# serial_adder

serial_adder, a small window of the routed layout:
The bar under the picture is 10 microns long. Region (31, 0) to (71, 40) microns. Cells in gray, sequential cells in the stronger gray; small squares are vias.
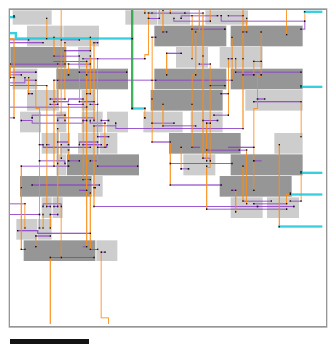
serial_adder, routing congestion:
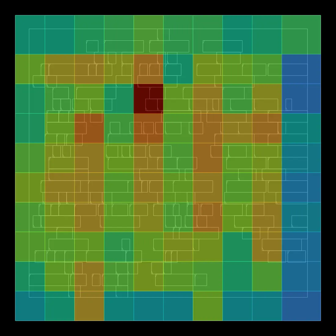
<file path="src/rtl/serial_adder.sv">
// serial_adder: bit-serial adder. One full-adder cell plus a carry flop adds two
// WIDTH-bit operands LSB first, one bit per clock, behind a start/busy/done
// handshake. Reports the raw carry-out of the MSB and signed overflow.
//
// Optional feature macro: SERIAL_ADDER_SUB_EN
//   defined     -> sub=1 at start computes a - b as a + ~b + 1 (cin ignored)
//   not defined -> sub is ignored; the datapath is a pure adder
module serial_adder #(
  parameter int WIDTH = 8
) (
  input  logic             clk,
  input  logic             rst_n,
  input  logic             start,
  input  logic [WIDTH-1:0] a,
  input  logic [WIDTH-1:0] b,
  input  logic             cin,
  input  logic             sub,
  output logic             busy,
  output logic             done,
  output logic [WIDTH-1:0] sum,
  output logic             cout,
  output logic             ovf
);

  // Bit counter only has to reach WIDTH-1.
  localparam int CW = (WIDTH > 2) ? $clog2(WIDTH) : 1;
  localparam logic [CW-1:0] LAST_BIT = CW'(WIDTH - 1);

  typedef enum logic [1:0] {
    IDLE = 2'd0,
    RUN  = 2'd1,
    DONE = 2'd2
  } state_t;

  state_t           state;
  logic [WIDTH-1:0] a_sr;
  logic [WIDTH-1:0] b_sr;
  logic [WIDTH-1:0] psum;
  logic [CW-1:0]    cnt;
  logic             c;
  logic             c_msb;

  // Operand/carry values loaded on an accepted start.
  logic [WIDTH-1:0] b_load;
  logic             c_load;

`ifdef SERIAL_ADDER_SUB_EN
  // Subtraction is two's-complement addition: invert b and force carry-in.
  always_comb begin
    b_load = sub ? ~b : b;
    c_load = sub ? 1'b1 : cin;
  end
`else
  // Addition only; sub is present for port compatibility and has no effect.
  logic unused_sub;
  assign unused_sub = sub;

  always_comb begin
    b_load = b;
    c_load = cin;
  end
`endif

  // The single full-adder cell operating on the current LSBs.
  logic             s_bit;
  logic             c_next;
  logic [WIDTH-1:0] psum_next;
  logic             last_step;

  always_comb begin
    s_bit     = a_sr[0] ^ b_sr[0] ^ c;
    c_next    = (a_sr[0] & b_sr[0]) | (a_sr[0] & c) | (b_sr[0] & c);
    psum_next = {s_bit, psum[WIDTH-1:1]};
    last_step = (cnt == LAST_BIT);
  end

  // Control FSM and datapath registers; outputs are registered and only
  // change on the completing edge (results) or on start/complete (handshake).
  always_ff @(posedge clk or negedge rst_n) begin
    if (!rst_n) begin
      state <= IDLE;
      a_sr  <= '0;
      b_sr  <= '0;
      psum  <= '0;
      cnt   <= '0;
      c     <= 1'b0;
      c_msb <= 1'b0;
      busy  <= 1'b0;
      done  <= 1'b0;
      sum   <= '0;
      cout  <= 1'b0;
      ovf   <= 1'b0;
    end else begin
      unique case (state)
        IDLE, DONE: begin
          // DONE lasts exactly one cycle; a start seen here runs back-to-back.
          done <= 1'b0;
          if (start) begin
            a_sr  <= a;
            b_sr  <= b_load;
            c     <= c_load;
            cnt   <= '0;
            busy  <= 1'b1;
            state <= RUN;
          end else begin
            state <= IDLE;
          end
        end

        RUN: begin
          // start is deliberately not looked at here.
          a_sr <= {1'b0, a_sr[WIDTH-1:1]};
          b_sr <= {1'b0, b_sr[WIDTH-1:1]};
          psum <= psum_next;
          c    <= c_next;
          cnt  <= cnt + CW'(1);
          if (last_step) begin
            // Carry into the MSB is the current c; carry out is c_next.
            c_msb <= c;
            sum   <= psum_next;
            cout  <= c_next;
            ovf   <= c ^ c_next;
            busy  <= 1'b0;
            done  <= 1'b1;
            state <= DONE;
          end
        end

        default: begin
          busy  <= 1'b0;
          done  <= 1'b0;
          state <= IDLE;
        end
      endcase
    end
  end

endmodule

</file>
<file path="config.mk">
export PLATFORM = sky130hd
export DESIGN_NAME = serial_adder
export DESIGN_NICKNAME = d
export VERILOG_FILES = /design/src/rtl/serial_adder.sv
export SDC_FILE = /design/constraint.sdc
export NUM_CORES = 1
export LEC_CHECK = 0
export ABC_CLOCK_PERIOD_IN_PS = 1850
export CORE_MARGIN = 3
export CORE_UTILIZATION = 45
export DETAILED_ROUTE_END_ITERATION = 8
export DONT_BUFFER_PORTS = 1
export PLACE_DENSITY_LB_ADDON = 0.12
export SLEW_MARGIN = 20
export SYNTH_ARGS = -nofsm -noshare
export SYNTH_HDL_FRONTEND = slang
export SYNTH_SLANG_ARGS = --single-unit
export TNS_END_PERCENT = 20
</file>
<file path="constraint.sdc">
create_clock -name clk -period 1.85 [get_ports clk]
set_input_delay 0.37 -clock clk [delete_from_list [all_inputs] [get_ports clk]]
set_output_delay 0.37 -clock clk [all_outputs]
set_load 0.02 [all_outputs]
</file>
==> results.py <==
# Physical implementation metrics
metrics = {
    "grt": {
        "grt_pass1_wl_mm": 5.80,
    },
    "detailed_routing": {
        "drtAntennaViolNets": 0,
        "drc": 0,
        "drt_iter0_drc": 49,
    },
    "setup_path": {
        "reg2reg_from": "cnt[0]",
        "path_buffers": 1,
        "setup.worst_path.end_class": "register",
        "crit_type": "reg2reg",
        "crit_chain": "ha_1 -> ha_1 -> nand3b_1 -> buf_4 -> mux2_2",
        "crit_required_ns": 2.03,
        "crit_fanout": 12,
    },
    "timing": {
        "grt_setup_unrepaired": "no",
        "max-slew-margin-rel_pct": 74.0,
    },
    "yosys": {
        "ys_warn_count": 0,
        "ys_cells": 156,
        "synthTopCellsByCount": "40 x dfrtp_1, 17 x mux2i_1, 15 x a211oi_1, 15 x a21oi_1, 15 x nor2b_1",
        "yosysTopAreaCell": "dfrtp_1",
        "syn_avg_cell_area_sq_um": 12.2,
        "synth-main-ff-cell": "dfrtp_1",
        "synth_seq_share_pct": 52.4,
    },
    "layout": {
        "finalNonFillerCells": 210,
        "n_all_inverters": 1,
        "mostFrequentLayoutCell": "dfrtp_1",
        "n_clock_buffer": 7,
        "bufAreaShareNonClock_pct": 3.27,
        "comb_share_pct": 40.6,
        "largest_class": "registers",
        "layout_top_cells": "40 x dfrtp_1, 17 x mux2i_1, 15 x nor2b_1, 15 x a211oi_1, 15 x a21oi_1",
    },
    "placed_design": {
        "port_buffers": 0,
        "placed_area_sq_mm": 0.00194,
        "routabilityCongestion": 0.664,
    },
    "floorplan": {
        "chip_area_sq_mm": 0.00506,
        "tapCellCount": 50,
        "fp-utilization_pct": 47.1,
    },
    "cts": {
        "clock_sinks": 40,
        "cts-root-buf": "clkbuf_8",
        "clk_path_buf_depth": 2,
        "cts_setup_buffers": 0,
    },
    "status": {
        "status": "finished, final reports clean",
    },
    "worst_hold_path": {
        "hp-class": "in2reg",
    },
    "flow_run": {
        "tool_warnings": 27,
    },
    "power_and_ir_drop": {
        "power.internal_mw": 2.30,
        "clock_power_mw": 0.603,
    },
}
About 'a small window of the routed layout' of serial_adder:
layer	color
metal 4	green
metal 2	orange
metal 3	cyan
metal 1	purple
cells with their middle in the window	47
sequential cells in the window	13
most frequent	dfrtp_1 (13), mux2_2 (8), buf_4 (5)
netlist names of flops here include	`psum` (4), `sum` (4), `cnt` (2)

About 'routing congestion' of serial_adder:
Wirelength per Cell: 15.6 microns
GRT Util Overall: 14.5%
post-layout util: 50.9%
GR Util met2: 23.1%
grt met1 use: 17.6%

==> worst max-delay path by stage <==
stage | from | endpoint | slack (ns)
2_1_floorplan | cnt[0] | cout | 0.36
3_3_place_gp | cnt[0] | sum[1] | 0.32
3_5_place_dp | cnt[0] | sum[2] | 0.28
4_1_cts | cnt[0] | sum[2] | 0.27
5_1_grt | cnt[0] | sum[2] | 0.21
6_report | cnt[0] | sum[2] | 0.28
==> sequential cells by signal, summed over array words and instances (netlist names) <==
name   count
b_sr       8
state      1
cnt        3
cout       1
psum       7
c          1
busy       1
ovf        1
done       1
sum        8
a_sr       8
==> routing by layer <==
| layer | global-route usage (%) | part of all wire (%) | routed length, microns | vias to the layer above |
|---|---|---|---|---|
| met5 | 0 | 0 | 0 | - |
| met4 | 6.26 | 1.7 | 57 | 0 |
| met3 | 5.68 | 5.3 | 174 | 7 |
| met2 | 23.1 | 49 | 1600 | 25 |
| met1 | 17.6 | 44 | 1440 | 588 |
| li1 | - | - | - | 567 |
==> kinds of logic after synthesis <==
logic type	share of synthesized area, %
DFF	52.4
AOI/OAI and AO/OA	12.0
muxes	20.9
and+or+nand+nor	8.12
buffers and inverters	3.73
adders and majority gates	2.36
xor gates and xnor gates	0.458

# onehot_decoder_seq

onehot_decoder_seq, routing congestion:
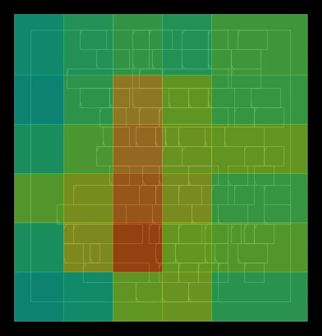
onehot_decoder_seq, logic cells by family:
The bar under the picture is 10 microns long.
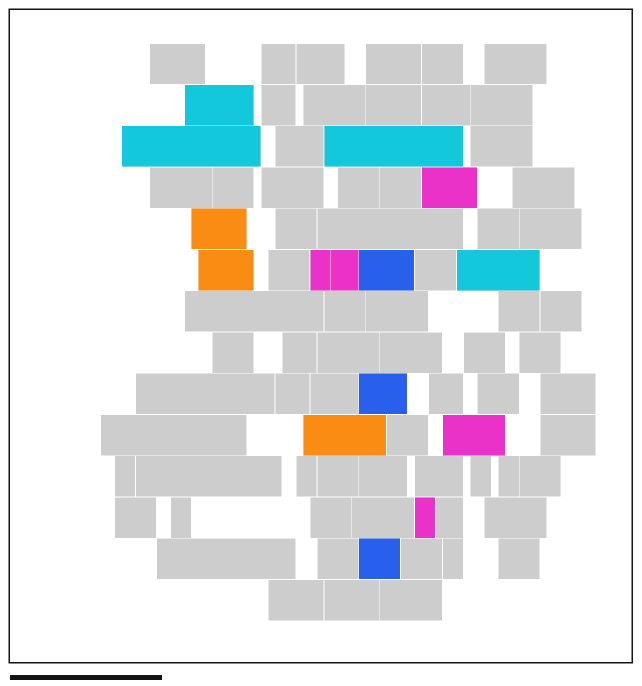
### src/rtl/onehot_decoder_seq.sv
// onehot_decoder_seq: registered SEL_W-to-2**SEL_W one-hot decoder with
// valid/ready handshakes on both sides.
// - DIRECT mode: one decoded word per accepted select, at up to one word per cycle.
// - STEP mode: walks the one-hot bit upward from the start index to STEP_MAX.
//   The block stops taking new input until that walk ends.
// STEP_MAX must be below 2**SEL_W, and SEL_W must be at least 1.
module onehot_decoder_seq #(
  parameter int SEL_W    = 2,
  parameter int STEP_MAX = 2**SEL_W - 1
) (
  input  logic                  clk,
  input  logic                  rst_n,
  input  logic                  in_valid,
  output logic                  in_ready,
  input  logic [SEL_W-1:0]      sel,
  input  logic                  mode,
  output logic                  out_valid,
  input  logic                  out_ready,
  output logic [2**SEL_W-1:0]   F,
  output logic [SEL_W-1:0]      idx
);

  typedef enum logic [1:0] {
    ST_IDLE   = 2'd0,
    ST_DIRECT = 2'd1,
    ST_STEP   = 2'd2
  } state_e;

  // Last index of a STEP walk, sized to the index arithmetic.
  localparam logic [SEL_W-1:0] STEP_LAST = SEL_W'(STEP_MAX);

  state_e           state_q, state_d;
  logic [SEL_W-1:0] idx_q, idx_d;
  logic             valid_q, valid_d;
  // Goes high on the first edge after reset release. It holds in_ready low
  // for that one cycle, so nothing is accepted in the cycle reset lifts.
  logic             live_q;

  logic accept;
  logic emit;

  assign in_ready  = live_q & (state_q != ST_STEP) & (~valid_q | out_ready);
  assign accept    = in_valid & in_ready;
  assign emit      = valid_q & out_ready;
  assign out_valid = valid_q;
  assign idx       = idx_q;

  // Next-state logic: load on accept, then advance or retire the word on emit.
  always_comb begin
    // NOTE: every variable gets its hold value first. Paths that do not
    // assign it then keep the register, and no latch is inferred.
    state_d = state_q;
    idx_d   = idx_q;
    valid_d = valid_q;

    unique case (state_q)
      ST_IDLE: begin
        if (accept) begin
          idx_d   = sel;
          valid_d = 1'b1;
          state_d = mode ? ST_STEP : ST_DIRECT;
        end
      end

      ST_DIRECT: begin
        if (emit) begin
          if (accept) begin
            // Emit and reload in the same cycle. out_valid never drops.
            idx_d   = sel;
            state_d = mode ? ST_STEP : ST_DIRECT;
          end else begin
            valid_d = 1'b0;
            state_d = ST_IDLE;
          end
        end
      end

      ST_STEP: begin
        if (emit) begin
          if (idx_q < STEP_LAST) begin
            idx_d = idx_q + SEL_W'(1);
          end else begin
            // This also covers a start index above STEP_LAST: that start
            // emits exactly one word instead of wrapping.
            valid_d = 1'b0;
            state_d = ST_IDLE;
          end
        end
      end

      default: begin
        valid_d = 1'b0;
        state_d = ST_IDLE;
      end
    endcase
  end

  // State, index and valid registers. Reset is asynchronous, so a STEP walk
  // in progress is dropped as soon as rst_n falls.
  always_ff @(posedge clk or negedge rst_n) begin
    if (!rst_n) begin
      state_q <= ST_IDLE;
      idx_q   <= '0;
      valid_q <= 1'b0;
      live_q  <= 1'b0;
    end else begin
      // NOTE: sequential state uses non-blocking assignments. Every register
      // then samples the values from before the edge, whatever order the
      // statements are written in.
      state_q <= state_d;
      idx_q   <= idx_d;
      valid_q <= valid_d;
      live_q  <= 1'b1;
    end
  end

  // One-hot decode of the held index, gated so F is all-zero while idle.
  always_comb begin
    F = '0;
    if (valid_q) begin
      F[idx_q] = 1'b1;
    end
  end

endmodule
### config.mk
export PLATFORM = sky130hd
export DESIGN_NAME = onehot_decoder_seq
export DESIGN_NICKNAME = d
export VERILOG_FILES = /design/src/rtl/onehot_decoder_seq.sv
export SDC_FILE = /design/constraint.sdc
export NUM_CORES = 1
export LEC_CHECK = 0
export CORE_AREA = 2 2 39 41
export DETAILED_ROUTE_END_ITERATION = 12
export DIE_AREA = 0 0 41 43
export SLEW_MARGIN = 10
export SYNTH_ARGS = -nofsm -noshare
export SYNTH_HDL_FRONTEND = slang
export SYNTH_SLANG_ARGS = --single-unit
### constraint.sdc
create_clock -name clk -period 1.3 [get_ports clk]
set_input_delay 0.13 -clock clk [delete_from_list [all_inputs] [get_ports clk]]
set_output_delay 0.13 -clock clk [all_outputs]
set_load 0.03 [all_outputs]
==> results.py <==
# Physical implementation metrics
metrics = {
    "status": {
        "status": "finished with violations",
        "violations": "setup timing",
    },
    "layout": {
        "antennaDiodeCount": 0,
        "fin_nets": 95,
        "n_all_inverters": 4,
        "logic_gate_count": 33,
        "regArea_sq_um": 154,
        "final-clk-cell-share_pct": 3.06,
        "final_util_pct": 62.0,
        "mostFrequentLayoutCell": "buf_4",
        "drive_above_1_share_pct": 60.2,
        "ff_count": 6,
        "combGateArea_sq_um": 304,
    },
    "detailed_routing": {
        "num_vias": 435,
        "highest_layer": "met4",
        "drt_iter0_drc": 0,
    },
    "power_and_ir_drop": {
        "clock_power_mw": 0.184,
        "pwr-share-comb_pct": 74.7,
        "leakage_nw": 0.416,
        "finalPower_mw": 2.07,
    },
    "grt": {
        "grt_pass1_vias": 437,
        "grtUsageTotal_pct": 15.0,
        "grt_pass1_wl_mm": 1.73,
    },
    "placed_design": {
        "port_buffers": 14,
        "routabilityCongestion": 0.648,
        "place_inst": 86,
    },
    "floorplan": {
        "tapCellCount": 16,
        "fp-utilization_pct": 29.9,
        "core_area_sq_mm": 0.00138,
        "rows": 14,
    },
    "setup_path": {
        "crit_fanout": 3,
        "rr_endpoint": "idx[0]",
        "start_kind": "register",
        "crit_required_ns": 1.17,
        "cp.arrival_ns": 1.29,
    },
    "cts": {
        "cts_tree": "yes",
        "clock_sinks": 6,
        "hold_buffers": 0,
        "cts-root-buf": "clkbuf_4",
        "clkLatencyLatePin_ns": 0.24,
    },
    "yosys": {
        "aoi_share_pct": 15.4,
        "yosysTopAreaCell": "dfrtp_1",
        "syn_avg_cell_area_sq_um": 9.63,
        "ys_cells": 43,
        "simple_gate_share_pct": 23.3,
        "ys_area_sq_um": 414,
        "adder_share_pct": 12.1,
        "floorplan.nets": 54,
    },
    "timing": {
        "setup_tns_ns": -0.663,
        "finalCriticalPeriod_ns": 1.42,
        "whs_ns": 0.125,
        "setup_violations": 6,
        "fin_ws_ns": -0.118,
    },
    "flow_run": {
        "tool_warnings": 32,
    },
}
## Picture notes: 'routing congestion' of onehot_decoder_seq
Top Usage Layer GRT: met2
grt met1 use: 17.3%

## Picture notes: 'logic cells by family' of onehot_decoder_seq
family	color	cells
nor cells	magenta	5
non-inverting ao/oa cells	blue	3
fa/ha/maj cells	cyan	4
mux cells	orange	3

## sequential cells by signal, summed over array words and instances (netlist names)
signal,count
state_q,2
out_valid,1
idx,2
live_q,1
## worst max path at each step
stage                     endpoint  cells past startpoint       from  slack [ns]
final                         F[0]                      6     idx[0]       -0.12
after global routing        idx[0]                      5  out_valid       -0.18
after CTS                     F[1]                      5     idx[1]       -0.12
after detailed placement    idx[0]                      5  out_ready       -0.19
after global placement      idx[0]                      5  out_ready       -0.16
after floorplan             idx[0]                      4  out_valid       -0.05
## Yosys cell counts
| library cell | number |
|---|---|
| and2_2 | 4 |
| dfrtp_1 | 6 |
| a221o_1 | 1 |
| nor3_1 | 2 |
| or2b_1 | 1 |
| and3_1 | 1 |
| o21a_1 | 1 |
| mux2i_1 | 2 |
| a21oi_2 | 1 |
| a31oi_1 | 1 |
| nor2_1 | 3 |
| a21o_2 | 1 |
| nand2b_1 | 1 |
| mux2_4 | 1 |
| nand2_1 | 3 |
| nand3b_1 | 1 |
| inv_1 | 4 |
| a21oi_1 | 1 |
| o2bb2ai_1 | 1 |
| ha_1 | 4 |
| or2_1 | 1 |
| conb_1 | 1 |
| a221oi_1 | 1 |

# pc_sequencer

<file path="src/rtl/pc_pkg.sv">
// Shared definitions for the program-counter sequencer: reset/step defaults,
// FSM state encoding and the target alignment helper.
package pc_pkg;

    localparam logic [31:0] PC_RESET_VECTOR = 32'h0000_0000;
    localparam logic [31:0] PC_STEP_DEFAULT = 32'd4;

    typedef enum logic [1:0] {
        StRun  = 2'b00,
        StHalt = 2'b01,
        StTrap = 2'b10
    } pc_state_e;

    // A fetch target must be word aligned.
    function automatic logic is_misaligned(input logic [31:0] addr);
        return addr[1:0] != 2'b00;
    endfunction

endpackage

</file>
<file path="src/rtl/pc_mux.sv">
// Final PC target selection: taken target or the sequential address.
module pc_mux (
    input  logic [31:0] JUMP,
    input  logic [31:0] NEXT,
    input  logic        BRANCH,
    output logic [31:0] TARGET
);

    // Pick the taken target when a branch is live, else fall through.
    always_comb begin
        TARGET = NEXT;
        if (BRANCH) begin
            TARGET = JUMP;
        end
    end

endmodule

</file>
<file path="src/rtl/pc_sequencer.sv">
// Program-counter sequencer: sequential fetch, branches with a one-entry
// pending target buffer for stalled cycles, halt and misaligned-target trap.
module pc_sequencer
    import pc_pkg::*;
#(
    parameter logic [31:0] RESET_VECTOR = PC_RESET_VECTOR,
    parameter logic [31:0] PC_STEP      = PC_STEP_DEFAULT
) (
    input  logic        CLK,
    input  logic        RST,
    input  logic [31:0] JUMP,
    input  logic        BRANCH,
    input  logic        STALL,
    input  logic        HALT,
    input  logic        FETCH_READY,
    output logic [31:0] PC,
    output logic [31:0] NEXT,
    output logic        FETCH_VALID,
    output logic        MISALIGNED,
    output logic        HALTED
);

    pc_state_e   state_q, state_d;
    logic [31:0] pc_q, pc_d;
    logic [31:0] pend_q, pend_d;
    logic        pend_valid_q, pend_valid_d;

    logic [31:0] eff_target;
    logic [31:0] sel_target;
    logic        taken;
    logic        advance;

    // Sequential address wraps naturally at 2^32.
    assign NEXT       = pc_q + PC_STEP;
    // A live BRANCH beats an older pending target.
    assign eff_target = BRANCH ? JUMP : pend_q;
    assign taken      = BRANCH | pend_valid_q;
    assign advance    = (state_q == StRun) & FETCH_READY & ~STALL & ~HALT;

    pc_mux u_pc_mux (
        .JUMP   (eff_target),
        .NEXT   (NEXT),
        .BRANCH (taken),
        .TARGET (sel_target)
    );

    // Next-state logic: HALT first, then the alignment check on advance,
    // otherwise capture any branch that could not be taken this cycle.
    always_comb begin
        state_d      = state_q;
        pc_d         = pc_q;
        pend_d       = pend_q;
        pend_valid_d = pend_valid_q;
        if (state_q == StRun) begin
            if (HALT) begin
                state_d      = StHalt;
                pend_valid_d = 1'b0;
            end else if (advance) begin
                pend_valid_d = 1'b0;
                if (taken && is_misaligned(sel_target)) begin
                    state_d = StTrap;
                end else begin
                    pc_d = sel_target;
                end
            end else if (BRANCH) begin
                pend_d       = JUMP;
                pend_valid_d = 1'b1;
            end
        end
    end

    // State registers with synchronous reset.
    always_ff @(posedge CLK) begin
        if (RST) begin
            state_q      <= StRun;
            pc_q         <= RESET_VECTOR;
            pend_q       <= '0;
            pend_valid_q <= 1'b0;
        end else begin
            state_q      <= state_d;
            pc_q         <= pc_d;
            pend_q       <= pend_d;
            pend_valid_q <= pend_valid_d;
        end
    end

    assign PC          = pc_q;
    assign FETCH_VALID = (state_q == StRun);
    // TRAP is only left through reset, so the state itself is the sticky flag.
    assign MISALIGNED  = (state_q == StTrap);
    assign HALTED      = (state_q == StHalt);

endmodule

</file>
<file path="config.mk">
export PLATFORM = sky130hd
export DESIGN_NAME = pc_sequencer
export DESIGN_NICKNAME = d
export VERILOG_FILES = /design/src/rtl/pc_pkg.sv /design/src/rtl/pc_mux.sv /design/src/rtl/pc_sequencer.sv
export SDC_FILE = /design/constraint.sdc
export NUM_CORES = 1
export LEC_CHECK = 0
export ABC_AREA = 0
export CAP_MARGIN = 20
export CORE_AREA = 2 2 113 115
export CTS_BUF_LIST = sky130_fd_sc_hd__clkbuf_8
export CTS_CLUSTER_DIAMETER = 120
export DETAILED_ROUTE_END_ITERATION = 16
export DIE_AREA = 0 0 115 117
export PLACE_DENSITY_LB_ADDON = 0.25
export SKIP_LAST_GASP = 1
export SLEW_MARGIN = 20
export SYNTH_ARGS = -nofsm -noshare
export SYNTH_HDL_FRONTEND = slang
export SYNTH_SLANG_ARGS = --single-unit
</file>
<file path="constraint.sdc">
create_clock -name CLK -period 3 [get_ports CLK]
set_input_delay 0.9 -clock CLK [delete_from_list [all_inputs] [get_ports CLK]]
set_output_delay 0.9 -clock CLK [all_outputs]
set_load 0.05 [all_outputs]
</file>
pc_sequencer, logic cells by family:
The bar under the picture is 20 microns long.
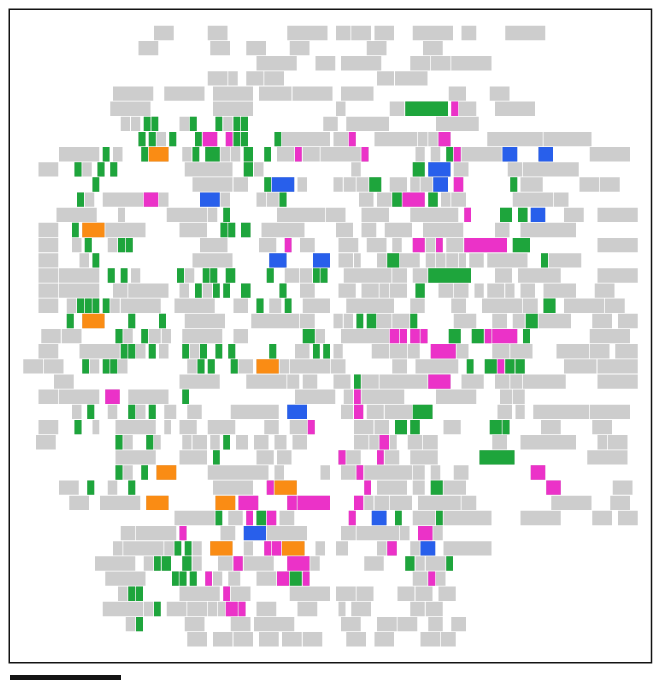
family	color	cells
nor cells	magenta	58
nand cells	green	144
non-inverting ao/oa cells	blue	13
mux cells	orange	10

pc_sequencer, a small window of the routed layout:
The bar under the picture is 10 microns long. Region (66, 9) to (106, 49) microns. Cells in gray, sequential cells in the stronger gray; small squares are vias.
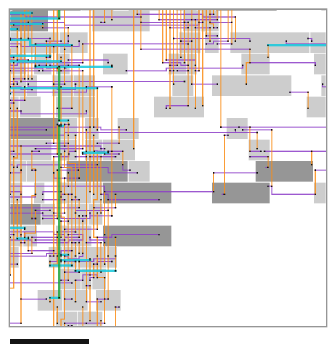
layer	color
metal 3	cyan
metal 1	purple
metal 4	green
metal 2	orange
netlist names of flops here include	`PC` (8)
cells with their middle in the window	68
most frequent	buf_4 (9), o21ai_0 (5), nand2_1 (4)
sequential cells in the window	8

==> results.py <==
# Physical implementation metrics
metrics = {
    "yosys": {
        "synth-main-ff-cell": "dfxtp_1",
        "synth.distinct_cells": 60,
        "yosysTopAreaCell": "dfxtp_1",
        "synth_seq_share_pct": 35.1,
        "synthTopCellsByCount": "108 x nand2_1, 67 x dfxtp_1, 62 x a21oi_1",
        "synthArstFlopShare_pct": 0,
    },
    "grt": {
        "antenna_found_initial": 0,
        "grt_max_degree": 35,
        "grtUsageTotal_pct": 20.7,
    },
    "layout": {
        "fill_cells": 1206,
        "bufAreaShareNonClock_pct": 27.8,
        "antennaDiodeCount": 0,
        "fin_area_sq_mm": 0.00604,
        "comb_share_pct": 42.0,
        "logic_gate_count": 400,
        "finalNonFillerCells": 800,
        "fin_nets": 684,
        "signal_buffers": 158,
        "mostFrequentLayoutCell": "nand2_1",
    },
    "setup_path": {
        "reg2reg_slack_ns": 0.91,
        "start_kind": "register",
        "crit_fanout": 7,
        "crit_type": "reg2out",
        "path_buffers": 1,
        "cp_slowest_cell": "or4_4",
        "slowest_delay_ns": 0.57,
        "r2r_cells": 6,
    },
    "timing": {
        "grt_setup_unrepaired": "yes",
        "setup_tns_ns": 0,
        "fin_ws_ns": 0.0340,
        "max_freq_mhz": 337,
        "finalCriticalPeriod_ns": 2.97,
        "setup_violations": 0,
        "slew_violations": 0,
    },
    "placed_design": {
        "routabilityCongestion": 0.909,
        "place_inst": 765,
        "place_hpwl_mm": 10.2,
        "post-place-ws_ns": -0.0496,
    },
    "cts": {
        "clk_path_buf_depth": 2,
    },
    "detailed_routing": {
        "wl_per_cell_microns": 17.6,
        "via_per_inst": 5.42,
        "drtPass1Iterations": 8,
        "drtAntennaViolNets": 0,
    },
    "power_and_ir_drop": {
        "power_density_mw_per_mm2": 355,
        "leakage_nw": 2.26,
    },
    "floorplan": {
        "fp.dieH_microns": 117,
        "chip_area_sq_mm": 0.0135,
    },
    "status": {
        "status": "finished, final reports clean",
    },
    "worst_hold_path": {
        "whs_path_depth": 2,
    },
}
cells by family (layout without fill, tap and decap cells):
family / after synthesis / in the layout / share of synthesized area [%]
compound gates: 135 / 135 / 21.4
flops: 67 / 67 / 35.1
simple gates: 227 / 227 / 29.2
mux: 10 / 10 / 2.85
xor+xnor: 27 / 27 / 6.18
buf+inv: 45 / 183 / 4.97
fa+ha+maj: 1 / 1 / 0.327
power by group:
group	switching, mW	internal (mW)	leakage (nW)
Combinational	0.240	0.174	1.61
Sequential	0.0317	0.909	0.559
Clock	0.398	0.390	0.0962
repair_timing:
| item | CTS | global route |
|---|---|---|
| pin swaps | 3 | 11 |
| setup buffers | 4 | 15 |
| gates resized | 18 | 25 |
| cloned | 0 | 0 |
| setup endpoints to repair | 15 | 17 |
per-layer routing:
metal | GRT usage (%) | part of all wire [%]
met5 | 0 | 0
met4 | 5.22 | 1.1
met3 | 3.40 | 7.6
met2 | 32.4 | 46
met1 | 29.8 | 45
worst reg2reg max path, stage by stage (launching register included):
cell	delay, ns
dfxtp_1	0.36
nor3_1	0.37
o2111ai_2	0.34
a211oi_1	0.51
buf_4	0.20
nor3_1	0.05
a21o_1	0.16

# button_conditioner

**config.mk**
```make
export PLATFORM = sky130hd
export DESIGN_NAME = button_conditioner
export DESIGN_NICKNAME = d
export VERILOG_FILES = /design/src/rtl/btn_pkg.sv /design/src/rtl/debounce_channel.sv /design/src/rtl/button_conditioner.sv
export SDC_FILE = /design/constraint.sdc
export NUM_CORES = 1
export LEC_CHECK = 0
export CAP_MARGIN = 10
export CORE_UTILIZATION = 40
export CTS_CLUSTER_SIZE = 40
export DETAILED_ROUTE_END_ITERATION = 16
export SLEW_MARGIN = 25
export SYNTH_ARGS = -nofsm -noshare
export SYNTH_HDL_FRONTEND = slang
export SYNTH_SLANG_ARGS = --single-unit
```
**constraint.sdc**
```tcl
create_clock -name clk -period 2.4 [get_ports clk]
set_input_delay 0.48 -clock clk [delete_from_list [all_inputs] [get_ports clk]]
set_output_delay 0.48 -clock clk [all_outputs]
set_load 0.02 [all_outputs]
```
**src/rtl/btn_pkg.sv**
```systemverilog
// Shared state encoding, default timing constants and counter sizing for the
// push-button conditioner (optional auto-repeat is enabled with BTN_AUTOREPEAT_EN).
package btn_pkg;

   typedef enum logic [1:0] {
      ST_IDLE         = 2'd0,
      ST_PRESS_WAIT   = 2'd1,
      ST_HELD         = 2'd2,
      ST_RELEASE_WAIT = 2'd3
   } btn_state_e;

   localparam int BTN_N_DEFAULT             = 2;
   localparam int BTN_DEBOUNCE_DEFAULT      = 250000;
   localparam int BTN_REPEAT_DELAY_DEFAULT  = 50000000;
   localparam int BTN_REPEAT_PERIOD_DEFAULT = 10000000;

   // One counter serves debounce and repeat timing, so it is sized for the longest.
   function automatic int btn_cnt_width(input int debounce, input int rdelay, input int rperiod);
      int m;
      m = debounce;
      if (rdelay > m) m = rdelay;
      if (rperiod > m) m = rperiod;
      return (m > 1) ? $clog2(m) : 1;
   endfunction

endpackage

```
**src/rtl/debounce_channel.sv**
```systemverilog
// Single-button conditioner: 2-flop synchronizer, 4-state debounce FSM and a
// shared counter; with BTN_AUTOREPEAT_EN the counter also times repeat presses.
module debounce_channel
   import btn_pkg::*;
#(
   parameter int DEBOUNCE_CYCLES = BTN_DEBOUNCE_DEFAULT,
   parameter int REPEAT_DELAY    = BTN_REPEAT_DELAY_DEFAULT,
   parameter int REPEAT_PERIOD   = BTN_REPEAT_PERIOD_DEFAULT
) (
   input  logic clk,
   input  logic rst,
   input  logic i_btn,
   output logic o_level,
   output logic o_press,
   output logic o_release
);

   localparam int CNT_W = btn_cnt_width(DEBOUNCE_CYCLES, REPEAT_DELAY, REPEAT_PERIOD);
   localparam logic [CNT_W-1:0] DB_LAST = CNT_W'(DEBOUNCE_CYCLES - 1);

   logic             r_sync1;
   logic             r_sync2;
   logic             w_s;
   btn_state_e       r_state;
   logic [CNT_W-1:0] r_cnt;
   logic             r_level;
   logic             r_press;
   logic             r_release;

`ifdef BTN_AUTOREPEAT_EN
   localparam logic [CNT_W-1:0] RPT_DELAY_LAST  = CNT_W'(REPEAT_DELAY - 1);
   localparam logic [CNT_W-1:0] RPT_PERIOD_LAST = CNT_W'(REPEAT_PERIOD - 1);

   // Cleared while waiting for the first repeat, set once the periodic phase starts.
   logic r_rep_phase;
   logic w_rep_fire;

   assign w_rep_fire = r_rep_phase ? (r_cnt == RPT_PERIOD_LAST)
                                   : (r_cnt == RPT_DELAY_LAST);
`endif

   always_ff @(posedge clk or posedge rst) begin
      if (rst) begin
         r_sync1 <= 1'b0;
         r_sync2 <= 1'b0;
      end else begin
         r_sync1 <= i_btn;
         r_sync2 <= r_sync1;
      end
   end

   assign w_s = r_sync2;

   always_ff @(posedge clk or posedge rst) begin
      if (rst) begin
         r_state   <= ST_IDLE;
         r_cnt     <= '0;
         r_level   <= 1'b0;
         r_press   <= 1'b0;
         r_release <= 1'b0;
`ifdef BTN_AUTOREPEAT_EN
         r_rep_phase <= 1'b0;
`endif
      end else begin
         r_press   <= 1'b0;
         r_release <= 1'b0;
         case (r_state)
            ST_IDLE: begin
               if (w_s) begin
                  r_state <= ST_PRESS_WAIT;
                  r_cnt   <= '0;
               end
            end
            ST_PRESS_WAIT: begin
               if (!w_s) begin
                  r_state <= ST_IDLE;
                  r_cnt   <= '0;
               end else if (r_cnt == DB_LAST) begin
                  r_state <= ST_HELD;
                  r_cnt   <= '0;
                  r_level <= 1'b1;
                  r_press <= 1'b1;
`ifdef BTN_AUTOREPEAT_EN
                  r_rep_phase <= 1'b0;
`endif
               end else begin
                  r_cnt <= r_cnt + 1'b1;
               end
            end
            ST_HELD: begin
               if (!w_s) begin
                  r_state <= ST_RELEASE_WAIT;
                  r_cnt   <= '0;
`ifdef BTN_AUTOREPEAT_EN
                  r_rep_phase <= 1'b0;
               end else if (w_rep_fire) begin
                  r_press     <= 1'b1;
                  r_cnt       <= '0;
                  r_rep_phase <= 1'b1;
               end else begin
                  r_cnt <= r_cnt + 1'b1;
`endif
               end
            end
            ST_RELEASE_WAIT: begin
               // A bounce back to pressed re-enters HELD with fresh repeat timing.
               if (w_s) begin
                  r_state <= ST_HELD;
                  r_cnt   <= '0;
`ifdef BTN_AUTOREPEAT_EN
                  r_rep_phase <= 1'b0;
`endif
               end else if (r_cnt == DB_LAST) begin
                  r_state   <= ST_IDLE;
                  r_cnt     <= '0;
                  r_level   <= 1'b0;
                  r_release <= 1'b1;
               end else begin
                  r_cnt <= r_cnt + 1'b1;
               end
            end
            default: begin
               r_state <= ST_IDLE;
               r_cnt   <= '0;
            end
         endcase
      end
   end

   assign o_level   = r_level;
   assign o_press   = r_press;
   assign o_release = r_release;

endmodule

```
**src/rtl/button_conditioner.sv**
```systemverilog
// Bank of independent push-button conditioners feeding the up/down LED counter;
// define BTN_AUTOREPEAT_EN to add hold-to-repeat press pulses on every channel.
module button_conditioner
   import btn_pkg::*;
#(
   parameter int N_BTN           = BTN_N_DEFAULT,
   parameter int DEBOUNCE_CYCLES = BTN_DEBOUNCE_DEFAULT,
   parameter int REPEAT_DELAY    = BTN_REPEAT_DELAY_DEFAULT,
   parameter int REPEAT_PERIOD   = BTN_REPEAT_PERIOD_DEFAULT
) (
   input  logic             clk,
   input  logic             rst,
   input  logic [N_BTN-1:0] btn_in,
   output logic [N_BTN-1:0] btn_level,
   output logic [N_BTN-1:0] btn_press,
   output logic [N_BTN-1:0] btn_release
);

   genvar g;
   generate
      for (g = 0; g < N_BTN; g++) begin : g_chan
         debounce_channel #(
            .DEBOUNCE_CYCLES (DEBOUNCE_CYCLES),
            .REPEAT_DELAY    (REPEAT_DELAY),
            .REPEAT_PERIOD   (REPEAT_PERIOD)
         ) u_chan (
            .clk       (clk),
            .rst       (rst),
            .i_btn     (btn_in[g]),
            .o_level   (btn_level[g]),
            .o_press   (btn_press[g]),
            .o_release (btn_release[g])
         );
      end
   endgenerate

endmodule

```
button_conditioner, a small window of the routed layout:
The bar under the picture is 10 microns long. Region (53, 4) to (93, 44) microns. Cells in gray, sequential cells in the stronger gray; small squares are vias.
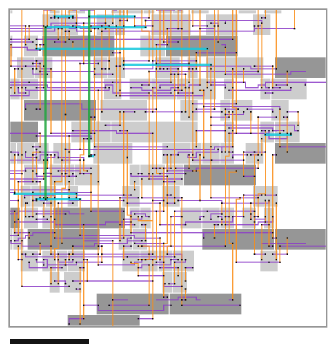
layer	color
metal 1	purple
metal 4	green
metal 3	cyan
metal 2	orange
cells with their middle in the window	99
most frequent	nand2_1 (15), dfrtp_1 (13), a31oi_1 (12)
sequential cells in the window	13
netlist names of flops here include	`g_chan.u_chan.r_cnt` (13)

button_conditioner, signal wires on met3:
The bar under the picture is 20 microns long. Cells faint in the background.
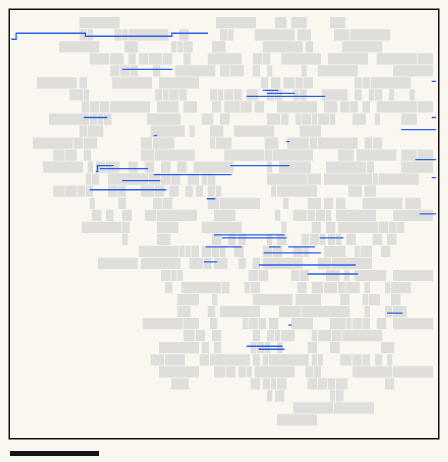
main direction	horizontal
share of all routed wire	4.0%
longest straight run	21.6 microns
wire length on this layer	296 microns
routed wire length: 7.46 mm
grt met3 use: 2.82%
detailed-route via count: 2883

power breakdown:
part / switching (mW) / internal [mW] / total, mW
clock: 0.468 / 0.594 / 1.06
sequential: 0.0480 / 1.15 / 1.20
combinational: 0.203 / 0.108 / 0.311
per-layer routing:
metal  vias up  GRT usage, %  wire length (microns)
met5         -             0                      0
met4         0          7.23                    109
met3        10          2.82                    296
met2        60          25.0                   3250
met1      1383          26.0                   3800
li1       1430             -                      -
worst max-delay path by stage:
stage	to	start	cells past startpoint	slack (ns)
2_1_floorplan	async pin	rst	1	0.27
3_3_place_gp	g_chan[0].u_chan.r_cnt[12]	g_chan[0].u_chan.r_cnt[0]	6	0.38
3_5_place_dp	g_chan[0].u_chan.r_cnt[21]	g_chan[0].u_chan.r_cnt[0]	6	0.39
4_1_cts	g_chan[0].u_chan.r_cnt[21]	g_chan[0].u_chan.r_cnt[0]	6	0.36
5_1_grt	g_chan[0].u_chan.r_cnt[24]	g_chan[0].u_chan.r_cnt[0]	6	0.23
6_report	g_chan[0].u_chan.r_cnt[21]	g_chan[0].u_chan.r_cnt[0]	6	0.39
==> results.py <==
# Physical implementation metrics
metrics = {
    "cts": {
        "cts_tree": "yes",
        "cts_setup_buffers": 0,
        "ctsResizeCount": 0,
        "clk_path_buf_depth": 2,
    },
    "layout": {
        "synthToLayoutAreaGrowth_pct": 10.4,
        "signal_buffers": 18,
        "regMostFlops": "g_chan.u_chan.r_cnt",
        "mostFrequentLayoutCell": "dfrtp_1",
        "fin_nets": 390,
        "comb_share_pct": 43.9,
        "n_clock_buffer": 9,
        "combGateArea_sq_mm": 0.00174,
        "n_all_inverters": 8,
    },
    "yosys": {
        "synth_seq_share_pct": 46.0,
        "floorplan.nets": 388,
        "ys_cells": 382,
        "synth_flops": 66,
        "ys_warn_count": 0,
        "yosys.area.top_type_share_pct": 46.0,
        "logic_family": "simple AND/OR/NAND/NOR gates",
        "area_leaders": "dfrtp_1 46%, a31oi_1 5.4%, nand2_1 4.3%",
        "yosysTopAreaCell": "dfrtp_1",
        "synth.distinct_cells": 55,
    },
    "detailed_routing": {
        "via_per_inst": 5.80,
        "drt_iter0_drc": 207,
    },
    "placed_design": {
        "place_inst": 481,
        "placed_area_sq_mm": 0.00374,
        "post-place-ws_ns": 0.390,
        "routabilityCongestion": 0.806,
    },
    "timing": {
        "finalCriticalPeriod_ns": 2.01,
        "tightest_slew_ns": 0.580,
        "setup_tns_ns": 0,
        "hold_violations": 0,
        "max-slew-margin-rel_pct": 60.9,
        "whs_ns": 0.352,
        "grt_setup_unrepaired": "no",
        "setup_violations": 0,
    },
    "setup_path": {
        "crit_required_ns": 2.66,
        "critPathTopFamily": "simple AND/OR/NAND/NOR gates",
        "reg2reg_from": "g_chan[0].u_chan.r_cnt[0]",
        "reg2reg_slack_ns": 0.39,
        "cp.arrival_ns": 2.27,
        "crit_type": "reg2reg",
        "crit_fanout": 17,
    },
    "floorplan": {
        "chip_area_sq_mm": 0.00935,
        "die_x_microns": 96.7,
        "tapCellCount": 108,
        "core_area_sq_mm": 0.00872,
    },
    "power_and_ir_drop": {
        "power_density_mw_per_mm2": 649,
        "irDropWorstVdd_mv": 0.282,
    },
    "worst_hold_path": {
        "hp-class": "reg2reg",
        "whs_path_depth": 0,
    },
    "grt": {
        "grtUsageTotal_pct": 17.4,
        "grt_pass1_wl_mm": 13.3,
    },
    "status": {
        "status": "finished, final reports clean",
    },
    "flow_run": {
        "tool_warnings": 26,
    },
}

# pixel_fetch

pixel_fetch, routing congestion:
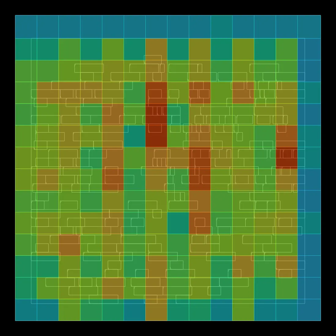
pixel_fetch, logic cells by family:
The bar under the picture is 20 microns long.
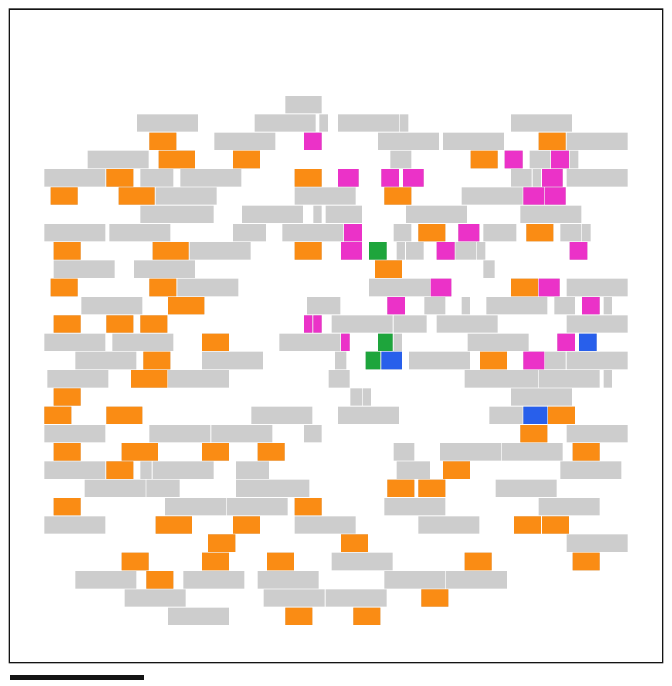
pixel_fetch, signal wires on met1:
The bar under the picture is 20 microns long. Supply wires on this layer in gray.
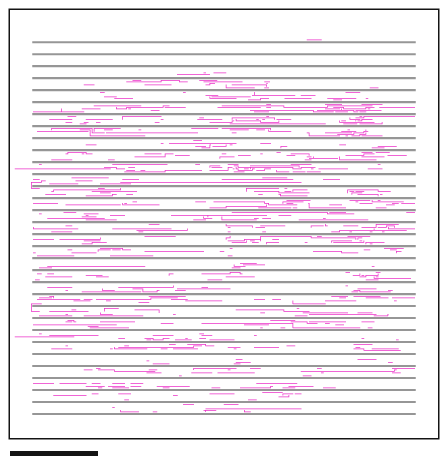
==> config.mk <==
export PLATFORM = sky130hd
export DESIGN_NAME = pixel_fetch
export DESIGN_NICKNAME = d
export VERILOG_FILES = /design/src/rtl/pixel_fetch.sv
export SDC_FILE = /design/constraint.sdc
export NUM_CORES = 1
export LEC_CHECK = 0
export CAP_MARGIN = 20
export CORE_MARGIN = 5
export CORE_UTILIZATION = 40
export DETAILED_ROUTE_END_ITERATION = 7
export DONT_BUFFER_PORTS = 1
export SLEW_MARGIN = 25
export SYNTH_ARGS = -nofsm -noshare
export SYNTH_HDL_FRONTEND = slang
export SYNTH_SLANG_ARGS = --single-unit
==> constraint.sdc <==
create_clock -name clk_in -period 3.3 [get_ports clk_in]
set_input_delay 0.825 -clock clk_in [delete_from_list [all_inputs] [get_ports clk_in]]
set_output_delay 0.825 -clock clk_in [all_outputs]
set_load 0.05 [all_outputs]
==> src/rtl/pixel_fetch.sv <==
// pixel_fetch: framebuffer fetch engine for the HUB75 matrix driver.
// Each accepted request reads one pixel per scan section from a synchronous
// RAM with a configurable read latency. All section pixels are then presented
// together on `pixels`, with a one-cycle `valid` strobe.
// Optional build macro PIXEL_FETCH_MIRROR_EN: the column field of `ram_addr` is
// inverted, for panels wired right-to-left. When it is not defined, the column
// is used as captured.
module pixel_fetch #(
    parameter int COLUMN_BITS  = 6,
    parameter int ROW_BITS     = 4,
    parameter int SECTION_BITS = 1,
    parameter int PIXEL_WIDTH  = 16,
    parameter int RAM_LATENCY  = 2
) (
    input  logic                                          clk_in,
    input  logic                                          reset,
    input  logic                                          start,
    input  logic [COLUMN_BITS-1:0]                        column_address,
    input  logic [ROW_BITS-1:0]                           row_address,
    output logic [SECTION_BITS+ROW_BITS+COLUMN_BITS-1:0]  ram_addr,
    output logic                                          ram_clk_en,
    input  logic [PIXEL_WIDTH-1:0]                        ram_data,
    output logic [(1<<SECTION_BITS)*PIXEL_WIDTH-1:0]      pixels,
    output logic                                          valid,
    output logic                                          busy,
    output logic                                          overrun
);

    localparam int NSEC   = 1 << SECTION_BITS;
    localparam int AW     = SECTION_BITS + ROW_BITS + COLUMN_BITS;
    // The section counter needs at least one bit, even when there is a single section.
    localparam int SEC_W  = (SECTION_BITS > 0) ? SECTION_BITS : 1;
    localparam int WAIT_W = (RAM_LATENCY > 1) ? $clog2(RAM_LATENCY) : 1;
    localparam logic [WAIT_W-1:0] WAIT_RELOAD = WAIT_W'(RAM_LATENCY - 1);
    localparam logic [SEC_W-1:0]  LAST_SEC    = SEC_W'(NSEC - 1);

    typedef enum logic {
        IDLE  = 1'b0,
        FETCH = 1'b1
    } state_t;

    state_t                         state_q;
    logic [SEC_W-1:0]               sec_q;
    logic [WAIT_W-1:0]              wait_q;
    logic [ROW_BITS-1:0]            row_q;
    logic [COLUMN_BITS-1:0]         col_q;
    logic [AW-1:0]                  addr_q;
    logic [NSEC*PIXEL_WIDTH-1:0]    stage_q;
    logic [NSEC*PIXEL_WIDTH-1:0]    pixels_q;
    logic                           valid_q;
    logic                           busy_q;
    logic                           overrun_q;

    logic [AW-1:0]                  accept_addr_d;
    logic [AW-1:0]                  advance_addr_d;
    logic [NSEC*PIXEL_WIDTH-1:0]    pixels_d;

    // Build the RAM address {section, row, column}. With a single section,
    // the section bit is dropped by keeping only the low AW bits.
    function automatic logic [AW-1:0] form_addr(
        input logic [SEC_W-1:0]       sec,
        input logic [ROW_BITS-1:0]    row,
        input logic [COLUMN_BITS-1:0] col
    );
        logic [SEC_W+ROW_BITS+COLUMN_BITS-1:0] full;
`ifdef PIXEL_FETCH_MIRROR_EN
        full = {sec, row, ~col};
`else
        full = {sec, row, col};
`endif
        return full[AW-1:0];
    endfunction

    // Compute the address loaded on accept and on each section advance.
    // Also compute the final pixel word: the staged sections plus the sample arriving now.
    always_comb begin
        accept_addr_d  = form_addr('0, row_address, column_address);
        advance_addr_d = form_addr(sec_q + SEC_W'(1), row_q, col_q);
        pixels_d       = stage_q;
        pixels_d[(NSEC-1)*PIXEL_WIDTH +: PIXEL_WIDTH] = ram_data;
    end

    // Fetch state machine. All outputs are registered here.
    always_ff @(posedge clk_in or negedge reset) begin
        if (!reset) begin
            state_q   <= IDLE;
            sec_q     <= '0;
            wait_q    <= '0;
            row_q     <= '0;
            col_q     <= '0;
            addr_q    <= '0;
            stage_q   <= '0;
            pixels_q  <= '0;
            valid_q   <= 1'b0;
            busy_q    <= 1'b0;
            overrun_q <= 1'b0;
        end else begin
            valid_q <= 1'b0;
            case (state_q)
                IDLE: begin
                    if (start) begin
                        row_q   <= row_address;
                        col_q   <= column_address;
                        addr_q  <= accept_addr_d;
                        sec_q   <= '0;
                        wait_q  <= WAIT_RELOAD;
                        busy_q  <= 1'b1;
                        state_q <= FETCH;
                    end
                end
                FETCH: begin
                    // A request arriving mid-fetch is dropped. The drop is remembered until reset.
                    if (start) begin
                        overrun_q <= 1'b1;
                    end
                    if (wait_q != '0) begin
                        wait_q <= wait_q - WAIT_W'(1);
                    end else if (sec_q == LAST_SEC) begin
                        // Publish all sections at once, so partial data is never visible.
                        pixels_q <= pixels_d;
                        valid_q  <= 1'b1;
                        busy_q   <= 1'b0;
                        state_q  <= IDLE;
                    end else begin
                        stage_q[int'(sec_q)*PIXEL_WIDTH +: PIXEL_WIDTH] <= ram_data;
                        sec_q  <= sec_q + SEC_W'(1);
                        addr_q <= advance_addr_d;
                        wait_q <= WAIT_RELOAD;
                    end
                end
            endcase
        end
    end

    assign ram_addr   = addr_q;
    assign ram_clk_en = busy_q;
    assign pixels     = pixels_q;
    assign valid      = valid_q;
    assign busy       = busy_q;
    assign overrun    = overrun_q;

endmodule

==> results.py <==
# Physical implementation metrics
metrics = {
    "grt": {
        "grt_pass1_wl_mm": 9.83,
    },
    "timing": {
        "whs_ns": 0.171,
        "hold_violations": 0,
        "grt_setup_unrepaired": "no",
    },
    "yosys": {
        "adder_share_pct": 0,
        "synthArstFlopShare_pct": 100,
        "synth_seq_share_pct": 61.9,
    },
    "detailed_routing": {
        "drt-total-wl_mm": 5.82,
        "via_per_inst": 5.26,
    },
    "floorplan": {
        "die_x_microns": 97.1,
    },
    "status": {
        "status": "finished, final reports clean",
    },
    "cts": {
        "clk_path_buf_depth": 2,
        "htree_levels": 3,
    },
    "setup_path": {
        "reg2reg_from": "state_q",
        "setup.worst_path.end_class": "register",
    },
    "layout": {
        "final-clk-cell-share_pct": 7.22,
        "regArea_sq_mm": 0.00188,
    },
}
Notes on 'routing congestion' of pixel_fetch above:
Top Usage Layer GRT: met2
GRT Util Overall: 13.2%
post-layout util: 45.4%
GR Util met2: 20.1%
grt met1 use: 15.4%

Notes on 'logic cells by family' of pixel_fetch above:
family	color	cells
nand cells	green	3
mux cells	orange	58
nor cells	magenta	23
non-inverting ao/oa cells	blue	3

Notes on 'signal wires on met1' of pixel_fetch above:
longest straight run	40.9 microns
main direction	horizontal

==> final timing paths <==
| kind | end | slack, ns |
|---|---|---|
| max in group asynchronous | pixels[28] | 3.01 |
| worst max register to register | col_q[2] | 1.10 |
| worst max-delay path | col_q[2] | 1.10 |
| worst min-delay path | col_q[4] | 0.17 |
| worst min register to register | pixels[4] | 0.51 |
| min in group clk_in | pixels[4] | 0.51 |
==> logic make-up (layout without fill, tap and decap cells) <==
family          count (synthesis)  count (layout)
flops                          75              75
mux                            58              58
simple gates                   27              27
buf+inv                        27              31
compound gates                 15              15
==> critical path: stages (launching register included) <==
cell      delay [ns]
dfrtp_1         0.82
nand2b_1        0.83
mux2_2          0.42
==> cell usage in the layout, fill, tap and decap left out <==
master       n
or3b_1       1
nor2_1       3
clkbuf_8     9
nand3b_1     1
bufinv_16    3
inv_1       12
o21ai_0      2
dfrtp_1     75
a21bo_2      1
clkinv_2     2
nand2b_1     2
clkinv_1     1
a311oi_2     2
a21o_1       1
a311oi_1     8
a22o_1       1
nor4b_1     10
buf_4        2
mux2_4       8
nor3b_1     10
mux2_2      50
clkinvlp_4   1
clkinv_4     1

# led_fade_driver_flat

led_fade_driver_flat, signal wires on met3:
The bar under the picture is 20 microns long. Cells faint in the background.
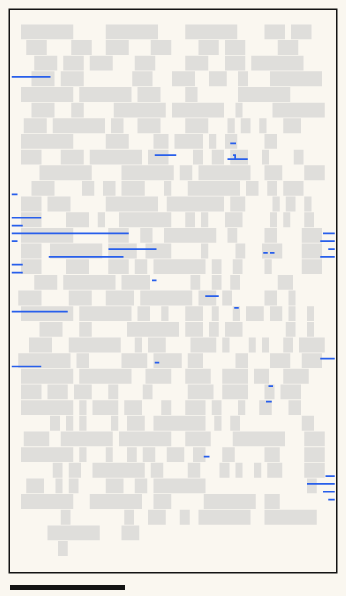
led_fade_driver_flat, signal wires on met1:
The bar under the picture is 20 microns long. Supply wires on this layer in gray.
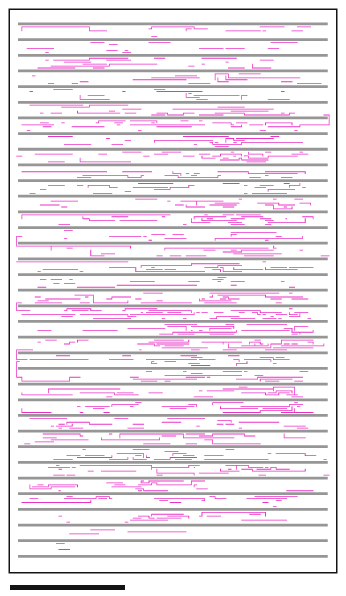
led_fade_driver_flat, floorplan with the power grid:
Pins as bars on the die edge.
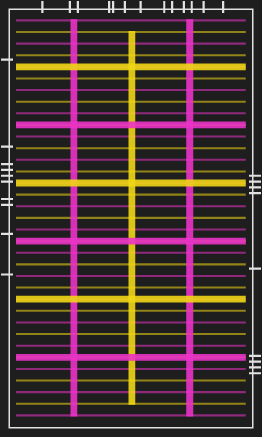
$ cat src/rtl/led_fade_driver_if.sv
// Pattern handshake between a pattern producer and led_fade_driver.
// Valid/ready: a pattern moves on a rising hwclk when pattern_valid and
// pattern_ready are both high. A producer that sees ready low keeps valid and
// data stable until the transfer happens. Ready never depends on valid.
interface led_fade_driver_if #(
   parameter int N_LEDS = 8
);
   logic [N_LEDS-1:0] pattern_in;
   logic              pattern_valid;
   logic              pattern_ready;

   modport master (
      output pattern_in,
      output pattern_valid,
      input  pattern_ready
   );

   modport slave (
      input  pattern_in,
      input  pattern_valid,
      output pattern_ready
   );
endinterface

$ cat src/rtl/led_fade_driver.sv
// LED output stage with PWM cross-fade between patterns.
// A new pattern fades the current one down to dark, swaps it in, then fades it
// up to full brightness. Brightness moves one STEP per 256-tick PWM frame.
module led_fade_driver #(
   parameter int N_LEDS   = 8,
   parameter int PRESCALE = 16,
   parameter int STEP     = 8
) (
   input  logic              hwclk,
   input  logic              rst_n,
   led_fade_driver_if.slave  pat_if,
   output logic              busy,
   output logic [N_LEDS-1:0] led,
   output logic [1:0]        o_dbg_state,
   output logic [8:0]        o_dbg_level
);

   localparam int            PW      = (PRESCALE > 1) ? $clog2(PRESCALE) : 1;
   localparam logic [PW-1:0] PRE_MAX = PW'(PRESCALE - 1);
   localparam logic [8:0]    STEP9   = 9'(STEP);
   localparam logic [9:0]    STEP10  = 10'(STEP);

   typedef enum logic [1:0] {
      S_IDLE     = 2'd0,
      S_HOLD     = 2'd1,
      S_FADE_OUT = 2'd2,
      S_FADE_IN  = 2'd3
   } state_t;

   state_t            r_state;
   state_t            w_state_nxt;
   logic [PW-1:0]     r_pre;
   logic [7:0]        r_pwm;
   logic [8:0]        r_level;
   logic [8:0]        w_level_nxt;
   logic [N_LEDS-1:0] r_cur_pat;
   logic [N_LEDS-1:0] w_cur_pat_nxt;
   logic [N_LEDS-1:0] r_next_pat;
   logic [N_LEDS-1:0] w_next_pat_nxt;
   logic [N_LEDS-1:0] r_led;
   logic              w_tick;
   logic              w_frame_end;
   logic              w_xfer;
   logic              w_lit;
   logic [9:0]        w_up_sum;
   logic [8:0]        w_level_up;
   logic [8:0]        w_level_dn;

   assign w_tick      = (r_pre == PRE_MAX);
   assign w_frame_end = w_tick && (r_pwm == 8'hFF);

   // Ready is a function of state only, so it can never loop back through valid.
   assign pat_if.pattern_ready = (r_state == S_IDLE) || (r_state == S_HOLD);
   assign w_xfer               = pat_if.pattern_valid && pat_if.pattern_ready;
   assign busy                 = (r_state == S_FADE_OUT) || (r_state == S_FADE_IN);

   // Saturating level steps: clamp at 0 and 256 for STEP values that do not divide 256.
   assign w_up_sum   = {1'b0, r_level} + STEP10;
   assign w_level_up = (w_up_sum >= 10'd256) ? 9'd256 : w_up_sum[8:0];
   assign w_level_dn = (r_level > STEP9) ? (r_level - STEP9) : 9'd0;

   // Pixel is lit for the first 'level' counts of every 256-count frame.
   assign w_lit = ({1'b0, r_pwm} < r_level);

   // Prescaler: free-running 0..PRESCALE-1, tick on the last count.
   always_ff @(posedge hwclk or negedge rst_n) begin
      if (!rst_n) begin
         r_pre <= '0;
      end else if (w_tick) begin
         r_pre <= '0;
      end else begin
         r_pre <= r_pre + 1'b1;
      end
   end

   // PWM counter: advances once per tick and wraps 255 -> 0.
   always_ff @(posedge hwclk or negedge rst_n) begin
      if (!rst_n) begin
         r_pwm <= 8'd0;
      end else if (w_tick) begin
         r_pwm <= r_pwm + 8'd1;
      end
   end

   // FSM state and fade datapath registers.
   always_ff @(posedge hwclk or negedge rst_n) begin
      if (!rst_n) begin
         r_state    <= S_IDLE;
         r_level    <= 9'd0;
         r_cur_pat  <= '0;
         r_next_pat <= '0;
      end else begin
         r_state    <= w_state_nxt;
         r_level    <= w_level_nxt;
         r_cur_pat  <= w_cur_pat_nxt;
         r_next_pat <= w_next_pat_nxt;
      end
   end

   // Next-state logic: accept patterns when idle/holding, step level on frame ends.
   always_comb begin
      w_state_nxt    = r_state;
      w_level_nxt    = r_level;
      w_cur_pat_nxt  = r_cur_pat;
      w_next_pat_nxt = r_next_pat;
      case (r_state)
         S_IDLE: begin
            if (w_xfer) begin
               w_cur_pat_nxt = pat_if.pattern_in;
               w_state_nxt   = S_FADE_IN;
            end
         end
         S_HOLD: begin
            // Level stays at full brightness here even if a frame ends.
            if (w_xfer) begin
               w_next_pat_nxt = pat_if.pattern_in;
               w_state_nxt    = S_FADE_OUT;
            end
         end
         S_FADE_OUT: begin
            if (w_frame_end) begin
               w_level_nxt = w_level_dn;
               if (w_level_dn == 9'd0) begin
                  w_cur_pat_nxt = r_next_pat;
                  w_state_nxt   = S_FADE_IN;
               end
            end
         end
         S_FADE_IN: begin
            if (w_frame_end) begin
               w_level_nxt = w_level_up;
               if (w_level_up == 9'd256) begin
                  w_state_nxt = S_HOLD;
               end
            end
         end
         default: begin
            w_state_nxt = S_IDLE;
         end
      endcase
   end

   // Registered LED drive, one cycle behind the PWM counter.
   always_ff @(posedge hwclk or negedge rst_n) begin
      if (!rst_n) begin
         r_led <= '0;
      end else begin
         r_led <= r_cur_pat & {N_LEDS{w_lit}};
      end
   end

   assign led         = r_led;
   assign o_dbg_state = r_state;
   assign o_dbg_level = r_level;

endmodule

$ cat src/flat_wrapper.sv
// flat-port wrapper written by rule: the top's interface ports become plain ports
module led_fade_driver_flat 
#(
   parameter int N_LEDS   = 8,
   parameter int PRESCALE = 16,
   parameter int STEP     = 8
)
  (hwclk, rst_n, busy, led, o_dbg_state, o_dbg_level, pat_if_pattern_in, pat_if_pattern_valid, pat_if_pattern_ready);
  led_fade_driver_if #(.N_LEDS(N_LEDS)) pat_if_i ();
  input  logic hwclk;
  input  logic rst_n;
  output logic busy;
  output logic [N_LEDS-1:0] led;
  output logic [1:0] o_dbg_state;
  output logic [8:0] o_dbg_level;
  input wire logic [$bits(pat_if_i.pattern_in)-1:0] pat_if_pattern_in;
  input wire logic [$bits(pat_if_i.pattern_valid)-1:0] pat_if_pattern_valid;
  output wire logic [$bits(pat_if_i.pattern_ready)-1:0] pat_if_pattern_ready;
  assign pat_if_i.pattern_in = pat_if_pattern_in;
  assign pat_if_i.pattern_valid = pat_if_pattern_valid;
  assign pat_if_pattern_ready = pat_if_i.pattern_ready;
  led_fade_driver #(.N_LEDS(N_LEDS), .PRESCALE(PRESCALE), .STEP(STEP)) u_core (.hwclk(hwclk), .rst_n(rst_n), .pat_if(pat_if_i), .busy(busy), .led(led), .o_dbg_state(o_dbg_state), .o_dbg_level(o_dbg_level));
endmodule
$ cat config.mk
export PLATFORM = sky130hd
export DESIGN_NAME = led_fade_driver_flat
export DESIGN_NICKNAME = d
export VERILOG_FILES = /design/src/rtl/led_fade_driver_if.sv /design/src/rtl/led_fade_driver.sv /design/src/flat_wrapper.sv
export SDC_FILE = /design/constraint.sdc
export NUM_CORES = 1
export LEC_CHECK = 0
export ABC_CLOCK_PERIOD_IN_PS = 4100
export CELL_PAD_IN_SITES_DETAIL_PLACEMENT = 1
export CELL_PAD_IN_SITES_GLOBAL_PLACEMENT = 1
export CORE_ASPECT_RATIO = 1.75
export CORE_UTILIZATION = 47
export DETAILED_ROUTE_END_ITERATION = 10
export PLACE_DENSITY_LB_ADDON = 0.1
export SKIP_LAST_GASP = 1
export SYNTH_ARGS = -nofsm -noshare
export SYNTH_HDL_FRONTEND = slang
export SYNTH_SLANG_ARGS = --single-unit
export TNS_END_PERCENT = 10
$ cat constraint.sdc
create_clock -name hwclk -period 4.1 [get_ports hwclk]
set_input_delay 0.82 -clock hwclk [delete_from_list [all_inputs] [get_ports hwclk]]
set_output_delay 0.82 -clock hwclk [all_outputs]
set_load 0.005 [all_outputs]
==> results.py <==
# Physical implementation metrics
metrics = {
    "detailed_routing": {
        "via_per_inst": 5.88,
        "drc": 0,
    },
    "yosys": {
        "synth-edff-count": 0,
        "synth-main-ff-cell": "dfrtp_1",
        "ys_cells": 222,
        "ys_area_sq_mm": 0.00246,
    },
    "layout": {
        "drive_above_1_share_pct": 15.4,
        "fin_nets": 275,
        "synthToLayoutAreaGrowth_pct": 16.0,
        "layout_top_cells": "47 x dfrtp_1, 30 x clkdlybuf4s50_1, 24 x mux2_2",
        "largest_reg_flops": 9,
    },
    "power_and_ir_drop": {
        "clock_power_share_pct": 32.5,
        "pwr-share-comb_pct": 8.9,
        "leakage_nw": 1.26,
        "irDropWorstVdd_mv": 0.289,
    },
    "setup_path": {
        "reg2reg_from": "u_core.o_dbg_level[3]",
        "crit_required_ns": 4.28,
        "crit_type": "reg2reg",
        "reg2reg_slack_ns": 1.68,
        "start_kind": "register",
    },
    "placed_design": {
        "placed_area_sq_mm": 0.00276,
    },
    "grt": {
        "antenna_found_initial": 0,
    },
    "status": {
        "status": "finished, final reports clean",
    },
    "floorplan": {
        "rows": 34,
    },
    "cts": {
        "clkLatencyLatePin_ns": 0.29,
        "htree_levels": 2,
        "cts-root-buf": "clkbuf_8",
    },
}
Notes on 'signal wires on met3' of led_fade_driver_flat above:
wire length on this layer	103 microns
share of all routed wire	1.8%
grt met3 use: 2.40%
detailed-route via count: 1804
routed wire length: 5.73 mm

Notes on 'signal wires on met1' of led_fade_driver_flat above:
nets with wire on the layer	243
longest straight run	25.8 microns
share of all routed wire	40%
wire length on this layer	2290 microns
main direction	horizontal
grt met1 use: 25.2%

Notes on 'floorplan with the power grid' of led_fade_driver_flat above:
net	color
VDD	yellow
VSS	magenta
rows	34
signal pins	32
met4 straps	3
met1 rails	35

power by group through the flow:
stage	Clock, mW	Combinational (mW)	Sequential (mW)
detailed placement	0	0.0740	0.491
global route	0.292	0.0798	0.484
global placement	0	0.0735	0.491
CTS	0.276	0.0747	0.482
floorplan	0	0.0470	0.486
finish	0.267	0.0733	0.482
metal layers:
metal  routed length, microns  vias up  part of all wire [%]
met5                        0        -                     0
met2                     3170       35                    55
met1                     2290      901                    40
li1                         -      854                     -
met4                      172        0                   3.0
met3                      102       14                   1.8
layout make-up:
cell class | instances | area (sq um)
multi-input combinational | 156 | 1170
inverter | 9 | 33.8
fill | 543 | 2130
clock buffer | 7 | 76.3
tap | 54 | 67.6
clock inverter | 1 | 5.00
timing repair buffer | 33 | 318
sequential | 47 | 1180
cells by family (layout without fill, tap and decap cells):
family,Yosys count,after routing,synth area share (%)
compound gates,42,42,12.2
simple gates,68,68,14.9
mux,25,25,11.4
xor+xnor,9,9,3.21
fa+ha+maj,12,12,6.11
buf+inv,19,50,4.33
flops,47,47,47.9

# integer_exec_unit

integer_exec_unit, logic cells by family:
The bar under the picture is 50 microns long.
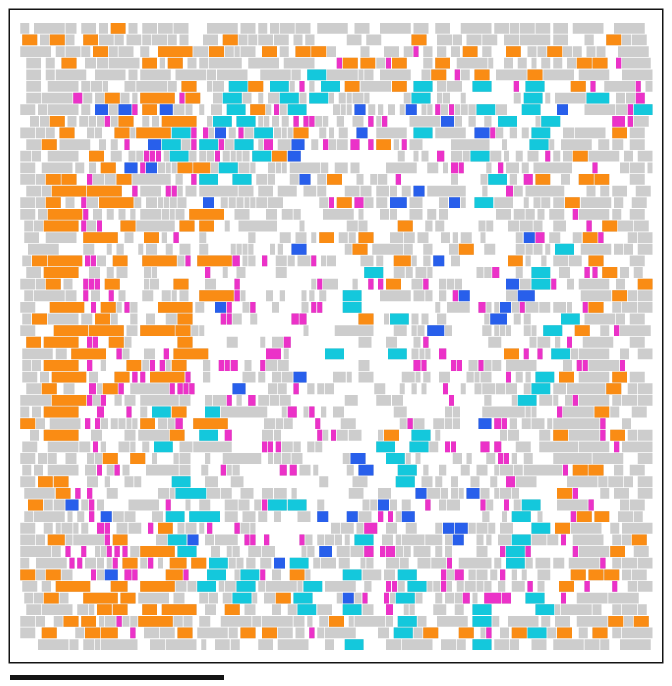
integer_exec_unit, signal wires on met1:
The bar under the picture is 50 microns long. Supply wires on this layer in gray.
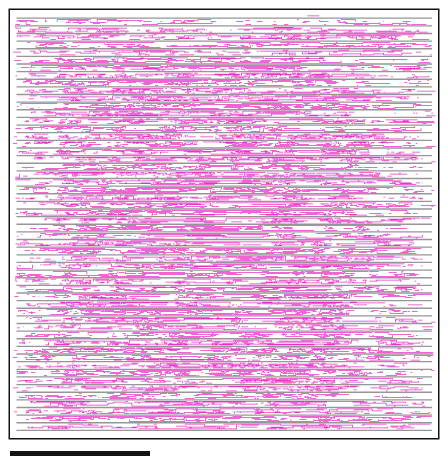
$ cat src/rtl/integer_exec_unit_pkg.sv
// Shared types and constants for the integer execution unit.
// INT_EXU_RESULT_BUF_EN: when defined the result buffer is a 2-entry FIFO,
// otherwise a single result register.
package integer_exec_unit_pkg;

  localparam int unsigned XLEN  = 32;
  localparam int unsigned TAG_W = 6;
  localparam int unsigned OPC_W = 3;

`ifdef INT_EXU_RESULT_BUF_EN
  localparam int unsigned RES_DEPTH = 2;
`else
  localparam int unsigned RES_DEPTH = 1;
`endif

  // Occupancy counter must hold 0..RES_DEPTH inclusive.
  localparam int unsigned CNT_W = $clog2(RES_DEPTH + 1);

  typedef enum logic [OPC_W-1:0] {
    AluAdd = 3'd0,
    AluSub = 3'd1,
    AluAnd = 3'd2,
    AluOr  = 3'd3,
    AluXor = 3'd4,
    AluSll = 3'd5,
    AluSrl = 3'd6,
    AluSlt = 3'd7
  } alu_op_e;

  typedef struct packed {
    logic             valid;
    logic [TAG_W-1:0] rd_tag;
    alu_op_e          opcode;
    logic [XLEN-1:0]  rs_data;
    logic [XLEN-1:0]  rt_data;
  } exu_entry_t;

  typedef struct packed {
    logic [TAG_W-1:0] rd_tag;
    logic [XLEN-1:0]  data;
  } exu_result_t;

endpackage

$ cat src/rtl/integer_exec_unit_alu.sv
// Purely combinational integer ALU used by the EX stage.
module int_alu
  import integer_exec_unit_pkg::*;
(
  input  alu_op_e         opcode,
  input  logic [XLEN-1:0] a,
  input  logic [XLEN-1:0] b,
  output logic [XLEN-1:0] result
);

  // Decode the opcode; shifts use only the low five bits of b.
  always_comb begin
    result = '0;
    unique case (opcode)
      AluAdd:  result = a + b;
      AluSub:  result = a - b;
      AluAnd:  result = a & b;
      AluOr:   result = a | b;
      AluXor:  result = a ^ b;
      AluSll:  result = a << b[4:0];
      AluSrl:  result = a >> b[4:0];
      AluSlt:  result = ($signed(a) < $signed(b)) ? XLEN'(1) : '0;
      default: result = '0;
    endcase
  end

endmodule

$ cat src/rtl/integer_exec_unit.sv
// Integer execution unit: EX operand register, ALU, result buffer and CDB
// request/grant handshake. Buffer depth selected by INT_EXU_RESULT_BUF_EN.
module integer_exec_unit
  import integer_exec_unit_pkg::*;
(
  input  logic             clk,
  input  logic             reset,
  input  logic             issueque_ready,
  input  logic [XLEN-1:0]  issueque_rs_data,
  input  logic [XLEN-1:0]  issueque_rt_data,
  input  logic [TAG_W-1:0] issueque_rd_tag,
  input  logic [OPC_W-1:0] issueque_opcode,
  output logic             issueblk_done,
  output logic             cdb_req,
  input  logic             cdb_grant,
  output logic [TAG_W-1:0] exu_cdb_tag,
  output logic [XLEN-1:0]  exu_cdb_data,
  output logic             exu_busy
);

  exu_entry_t       ex_q, ex_d;
  exu_result_t      res_q [RES_DEPTH];
  exu_result_t      res_d [RES_DEPTH];
  logic [CNT_W-1:0] cnt_q, cnt_d;
  logic [CNT_W-1:0] cnt_after_pop;
  logic [XLEN-1:0]  alu_result;
  logic             cdb_fire;
  logic             ex_adv;
  logic             res_has_room;

  int_alu u_alu (
    .opcode (ex_q.opcode),
    .a      (ex_q.rs_data),
    .b      (ex_q.rt_data),
    .result (alu_result)
  );

  // Handshake: gated by reset so nothing is broadcast or accepted in the reset cycle.
  always_comb begin
    res_has_room  = cnt_q < CNT_W'(RES_DEPTH);
    cdb_req       = ~reset & (cnt_q != '0);
    cdb_fire      = cdb_req & cdb_grant;
    ex_adv        = ex_q.valid & (res_has_room | cdb_fire);
    issueblk_done = ~reset & issueque_ready & (~ex_q.valid | ex_adv);
    exu_cdb_tag   = cdb_req ? res_q[0].rd_tag : '0;
    exu_cdb_data  = cdb_req ? res_q[0].data : '0;
    exu_busy      = ~reset & (ex_q.valid | (cnt_q != '0));
  end

  // EX register next state: capture on accept, otherwise drain on advance.
  always_comb begin
    ex_d = ex_q;
    if (issueblk_done) begin
      ex_d.valid   = 1'b1;
      ex_d.rd_tag  = issueque_rd_tag;
      ex_d.opcode  = alu_op_e'(issueque_opcode);
      ex_d.rs_data = issueque_rs_data;
      ex_d.rt_data = issueque_rt_data;
    end else if (ex_adv) begin
      ex_d.valid = 1'b0;
    end
  end

  // Shifting FIFO: head at index 0; pop shifts down first, then push lands at the new tail.
  always_comb begin
    res_d         = res_q;
    cnt_after_pop = cnt_q;
    if (cdb_fire) begin
      for (int i = 0; i < int'(RES_DEPTH) - 1; i++) begin
        res_d[i] = res_q[i+1];
      end
      cnt_after_pop = cnt_q - 1'b1;
    end
    cnt_d = cnt_after_pop;
    if (ex_adv) begin
      for (int i = 0; i < int'(RES_DEPTH); i++) begin
        if (CNT_W'(i) == cnt_after_pop) begin
          res_d[i].rd_tag = ex_q.rd_tag;
          res_d[i].data   = alu_result;
        end
      end
      cnt_d = cnt_after_pop + 1'b1;
    end
  end

  // State registers with synchronous reset discarding EX and all buffered results.
  always_ff @(posedge clk) begin
    if (reset) begin
      ex_q  <= '0;
      cnt_q <= '0;
      for (int i = 0; i < int'(RES_DEPTH); i++) begin
        res_q[i] <= '0;
      end
    end else begin
      ex_q  <= ex_d;
      cnt_q <= cnt_d;
      res_q <= res_d;
    end
  end

endmodule
$ cat config.mk
export PLATFORM = sky130hd
export DESIGN_NAME = integer_exec_unit
export DESIGN_NICKNAME = d
export VERILOG_FILES = /design/src/rtl/integer_exec_unit_pkg.sv /design/src/rtl/integer_exec_unit_alu.sv /design/src/rtl/integer_exec_unit.sv
export SDC_FILE = /design/constraint.sdc
export NUM_CORES = 1
export LEC_CHECK = 0
export CORE_MARGIN = 2
export CORE_UTILIZATION = 60
export DETAILED_ROUTE_END_ITERATION = 8
export PLACE_DENSITY = 0.85
export SYNTH_ARGS = -nofsm -noshare
export SYNTH_HDL_FRONTEND = slang
export SYNTH_HIERARCHICAL = 1
export SYNTH_SLANG_ARGS = --single-unit
$ cat constraint.sdc
create_clock -name clk -period 4.3 [get_ports clk]
set_clock_uncertainty 0.15 [all_clocks]
set_input_delay 0.43 -clock clk [delete_from_list [all_inputs] [get_ports clk]]
set_output_delay 0.43 -clock clk [all_outputs]
set_load 0.005 [all_outputs]
==> results.py <==
# Physical implementation metrics
metrics = {
    "cts": {
        "clk_path_buf_depth": 2,
        "cts_tree": "yes",
        "clkLatencyLatePin_ns": 0.43,
    },
    "setup_path": {
        "crit_start": "ex_q[4]",
        "crit_fanout": 10,
        "path_buffers": 1,
        "start_kind": "register",
        "crit_required_ns": 4.43,
        "setup.worst_path.end_class": "register",
        "cp_slowest_cell": "o41ai_4",
        "crit_chain": "inv_1 -> ha_1 -> nand2b_1 -> a311oi_1 -> a211oi_2 -> a31oi_4 -> o41ai_4 -> a31oi_2 -> o31ai_2 -> nand4_1 -> a31o_1 -> mux2i_1 -> nor2_1",
        "critPathTopFamily": "AND-OR/OR-AND gates",
    },
    "detailed_routing": {
        "drtAntennaViolNets": 0,
        "num_vias": 13900,
        "drc": 0,
        "via_per_inst": 6.67,
    },
    "power_and_ir_drop": {
        "leakage_nw": 6.13,
        "power_density_mw_per_mm2": 303,
        "pwr-share-comb_pct": 41.9,
        "power.internal_mw": 2.76,
        "irDropWorstVdd_mv": 0.199,
    },
    "layout": {
        "largest_reg_flops": 74,
        "final_util_pct": 69.8,
        "regMostFlops": "ex_q",
    },
    "yosys": {
        "adder_share_pct": 9.74,
        "synth.distinct_cells": 85,
        "synthMuxAreaShare_pct": 18.7,
        "aoi_share_pct": 21.5,
        "simple_gate_share_pct": 23.0,
        "yosysTopAreaCell": "dfxtp_1",
        "ys_cells": 1713,
        "yosys.area.top_type_share_pct": 17.1,
    },
    "grt": {
        "grtUsageTotal_pct": 42.5,
    },
    "timing": {
        "max-slew-margin-rel_pct": 18.4,
        "finalCriticalPeriod_ns": 3.77,
        "fin_ws_ns": 0.534,
        "hold_violations": 0,
    },
    "status": {
        "status": "finished, final reports clean",
    },
    "worst_hold_path": {
        "holdPathEnd": "ex_q[69]",
    },
    "floorplan": {
        "fp.dieH_microns": 153,
    },
    "placed_design": {
        "routabilityCongestion": 1.08,
    },
}
About 'logic cells by family' of integer_exec_unit:
family	color	cells
non-inverting ao/oa cells	blue	51
nor cells	magenta	251
mux cells	orange	200
fa/ha/maj cells	cyan	102
Post-Layout Cell Count: 2083
most numerous logic cell after layout: nor2_1
logic share of the area: 65.2%

About 'signal wires on met1' of integer_exec_unit:
share of all routed wire	39%
main direction	horizontal

-- synthesized netlist by cell type, drive strengths merged (4+ instances only) --
library cell / number
nor2b: 10
mux2i: 156
nor2: 210
a211o: 9
clkbuf: 65
a221oi: 8
nor3: 26
a211oi: 24
nor4: 5
a21oi: 127
o211ai: 22
o31ai: 8
o22ai: 17
xor2: 4
mux2: 7
ha: 99
a311oi: 4
a31oi: 11
mux4: 37
a222oi: 19
nand2: 95
o2111ai: 8
and2: 40
a22oi: 18
o21ai: 88
a21o: 16
a2111oi: 4
or2: 7
nand3: 24
dfxtp: 113
o21bai: 5
or3: 14
buf: 63
o21a: 10
nand2b: 165
nand4: 11
xnor2: 21
inv: 101
-- layout make-up --
| class | instances | share of cell area [%] |
|---|---|---|
| antenna | 1 | 0.0165 |
| clock buffer | 21 | 3.10 |
| clock inverter | 10 | 0.717 |
| inverter | 104 | 2.57 |
| multi-input combinational | 1368 | 65.2 |
| sequential | 113 | 14.9 |
| tap | 280 | 2.31 |
| timing repair buffer | 186 | 11.2 |
-- layer usage --
layer  GRT usage, %  share of wire (%)
met1           57.5                 39
met2           63.2                 42
met3           12.8                 14
met4           18.3                4.7
met5              0                  0

# uart_tx_word

uart_tx_word, routing congestion:
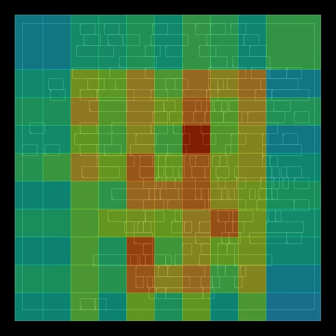
uart_tx_word, signal wires on met3:
The bar under the picture is 20 microns long. Cells faint in the background.
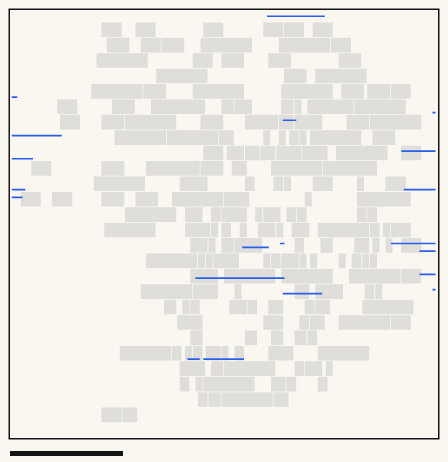
File: src/rtl/uart_tx_word.sv
// UART word transmitter: sends one 16-bit word as two 8N1 frames,
// high byte first, on a single idle-high TX line.
module uart_tx_word #(
   parameter int CLKS_PER_BIT = 434,
   parameter int WORD_WIDTH   = 16
) (
   input  logic                  clk,
   input  logic                  rst,
   input  logic [WORD_WIDTH-1:0] word_in,
   input  logic                  word_valid,
   output logic                  word_ready,
   output logic                  tx,
   output logic                  busy,
   output logic                  word_done
);

   localparam int CW = $clog2(CLKS_PER_BIT);
   localparam logic [CW-1:0] CNT_MAX = CW'(CLKS_PER_BIT - 1);

   localparam logic [1:0] IDLE  = 2'd0;
   localparam logic [1:0] START = 2'd1;
   localparam logic [1:0] DATA  = 2'd2;
   localparam logic [1:0] STOP  = 2'd3;

   logic [1:0]            state;
   logic [CW-1:0]         cnt;
   logic [2:0]            bit_idx;
   logic                  byte_sel;
   logic [WORD_WIDTH-1:0] shift_word;
   logic [7:0]            cur_byte;
   logic                  bit_end;

   assign cur_byte = byte_sel ? shift_word[7:0] : shift_word[15:8];
   assign bit_end  = (cnt == CNT_MAX);

   always_ff @(posedge clk or negedge rst) begin
      if (!rst) begin
         state      <= IDLE;
         cnt        <= '0;
         bit_idx    <= '0;
         byte_sel   <= 1'b0;
         shift_word <= '0;
         tx         <= 1'b1;
         word_ready <= 1'b1;
         busy       <= 1'b0;
         word_done  <= 1'b0;
      end else begin
         word_done <= 1'b0;
         unique case (state)
            IDLE: begin
               if (word_valid && word_ready) begin
                  shift_word <= word_in;
                  word_ready <= 1'b0;
                  busy       <= 1'b1;
                  tx         <= 1'b0;
                  state      <= START;
                  byte_sel   <= 1'b0;
                  cnt        <= '0;
                  bit_idx    <= '0;
               end
            end
            START: begin
               if (bit_end) begin
                  cnt     <= '0;
                  bit_idx <= '0;
                  tx      <= cur_byte[0];
                  state   <= DATA;
               end else begin
                  cnt <= cnt + 1'b1;
               end
            end
            DATA: begin
               if (bit_end) begin
                  cnt <= '0;
                  if (bit_idx == 3'd7) begin
                     bit_idx <= '0;
                     tx      <= 1'b1;
                     state   <= STOP;
                  end else begin
                     bit_idx <= bit_idx + 3'd1;
                     tx      <= cur_byte[bit_idx + 3'd1];
                  end
               end else begin
                  cnt <= cnt + 1'b1;
               end
            end
            STOP: begin
               if (bit_end) begin
                  cnt <= '0;
                  if (!byte_sel) begin
                     // second frame follows with no idle gap
                     byte_sel <= 1'b1;
                     tx       <= 1'b0;
                     state    <= START;
                  end else begin
                     byte_sel   <= 1'b0;
                     word_ready <= 1'b1;
                     busy       <= 1'b0;
                     word_done  <= 1'b1;
                     state      <= IDLE;
                  end
               end else begin
                  cnt <= cnt + 1'b1;
               end
            end
            default: state <= IDLE;
         endcase
      end
   end

endmodule

File: config.mk
export PLATFORM = sky130hd
export DESIGN_NAME = uart_tx_word
export DESIGN_NICKNAME = d
export VERILOG_FILES = /design/src/rtl/uart_tx_word.sv
export SDC_FILE = /design/constraint.sdc
export NUM_CORES = 1
export LEC_CHECK = 0
export CAP_MARGIN = 15
export CORE_MARGIN = 1.5
export CORE_UTILIZATION = 35
export CTS_CLUSTER_DIAMETER = 30
export DETAILED_ROUTE_END_ITERATION = 10
export PLACE_DENSITY = 0.61
export SLEW_MARGIN = 15
export SYNTH_ARGS = -nofsm -noshare
export SYNTH_HDL_FRONTEND = slang
export SYNTH_SLANG_ARGS = --single-unit
export TNS_END_PERCENT = 20
File: constraint.sdc
create_clock -name clk -period 5.3 [get_ports clk]
set_input_delay 1.325 -clock clk [delete_from_list [all_inputs] [get_ports clk]]
set_output_delay 1.325 -clock clk [all_outputs]
set_load 0.02 [all_outputs]
==> results.py <==
# Physical implementation metrics
metrics = {
    "flow_run": {
        "tool_warnings": 31,
    },
    "cts": {
        "hold_buffers": 0,
        "cts_setup_buffers": 0,
        "clock_sinks": 35,
        "cts-root-buf": "clkbuf_8",
        "clk_path_buf_depth": 2,
    },
    "timing": {
        "grt_setup_unrepaired": "no",
        "hold_violations": 0,
        "fin_ws_ns": 2.51,
        "skew_ns": 0.00948,
        "whs_ns": 0.474,
        "finalCriticalPeriod_ns": 2.79,
        "slew_violations": 0,
        "max_freq_mhz": 359,
        "tightest_slew_ns": 0.757,
    },
    "grt": {
        "grt_pass1_vias": 1258,
        "antenna_found_initial": 0,
    },
    "layout": {
        "signal_buffers": 23,
        "layout_top_cells": "33 x dfrtp_1, 22 x clkdlybuf4s50_1, 14 x o21ai_1, 14 x nand2_1, 11 x mux2_1",
        "seq_share_pct": 39.7,
        "fin_area_sq_mm": 0.00221,
        "n_all_inverters": 8,
        "regArea_sq_um": 878,
        "combGateArea_sq_um": 905,
    },
    "yosys": {
        "synth-main-ff-cell": "dfrtp_1",
        "synth-xor-area-share_pct": 0.475,
        "synth_flops": 35,
        "most_common_cell": "dfrtp_1",
        "syn_avg_cell_area_sq_um": 11.3,
        "floorplan.nets": 191,
        "logic_family": "multiplexers",
    },
    "floorplan": {
        "core_area_sq_mm": 0.00511,
        "fp-utilization_pct": 36.1,
        "tapCellCount": 70,
        "io_pins": 23,
        "fp.dieH_microns": 75.6,
    },
    "power_and_ir_drop": {
        "power_density_mw_per_mm2": 213,
        "leakage_nw": 1.07,
    },
    "status": {
        "status": "finished, final reports clean",
    },
    "worst_hold_path": {
        "hp-class": "reg2reg",
    },
    "detailed_routing": {
        "drtAntennaViolNets": 0,
        "via_per_inst": 4.86,
    },
    "placed_design": {
        "place_inst": 251,
        "placed_area_sq_mm": 0.00213,
    },
    "setup_path": {
        "crit_fanout": 16,
    },
}
About 'routing congestion' of uart_tx_word:
GR Util met2: 19.3%
Wirelength per Cell: 12.5 microns
post-layout util: 43.3%
grt met1 use: 18.2%
grt met3 use: 2.51%

About 'signal wires on met3' of uart_tx_word:
longest straight run	15.4 microns
main direction	horizontal
wire length on this layer	87.9 microns
share of all routed wire	2.7%
nets with wire on the layer	16
detailed-route via count: 1260
routed wire length: 3.23 mm

## worst max-delay path, cell delays in order
cell             delay [ns]
clkdlybuf4s50_1        0.52
nand3_1                0.56
mux2_1                 0.54
## flip-flops by register name, summed over array words and instances (netlist names)
register / count
cnt: 9
bit_idx: 3
tx: 1
byte_sel: 1
word_done: 1
state: 2
word_ready: 1
shift_word: 16
busy: 1
## report_power, final
group | switching [mW] | leakage (nW) | internal [mW] | total, mW
combinational | 0.00734 | 0.578 | 0.0124 | 0.0198
sequential | 0 | 0.446 | 0.267 | 0.267
clock | 0.0933 | 0.0412 | 0.0917 | 0.185
total | 0.101 | 1.07 | 0.371 | 0.472
## routing by layer
metal	GRT usage, %	wire (microns)	vias to the layer above
li1	-	-	643
met1	18.2	1630	588
met2	19.3	1440	23
met3	2.51	87	6
met4	7.14	71	0
met5	0	0	-
## final timing paths
path / cells past startpoint / to / start / slack (ns)
min in group asynchronous: 2 / shift_word[8] / rst / 1.44
max in group asynchronous: 2 / tx / rst / 3.51
max: 3 / shift_word[1] / word_valid / 2.51
min: 2 / tx / tx / 0.47
min reg2reg: 2 / tx / tx / 0.47
max reg2reg: 4 / shift_word[1] / state[0] / 3.07

# apb_param_mem_slave

===== src/rtl/apb_mem_pkg.sv =====
// Shared types and default parameter values for the APB parameterised memory slave.
package apb_mem_pkg;

  typedef enum logic [1:0] {
    IDLE   = 2'd0,
    SETUP  = 2'd1,
    ACCESS = 2'd2
  } apb_state_e;

  localparam int unsigned DEF_DATA_W      = 8;
  localparam int unsigned DEF_ADDR_W      = 8;
  localparam int unsigned DEF_DEPTH       = 256;
  localparam int unsigned DEF_WAIT_CYCLES = 0;
  localparam int unsigned CNT_W           = 4;

endpackage


===== src/rtl/apb_mem_array.sv =====
// Byte-enabled storage: one synchronous write port, one asynchronous read port.
module apb_mem_array #(
  parameter int unsigned DATA_W = 8,
  parameter int unsigned DEPTH  = 256,
  parameter int unsigned IDX_W  = 8
) (
  input  logic                  clk,
  input  logic                  i_we,
  input  logic [IDX_W-1:0]      i_waddr,
  input  logic [DATA_W-1:0]     i_wdata,
  input  logic [DATA_W/8-1:0]   i_strb,
  input  logic [IDX_W-1:0]      i_raddr,
  output logic [DATA_W-1:0]     o_rdata
);

  localparam int unsigned NB = DATA_W / 8;

  logic [DATA_W-1:0] r_mem [DEPTH];
  logic [DATA_W-1:0] w_old;
  logic [DATA_W-1:0] w_merged;

  assign w_old = r_mem[i_waddr];

  // Lanes with strobe low keep their stored byte.
  for (genvar g = 0; g < NB; g++) begin : g_lane
    assign w_merged[g*8 +: 8] = i_strb[g] ? i_wdata[g*8 +: 8] : w_old[g*8 +: 8];
  end

  always_ff @(posedge clk) begin
    if (i_we) r_mem[i_waddr] <= w_merged;
  end

  assign o_rdata = r_mem[i_raddr];

endmodule


===== src/rtl/apb_param_mem_slave.sv =====
// APB slave fronting a byte-enabled memory with fixed wait states, external stall
// and out-of-range error response.
module apb_param_mem_slave
  import apb_mem_pkg::*;
#(
  parameter int unsigned DATA_W      = DEF_DATA_W,
  parameter int unsigned ADDR_W      = DEF_ADDR_W,
  parameter int unsigned DEPTH       = DEF_DEPTH,
  parameter int unsigned WAIT_CYCLES = DEF_WAIT_CYCLES
) (
  input  logic                clk,
  input  logic                rst_n,
  input  logic                sel,
  input  logic                enable,
  input  logic                write,
  input  logic [ADDR_W-1:0]   addr,
  input  logic [DATA_W-1:0]   wdata,
  input  logic [DATA_W/8-1:0] strb,
  input  logic                ext_ready,
  output logic [DATA_W-1:0]   rdata,
  output logic                ready,
  output logic                slverr
);

  localparam int unsigned NB    = DATA_W / 8;
  localparam int unsigned IDX_W = (DEPTH > 1) ? $clog2(DEPTH) : 1;
  localparam logic [ADDR_W:0] DEPTH_L = (ADDR_W+1)'(DEPTH);

  apb_state_e         r_state;
  logic [CNT_W-1:0]   r_cnt;
  logic [ADDR_W-1:0]  r_addr;
  logic               r_write;
  logic [DATA_W-1:0]  r_wdata;
  logic [NB-1:0]      r_strb;
  logic               r_oor;
  logic [DATA_W-1:0]  r_rdata;

  logic               w_ready;
  logic               w_done;
  logic               w_we;
  logic [IDX_W-1:0]   w_idx;
  logic [DATA_W-1:0]  w_mem_rdata;

  assign w_ready = (r_state == ACCESS) && (r_cnt == '0) && ext_ready;
  assign w_done  = w_ready && sel && enable;
  // Reset on the completing edge must suppress the commit.
  assign w_we    = w_done && r_write && !r_oor && rst_n;
  assign w_idx   = IDX_W'(r_addr);

  always_ff @(posedge clk) begin
    if (!rst_n) begin
      r_state <= IDLE;
      r_cnt   <= '0;
      r_rdata <= '0;
    end else begin
      case (r_state)
        IDLE: begin
          if (sel && !enable) begin
            r_state <= SETUP;
            r_addr  <= addr;
            r_write <= write;
            r_wdata <= wdata;
            r_strb  <= strb;
            r_oor   <= ({1'b0, addr} >= DEPTH_L);
          end
        end
        SETUP: begin
          r_state <= ACCESS;
          r_cnt   <= CNT_W'(WAIT_CYCLES);
          r_rdata <= r_oor ? '0 : w_mem_rdata;
        end
        ACCESS: begin
          // Completion and abort both return to IDLE; a new setup is taken from there.
          if (!(sel && enable) || w_ready) r_state <= IDLE;
          if (r_cnt != '0) r_cnt <= r_cnt - 1'b1;
        end
        default: r_state <= IDLE;
      endcase
    end
  end

  apb_mem_array #(
    .DATA_W (DATA_W),
    .DEPTH  (DEPTH),
    .IDX_W  (IDX_W)
  ) u_mem (
    .clk     (clk),
    .i_we    (w_we),
    .i_waddr (w_idx),
    .i_wdata (r_wdata),
    .i_strb  (r_strb),
    .i_raddr (w_idx),
    .o_rdata (w_mem_rdata)
  );

  assign rdata  = r_rdata;
  assign ready  = w_ready;
  assign slverr = w_ready && r_oor;

endmodule


===== config.mk =====
export PLATFORM = sky130hd
export DESIGN_NAME = apb_param_mem_slave
export DESIGN_NICKNAME = d
export VERILOG_FILES = /design/src/rtl/apb_mem_pkg.sv /design/src/rtl/apb_mem_array.sv /design/src/rtl/apb_param_mem_slave.sv
export SDC_FILE = /design/constraint.sdc
export NUM_CORES = 2
export LEC_CHECK = 0
export CAP_MARGIN = 20
export CELL_PAD_IN_SITES_DETAIL_PLACEMENT = 0
export CELL_PAD_IN_SITES_GLOBAL_PLACEMENT = 1
export CORE_MARGIN = 3
export CORE_UTILIZATION = 56
export CTS_CLUSTER_DIAMETER = 120
export DETAILED_ROUTE_END_ITERATION = 7
export PLACE_DENSITY = 0.77
export RECOVER_POWER = 25
export SLEW_MARGIN = 20
export SYNTH_ARGS = -nofsm -noshare
export SYNTH_HDL_FRONTEND = slang
export SYNTH_SLANG_ARGS = --single-unit

===== constraint.sdc =====
create_clock -name clk -period 10.99 [get_ports clk]
set_input_delay 1.099 -clock clk [delete_from_list [all_inputs] [get_ports clk]]
set_output_delay 1.099 -clock clk [all_outputs]
set_load 0.03 [all_outputs]

apb_param_mem_slave, signal wires on met3:
The bar under the picture is 100 microns long. Cells faint in the background.
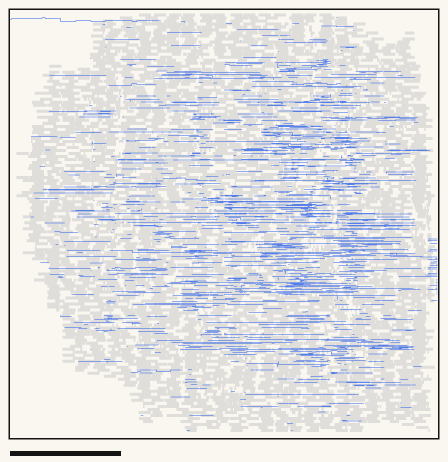
nets with wire on the layer	529
main direction	horizontal
wire length on this layer	19000 microns

==> results.py <==
# Physical implementation metrics
metrics = {
    "layout": {
        "final_util_pct": 62.4,
        "mostFrequentLayoutCell": "edfxtp_1",
        "finalNonFillerCells": 6121,
        "largest_reg_flops": 2048,
        "regMostFlops": "u_mem.r_mem",
    },
    "placed_design": {
        "placed_area_sq_mm": 0.0834,
        "routabilityCongestion": 0.872,
        "post-place-ws_ns": 4.75,
        "place_hpwl_mm": 118,
    },
    "power_and_ir_drop": {
        "irDropWorstVdd_mv": 0.118,
        "seqPwrFrac_pct": 54.2,
        "power.internal_mw": 12.9,
        "pwr-share-comb_pct": 4.9,
        "leakage_nw": 27.8,
    },
    "setup_path": {
        "crit_required_ns": 11.35,
        "rr_endpoint": "u_mem.r_mem[12][0]",
        "setup.worst_path.end": "u_mem.r_mem[12][0]",
        "crit_fanout": 230,
        "crit_type": "reg2reg",
    },
    "timing": {
        "whs_ns": 0.473,
        "finalCritPeriodShare_pct": 57.3,
        "setup_violations": 0,
        "fin_ws_ns": 4.69,
    },
    "yosys": {
        "synthTopCellsByCount": "2066 x edfxtp_1, 439 x mux4_2, 308 x nor2_1",
        "area_leaders": "edfxtp_1 76%, mux4_2 12%, mux2i_1 1.9%",
        "synthArstFlopShare_pct": 0,
        "synth-edff-count": 2066,
        "ys_cells": 3967,
        "yosysTopAreaCell": "edfxtp_1",
        "ys_area_sq_mm": 0.0811,
        "synth_seq_share_pct": 77.0,
        "syn_avg_cell_area_sq_um": 20.5,
        "ys_warn_count": 0,
    },
    "detailed_routing": {
        "via_per_inst": 6.62,
        "num_vias": 40600,
        "wl_per_cell_microns": 32.6,
    },
    "cts": {
        "ctsResizeCount": 0,
        "cts_tree": "yes",
        "clk_path_buf_depth": 3,
        "cts_setup_buffers": 0,
        "cts-root-buf": "clkbuf_16",
        "hold_buffers": 0,
        "cts_buffers": 201,
    },
    "flow_run": {
        "tool_warnings": 60,
        "drv_cap": 1,
    },
    "grt": {
        "grt_pass1_wl_mm": 289,
        "antenna_found_initial": 0,
    },
    "floorplan": {
        "fp-utilization_pct": 56.4,
        "die_x_microns": 387,
        "core_area_sq_mm": 0.144,
    },
    "status": {
        "violations": "capacitance limit",
        "status": "finished with violations",
    },
}
[cells by family after synthesis]
| family | share of synthesized area [%] |
|---|---|
| AND-OR/OR-AND | 3.32 |
| XOR/XNOR | 0.0216 |
| adder cells (fa/ha/maj) | 0.0308 |
| buffers and inverters | 1.71 |
| flip-flops | 77.0 |
| multiplexers | 14.6 |
| other | 0.00462 |
| AND/OR/NAND/NOR | 3.31 |
[metal layers]
layer | track usage, % | share of wire (%) | up-vias
met5 | 0 | 0 | -
met1 | 39.5 | 40 | 21500
li1 | - | - | 16600
met2 | 40.6 | 47 | 2107
met3 | 5.87 | 9.5 | 342
met4 | 9.26 | 3.4 | 0
[layout make-up]
type	instances	area, sq um
Sequential cell	2088	62500
Fill cell	9694	54000
Multi-Input combinational cell	1641	17500
Clock buffer	255	5320
Tap cell	1903	2380
Clock inverter	111	1050
Timing Repair Buffer	112	1050
Inverter	9	33.8
Antenna cell	2	5.00
[critical path: stages (launching register included)]
cell	delay [ns]
dfxtp_4	0.81
buf_4	0.68
buf_4	0.71
mux4_2	0.59
a22oi_1	0.37
a21oi_1	0.15
a2111oi_1	0.84
o21ai_1	0.16
o21ai_0	0.51
o21ai_4	0.33
buf_12	0.40

# rtc_bus_sequencer

rtc_bus_sequencer, a small window of the routed layout:
The bar under the picture is 10 microns long. Region (32, 0) to (72, 40) microns. Cells in gray, sequential cells in the stronger gray; small squares are vias.
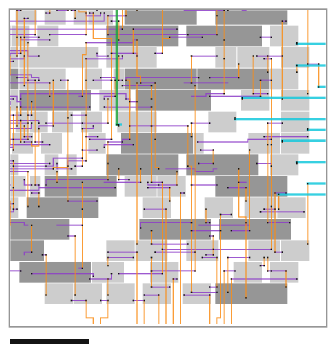
**config.mk**
```make
export PLATFORM = sky130hd
export DESIGN_NAME = rtc_bus_sequencer
export DESIGN_NICKNAME = d
export VERILOG_FILES = /design/src/rtl/rtc_bus_sequencer.sv
export SDC_FILE = /design/constraint.sdc
export NUM_CORES = 1
export LEC_CHECK = 0
export CAP_MARGIN = 15
export CORE_MARGIN = 2
export CORE_UTILIZATION = 48
export DETAILED_ROUTE_END_ITERATION = 6
export HOLD_SLACK_MARGIN = 0.12
export PLACE_DENSITY = 0.75
export SYNTH_ARGS = -nofsm -noshare
export SYNTH_HDL_FRONTEND = slang
export SYNTH_SLANG_ARGS = --single-unit
```
**constraint.sdc**
```tcl
create_clock -name clkC -period 2.36 [get_ports clkC]
set_clock_uncertainty 0.2 [all_clocks]
set_input_delay 0.472 -clock clkC [delete_from_list [all_inputs] [get_ports clkC]]
set_output_delay 0.472 -clock clkC [all_outputs]
set_load 0.01 [all_outputs]
```
**src/rtl/rtc_bus_sequencer.sv**
```systemverilog
// RTC multiplexed-bus sequencer: arbitrates a read port and a write port and
// runs one timed ADDR/GAP/DATA/DONE/REC transaction per grant.
module rtc_bus_sequencer #(
   parameter int T_ADDR = 4,
   parameter int T_GAP  = 2,
   parameter int T_DATA = 11,
   parameter int T_REC  = 3
) (
   input  logic       clkC,
   input  logic       resetC_n,
   input  logic       wr_req,
   input  logic [7:0] wr_addr,
   input  logic [7:0] wr_data,
   output logic       wr_ack,
   input  logic       rd_req,
   input  logic [7:0] rd_addr,
   output logic [7:0] rd_data,
   output logic       rd_ack,
   output logic       busy,
   output logic       bus_cs_n,
   output logic       bus_ale,
   output logic       bus_rd_n,
   output logic       bus_wr_n,
   output logic [7:0] bus_dout,
   output logic       bus_oe,
   input  logic [7:0] bus_din
);

   typedef enum logic [2:0] {IDLE, ADDR, GAP, DATA, DONE, REC} stateT;

   typedef struct packed {
      logic       isWrite;
      logic [7:0] addr;
      logic [7:0] data;
   } xferT;

   localparam logic [4:0] LD_ADDR = 5'(T_ADDR - 1);
   localparam logic [4:0] LD_GAP  = 5'(T_GAP - 1);
   localparam logic [4:0] LD_DATA = 5'(T_DATA - 1);
   localparam logic [4:0] LD_REC  = 5'(T_REC - 1);

   stateT      state, stateNext;
   logic [4:0] phaseCnt, phaseCntNext;
   xferT       xfer, xferNext;
   logic       lastGrantWr, lastGrantWrNext;
   logic       grantWr;

   // Bus pin values for the upcoming cycle, registered below so pins never glitch.
   logic       csNNext, aleNext, rdNNext, wrNNext, oeNext, busyNext;
   logic       wrAckNext, rdAckNext;
   logic [7:0] doutNext;

   // State, phase counter, latched transaction and round-robin history.
   always_ff @(posedge clkC or negedge resetC_n) begin
      if (!resetC_n) begin
         state       <= IDLE;
         phaseCnt    <= '0;
         xfer        <= '0;
         lastGrantWr <= 1'b0;
      end else begin
         state       <= stateNext;
         phaseCnt    <= phaseCntNext;
         xfer        <= xferNext;
         lastGrantWr <= lastGrantWrNext;
      end
   end

   // Next-state: grant only from IDLE, otherwise walk the timed phases.
   always_comb begin
      stateNext       = state;
      phaseCntNext    = phaseCnt;
      xferNext        = xfer;
      lastGrantWrNext = lastGrantWr;
      grantWr         = 1'b0;
      case (state)
         IDLE: begin
            if (wr_req || rd_req) begin
               // On a tie, go opposite to the previous grant.
               grantWr          = wr_req && (!rd_req || !lastGrantWr);
               xferNext.isWrite = grantWr;
               xferNext.addr    = grantWr ? wr_addr : rd_addr;
               xferNext.data    = wr_data;
               lastGrantWrNext  = grantWr;
               stateNext        = ADDR;
               phaseCntNext     = LD_ADDR;
            end
         end
         ADDR: begin
            if (phaseCnt == 5'd0) begin
               stateNext    = GAP;
               phaseCntNext = LD_GAP;
            end else phaseCntNext = phaseCnt - 5'd1;
         end
         GAP: begin
            if (phaseCnt == 5'd0) begin
               stateNext    = DATA;
               phaseCntNext = LD_DATA;
            end else phaseCntNext = phaseCnt - 5'd1;
         end
         DATA: begin
            if (phaseCnt == 5'd0) begin
               stateNext    = DONE;
               phaseCntNext = 5'd0;
            end else phaseCntNext = phaseCnt - 5'd1;
         end
         DONE: begin
            stateNext    = REC;
            phaseCntNext = LD_REC;
         end
         REC: begin
            if (phaseCnt == 5'd0) begin
               stateNext    = IDLE;
               phaseCntNext = 5'd0;
            end else phaseCntNext = phaseCnt - 5'd1;
         end
         default: begin
            stateNext    = IDLE;
            phaseCntNext = 5'd0;
         end
      endcase
   end

   // Pin values decoded from the next state, so they line up with the phase.
   always_comb begin
      csNNext   = 1'b1;
      aleNext   = 1'b0;
      rdNNext   = 1'b1;
      wrNNext   = 1'b1;
      oeNext    = 1'b0;
      doutNext  = 8'h00;
      wrAckNext = 1'b0;
      rdAckNext = 1'b0;
      busyNext  = (stateNext != IDLE);
      case (stateNext)
         ADDR: begin
            csNNext  = 1'b0;
            aleNext  = 1'b1;
            oeNext   = 1'b1;
            doutNext = xferNext.addr;
         end
         GAP: csNNext = 1'b0;
         DATA: begin
            csNNext = 1'b0;
            if (xferNext.isWrite) begin
               wrNNext  = 1'b0;
               oeNext   = 1'b1;
               doutNext = xferNext.data;
            end else rdNNext = 1'b0;
         end
         DONE: begin
            wrAckNext = xferNext.isWrite;
            rdAckNext = !xferNext.isWrite;
         end
         default: ;
      endcase
   end

   // Registered pins; read data captured at the edge closing the last DATA cycle.
   always_ff @(posedge clkC or negedge resetC_n) begin
      if (!resetC_n) begin
         bus_cs_n <= 1'b1;
         bus_ale  <= 1'b0;
         bus_rd_n <= 1'b1;
         bus_wr_n <= 1'b1;
         bus_oe   <= 1'b0;
         bus_dout <= 8'h00;
         wr_ack   <= 1'b0;
         rd_ack   <= 1'b0;
         busy     <= 1'b0;
         rd_data  <= 8'h00;
      end else begin
         bus_cs_n <= csNNext;
         bus_ale  <= aleNext;
         bus_rd_n <= rdNNext;
         bus_wr_n <= wrNNext;
         bus_oe   <= oeNext;
         bus_dout <= doutNext;
         wr_ack   <= wrAckNext;
         rd_ack   <= rdAckNext;
         busy     <= busyNext;
         if (state == DATA && phaseCnt == 5'd0 && !xfer.isWrite) rd_data <= bus_din;
      end
   end

endmodule

```
==> results.py <==
# Physical implementation metrics
metrics = {
    "cts": {
        "clock_sinks": 50,
    },
    "yosys": {
        "syn-cell-area_sq_mm": 0.00223,
        "netlist_instances": 189,
        "area_leaders": "dfrtp_1 53%, mux2i_1 3.6%, dfstp_2 3.5%",
        "synth.distinct_cells": 45,
        "synth-main-ff-cell": "dfrtp_1",
    },
    "layout": {
        "layout_top_cells": "58 x clkdlybuf4s50_1, 47 x dfrtp_1, 20 x nor2_1",
        "fin_nets": 299,
        "synthToLayoutAreaGrowth_pct": 34.8,
        "combGateArea_sq_um": 856,
        "antennaDiodeCount": 0,
        "fill_cells": 357,
    },
    "placed_design": {
        "post-place-ws_ns": -0.0000882,
    },
    "setup_path": {
        "slowest_delay_ns": 0.44,
        "path_depth": 6,
        "critPathTopFamily": "AND-OR/OR-AND gates",
        "crit_fanout": 10,
        "crit_chain": "inv_1 -> ha_1 -> or4b_1 -> buf_4 -> a31oi_4 -> o32ai_1",
        "crit_required_ns": 2.33,
    },
    "timing": {
        "max-slew-margin-rel_pct": 68.3,
        "setup_violations": 0,
        "finalCritPeriodShare_pct": 92.8,
        "whs_ns": 0.285,
        "slew_violations": 0,
        "max_freq_mhz": 456,
    },
    "status": {
        "status": "finished, final reports clean",
    },
    "grt": {
        "antenna_found_initial": 0,
        "grt_use_met1_pct": 23.8,
        "grtUsageTotal_pct": 18.6,
        "grt_pass1_vias": 1646,
        "grt-ovfl-total": 0,
    },
    "detailed_routing": {
        "drt_iter0_drc": 58,
        "via_per_inst": 5.15,
        "wl_per_cell_microns": 13.7,
    },
    "worst_hold_path": {
        "min_from": "xfer[8]",
    },
    "floorplan": {
        "fp.dieH_microns": 72.2,
    },
}
## Picture notes: 'a small window of the routed layout' of rtc_bus_sequencer
layer	color
metal 3	cyan
metal 2	orange
metal 1	purple
metal 4	green
netlist names of flops here include	`rd_data` (8), `state` (2), `xfer` (2)
most frequent	clkdlybuf4s50_1 (23), dfrtp_1 (17), mux2_1 (7)
sequential cells in the window	19
cells with their middle in the window	78

## cells by family after synthesis
family                     after synthesis  synth area share, %
adders and majority gates                2                 1.12
and+or+nand+nor                         58                 14.5
xor gates and xnor gates                 3                 2.02
buffers and inverters                   22                 5.44
muxes                                   16                 7.62
DFF                                     50                 56.2
AOI/OAI and AO/OA                       38                 13.1
## power breakdown
part,total (mW),leakage (nW),switching [mW],internal (mW)
combinational,1.60,0.674,0.773,0.831
clock,0.487,0.0452,0.277,0.209
sequential,1.42,0.588,0.181,1.24
## state kept, by name, summed over array words and instances, names as in the netlist
name	flops
rd_ack	1
phaseCnt	5
bus_rd_n	1
lastGrantWr	1
bus_ale	1
xfer	17
bus_oe	1
rd_data	8
bus_cs_n	1
state	3
wr_ack	1
busy	1
bus_dout	8
bus_wr_n	1
## repair_timing
| action | CTS | global route |
|---|---|---|
| endpoints found under the hold margin | 19 | 0 |
| endpoints found under the setup margin | 0 | 0 |
| hold buffers | 1 | 0 |
## area by class of cell
cell class	instances	share of cell area (%)
flip-flops and latches	50	41.7
multi-input cells	117	28.5
repair buffers	73	23.0
clock buffers	6	2.41
well taps	52	2.16
inverters	14	1.75
clock inverters	2	0.458

# tlk2711_axil_reg_bridge

tlk2711_axil_reg_bridge, logic cells by family:
The bar under the picture is 50 microns long.
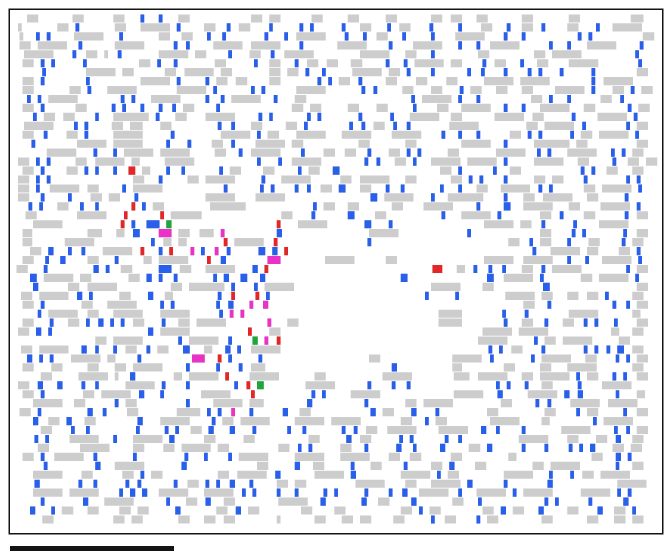
<file path="src/rtl/tlk2711_axil_reg_bridge.sv">
// AXI4-Lite slave that serialises PS accesses onto the TLK2711 simple register bus.
// Define REG_BRIDGE_ADDR_CHECK_EN to answer misaligned or out-of-range addresses with SLVERR.
module tlk2711_axil_reg_bridge #(
    parameter int          RD_LATENCY = 6,
    parameter logic [15:0] MAX_ADDR   = 16'h0100
) (
    input  logic        clk,
    input  logic        rst_n,

    input  logic [31:0] s_axil_awaddr,
    input  logic        s_axil_awvalid,
    output logic        s_axil_awready,
    input  logic [63:0] s_axil_wdata,
    input  logic [7:0]  s_axil_wstrb,
    input  logic        s_axil_wvalid,
    output logic        s_axil_wready,
    output logic [1:0]  s_axil_bresp,
    output logic        s_axil_bvalid,
    input  logic        s_axil_bready,

    input  logic [31:0] s_axil_araddr,
    input  logic        s_axil_arvalid,
    output logic        s_axil_arready,
    output logic [63:0] s_axil_rdata,
    output logic [1:0]  s_axil_rresp,
    output logic        s_axil_rvalid,
    input  logic        s_axil_rready,

    output logic        o_reg_wen,
    output logic [15:0] o_reg_waddr,
    output logic [63:0] o_reg_wdata,
    output logic        o_reg_ren,
    output logic [15:0] o_reg_raddr,
    input  logic [63:0] i_reg_rdata
);

    typedef enum logic [2:0] {IDLE, WR_STB, WR_RESP, RD_STB, RD_WAIT, RD_RESP} state_e;

    localparam logic [1:0] RESP_OKAY   = 2'b00;
    localparam logic [1:0] RESP_SLVERR = 2'b10;
    localparam logic [3:0] CNT_INIT    = 4'(RD_LATENCY - 1);

    state_e      state_q, state_d;
    logic        wr_prio_q, wr_prio_d;
    logic        err_q, err_d;
    logic [3:0]  cnt_q, cnt_d;
    logic [15:0] waddr_q, waddr_d;
    logic [15:0] raddr_q, raddr_d;
    logic [63:0] wdata_q, wdata_d;
    logic [63:0] rdata_q, rdata_d;
    logic [1:0]  bresp_q, bresp_d;
    logic [1:0]  rresp_q, rresp_d;

    logic wr_req, rd_req, grant_wr, grant_rd;
    logic wr_addr_err, rd_addr_err;

    // A write needs AW and W together; on a tie the type not granted last time wins.
    assign wr_req   = s_axil_awvalid && s_axil_wvalid;
    assign rd_req   = s_axil_arvalid;
    assign grant_wr = (state_q == IDLE) && wr_req && (!rd_req || wr_prio_q);
    assign grant_rd = (state_q == IDLE) && rd_req && !grant_wr;

`ifdef REG_BRIDGE_ADDR_CHECK_EN
    assign wr_addr_err = (s_axil_awaddr[2:0] != 3'b000) || (s_axil_awaddr[15:0] > MAX_ADDR);
    assign rd_addr_err = (s_axil_araddr[2:0] != 3'b000) || (s_axil_araddr[15:0] > MAX_ADDR);
`else
    assign wr_addr_err = 1'b0;
    assign rd_addr_err = 1'b0;
`endif

    logic unused_ok;
    assign unused_ok = &{1'b0, s_axil_awaddr[31:16], s_axil_araddr[31:16], s_axil_wstrb, MAX_ADDR};

    always_comb begin
        // NOTE: every variable gets its hold value first so no path can infer a latch.
        state_d   = state_q;
        wr_prio_d = wr_prio_q;
        err_d     = err_q;
        cnt_d     = cnt_q;
        waddr_d   = waddr_q;
        wdata_d   = wdata_q;
        raddr_d   = raddr_q;
        rdata_d   = rdata_q;
        bresp_d   = bresp_q;
        rresp_d   = rresp_q;

        case (state_q)
            IDLE: begin
                if (grant_wr) begin
                    state_d   = WR_STB;
                    waddr_d   = s_axil_awaddr[15:0];
                    wdata_d   = s_axil_wdata;
                    err_d     = wr_addr_err;
                    wr_prio_d = 1'b0;
                end else if (grant_rd) begin
                    state_d   = RD_STB;
                    raddr_d   = s_axil_araddr[15:0];
                    err_d     = rd_addr_err;
                    wr_prio_d = 1'b1;
                end
            end
            WR_STB: begin
                bresp_d = err_q ? RESP_SLVERR : RESP_OKAY;
                state_d = WR_RESP;
            end
            WR_RESP: begin
                if (s_axil_bready) state_d = IDLE;
            end
            RD_STB: begin
                cnt_d = CNT_INIT;
                if (err_q) begin
                    // Rejected reads skip the latency wait and answer with zero data.
                    rdata_d = '0;
                    rresp_d = RESP_SLVERR;
                    state_d = RD_RESP;
                end else begin
                    rresp_d = RESP_OKAY;
                    state_d = RD_WAIT;
                end
            end
            RD_WAIT: begin
                if (cnt_q == 4'd0) begin
                    rdata_d = i_reg_rdata;
                    state_d = RD_RESP;
                end else begin
                    cnt_d = cnt_q - 4'd1;
                end
            end
            RD_RESP: begin
                if (s_axil_rready) state_d = IDLE;
            end
            default: state_d = IDLE;
        endcase
    end

    // NOTE: the data/address registers are reset too, since they drive bus outputs that must read 0 in reset.
    always_ff @(posedge clk or negedge rst_n) begin
        if (!rst_n) begin
            state_q   <= IDLE;
            wr_prio_q <= 1'b1;
            err_q     <= 1'b0;
            cnt_q     <= '0;
            waddr_q   <= '0;
            wdata_q   <= '0;
            raddr_q   <= '0;
            rdata_q   <= '0;
            bresp_q   <= RESP_OKAY;
            rresp_q   <= RESP_OKAY;
        end else begin
            // NOTE: non-blocking assignments keep every register updating from the same pre-edge values.
            state_q   <= state_d;
            wr_prio_q <= wr_prio_d;
            err_q     <= err_d;
            cnt_q     <= cnt_d;
            waddr_q   <= waddr_d;
            wdata_q   <= wdata_d;
            raddr_q   <= raddr_d;
            rdata_q   <= rdata_d;
            bresp_q   <= bresp_d;
            rresp_q   <= rresp_d;
        end
    end

    assign s_axil_awready = grant_wr;
    assign s_axil_wready  = grant_wr;
    assign s_axil_arready = grant_rd;
    assign s_axil_bvalid  = (state_q == WR_RESP);
    assign s_axil_bresp   = bresp_q;
    assign s_axil_rvalid  = (state_q == RD_RESP);
    assign s_axil_rresp   = rresp_q;
    assign s_axil_rdata   = rdata_q;

    assign o_reg_wen   = (state_q == WR_STB) && !err_q;
    assign o_reg_ren   = (state_q == RD_STB) && !err_q;
    assign o_reg_waddr = waddr_q;
    assign o_reg_wdata = wdata_q;
    assign o_reg_raddr = raddr_q;

endmodule

</file>
<file path="config.mk">
export PLATFORM = sky130hd
export DESIGN_NAME = tlk2711_axil_reg_bridge
export DESIGN_NICKNAME = d
export VERILOG_FILES = /design/src/rtl/tlk2711_axil_reg_bridge.sv
export SDC_FILE = /design/constraint.sdc
export NUM_CORES = 1
export LEC_CHECK = 0
export ABC_AREA = 1
export CAP_MARGIN = 20
export CELL_PAD_IN_SITES_DETAIL_PLACEMENT = 2
export CELL_PAD_IN_SITES_GLOBAL_PLACEMENT = 2
export CORE_ASPECT_RATIO = 0.8
export CORE_UTILIZATION = 22
export DETAILED_ROUTE_END_ITERATION = 12
export PLACE_DENSITY_LB_ADDON = 0.1
export SETUP_SLACK_MARGIN = 0.3
export SLEW_MARGIN = 20
export SYNTH_ARGS = -nofsm -noshare
export SYNTH_HDL_FRONTEND = slang
export SYNTH_SLANG_ARGS = --single-unit
</file>
<file path="constraint.sdc">
create_clock -name clk -period 3.2 [get_ports clk]
set_input_delay 0.96 -clock clk [delete_from_list [all_inputs] [get_ports clk]]
set_output_delay 0.96 -clock clk [all_outputs]
set_load 0.02 [all_outputs]
</file>
==> results.py <==
# Physical implementation metrics
metrics = {
    "status": {
        "status": "finished, final reports clean",
    },
    "power_and_ir_drop": {
        "swShare_pct": 38.4,
        "irDropWorstVdd_mv": 0.347,
        "clock_power_share_pct": 20.3,
        "power.group.top": "combinational cells",
        "seqPwrFrac_pct": 32.9,
        "power_density_mw_per_mm2": 996,
    },
    "timing": {
        "grt_setup_unrepaired": "no",
        "max_freq_mhz": 359,
        "hold_violations": 0,
        "fin_ws_ns": 0.416,
    },
    "flow_run": {
        "drv_cap": 0,
    },
    "setup_path": {
        "slowest_delay_ns": 0.66,
        "crit_required_ns": 2.24,
        "reg2reg_slack_ns": 1.06,
        "setup.worst_path.end_class": "output pin",
        "path_common_cell": "inv_1",
        "crit_type": "reg2out",
        "path_depth": 4,
        "r2r_cells": 9,
        "critPathTopFamily": "buffers and inverters",
        "reg2reg_from": "cnt_q[0]",
    },
    "grt": {
        "grt_max_degree": 81,
        "grt_pass1_vias": 6744,
        "use_met3_pct": 6.67,
        "grt_pass1_wl_mm": 39.5,
    },
    "yosys": {
        "yosysTopAreaCell": "dfrtp_1",
        "ys_warn_count": 0,
        "area_leaders": "dfrtp_1 62%, nand2_1 24%, nand3_1 5.3%",
        "syn_avg_cell_area_sq_um": 8.81,
        "synthMuxAreaShare_pct": 0,
        "synth.distinct_cells": 22,
        "aoi_share_pct": 0.240,
        "synth-edff-count": 0,
        "netlist_instances": 769,
        "simple_gate_share_pct": 31.7,
        "adder_share_pct": 0.185,
        "syn-cell-area_sq_mm": 0.00678,
        "synthTopCellsByCount": "431 x nand2_1, 167 x dfrtp_1, 72 x nand3_1",
        "logic_family": "simple AND/OR/NAND/NOR gates",
    },
    "cts": {
        "clock_sinks": 168,
        "clk_path_buf_depth": 2,
        "cts_buffers": 17,
        "clkLatencyLatePin_ns": 0.43,
    },
    "detailed_routing": {
        "drc": 0,
        "via_per_inst": 4.12,
        "drtPass1Iterations": 4,
        "drt_iter0_drc": 147,
        "dr_wl_met3_mm": 2.13,
    },
    "layout": {
        "fin_nets": 1304,
        "synthToLayoutAreaGrowth_pct": 64.1,
    },
    "floorplan": {
        "die_x_microns": 198,
        "core_area_sq_mm": 0.0303,
        "fp.dieH_microns": 159,
    },
}
## Picture notes: 'logic cells by family' of tlk2711_axil_reg_bridge
family	color	cells
nor cells	magenta	13
inv cells	red	22
nand cells	blue	518
aoi and oai cells	green	3
logic share of the area: 19.8%
Post-Layout Cell Count: 1518
most numerous logic cell after layout: nand2_1

==> area by class of cell <==
| cell class | count | area, sq um |
|---|---|---|
| Fill cell | 3339 | 19200 |
| Sequential cell | 168 | 4210 |
| Timing Repair Buffer | 348 | 3490 |
| Multi-Input combinational cell | 539 | 2200 |
| Tap cell | 413 | 517 |
| Clock buffer | 19 | 443 |
| Clock inverter | 8 | 174 |
| Inverter | 22 | 90.1 |
| Antenna cell | 1 | 2.50 |
==> flip-flops by register name, indices dropped and copies added (netlist names) <==
name and count:
o_reg_wdata 64, s_axil_rdata 64, o_reg_raddr 16, o_reg_waddr 16, cnt_q 4, state_q 3
wr_prio_q 1
==> through the flow <==
step / util (%) / power (mW) / instances / hold slack (ns) / instance area (sq um)
final: 36.7 / 11.1 / 1518 / 0.441 / 11100
after global routing: 36.7 / 11.8 / 1517 / 0.448 / 11100
after CTS: 36.7 / 11.3 / 1517 / 0.433 / 11100
after detailed placement: 34.6 / 8.96 / 1489 / 0.460 / 10500
after global placement: 34.6 / 8.86 / 1489 / 0.454 / 10500
after floorplan: - / 6.16 / 772 / 0.482 / 6790


## Gallery

A small window of the routed layout.
Plate I
The bar under the picture is 10 microns long. Region (53, 4) to (93, 44) microns. Cells in gray, sequential cells in the stronger gray; small squares are vias.
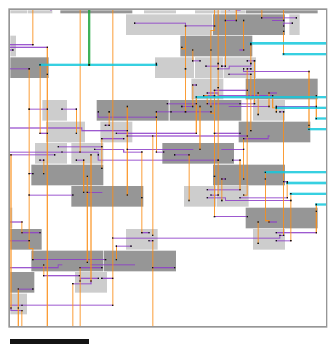
Plate II
The bar under the picture is 10 microns long. Region (270, 77) to (310, 117) microns. Cells in gray, sequential cells in the stronger gray; small squares are vias.
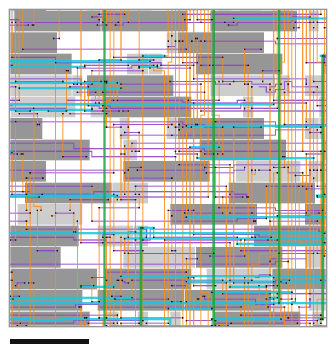
Plate III
The bar under the picture is 10 microns long. Region (94, 18) to (134, 58) microns. Cells in gray, sequential cells in the stronger gray; small squares are vias.
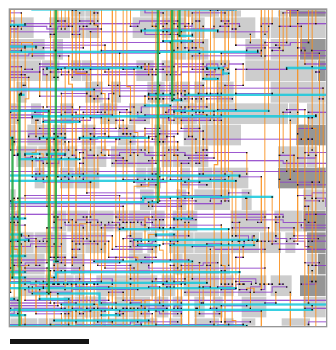
Plate IV
The bar under the picture is 10 microns long. Region (129, 20) to (169, 60) microns. Cells in gray, sequential cells in the stronger gray; small squares are vias.
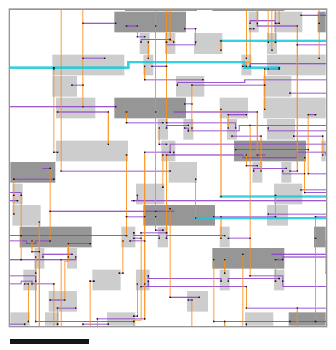
Plate V
The bar under the picture is 10 microns long. Region (36, 0) to (76, 40) microns. Cells in gray, sequential cells in the stronger gray; small squares are vias.
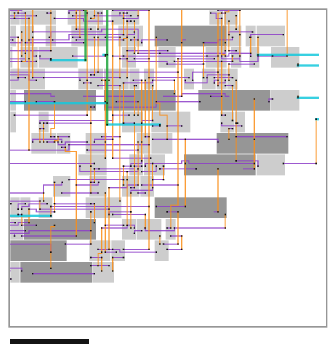
Plate I -> pixel_fetch
Plate IV -> tlk2711_axil_reg_bridge
Plate II -> apb_param_mem_slave
Plate III -> integer_exec_unit
Plate V -> uart_tx_word
Of these, largest die: Plate II


==> gallery <==
Signal wires on met3.
image #1
The bar under the picture is 20 microns long. Cells faint in the background.
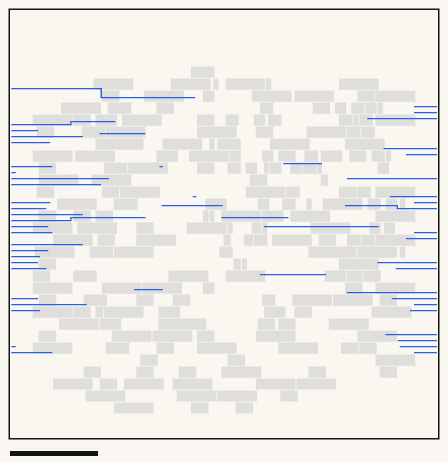
image #2
The bar under the picture is 50 microns long. Cells faint in the background.
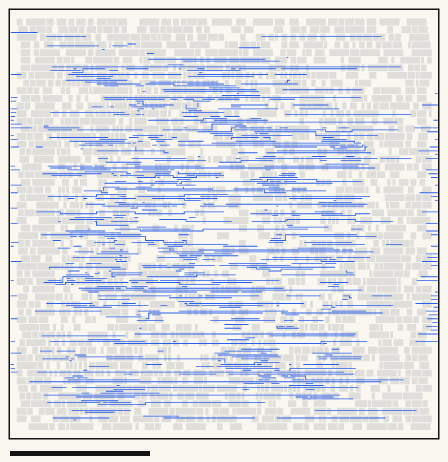
image #3
The bar under the picture is 50 microns long. Cells faint in the background.
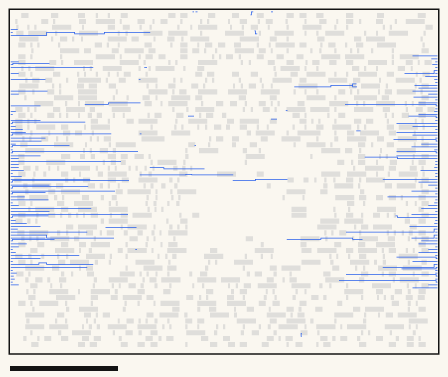
image #4
The bar under the picture is 20 microns long. Cells faint in the background.
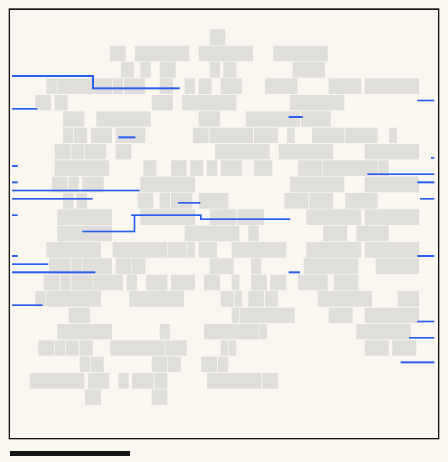
image #5
The bar under the picture is 20 microns long. Cells faint in the background.
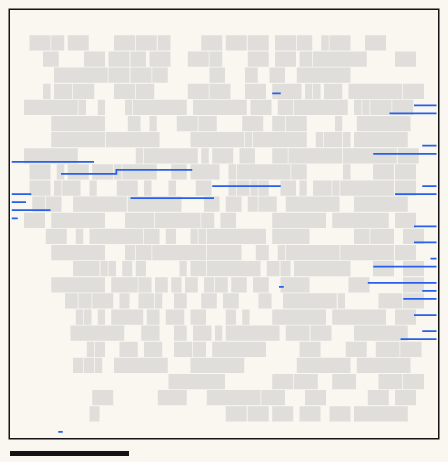
image #6
The bar under the picture is 20 microns long. Cells faint in the background.
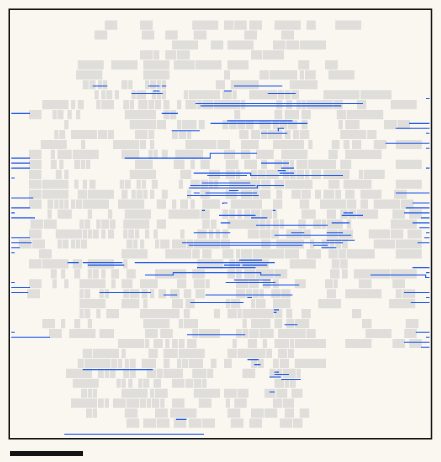
| from | picture |
|---|---|
| serial_adder | image #4 |
| integer_exec_unit | image #2 |
| pc_sequencer | image #6 |
| pixel_fetch | image #1 |
| tlk2711_axil_reg_bridge | image #3 |
| rtc_bus_sequencer | image #5 |
The one with the largest die is image #3.

Power is estimated from default activity; no workload was simulated.
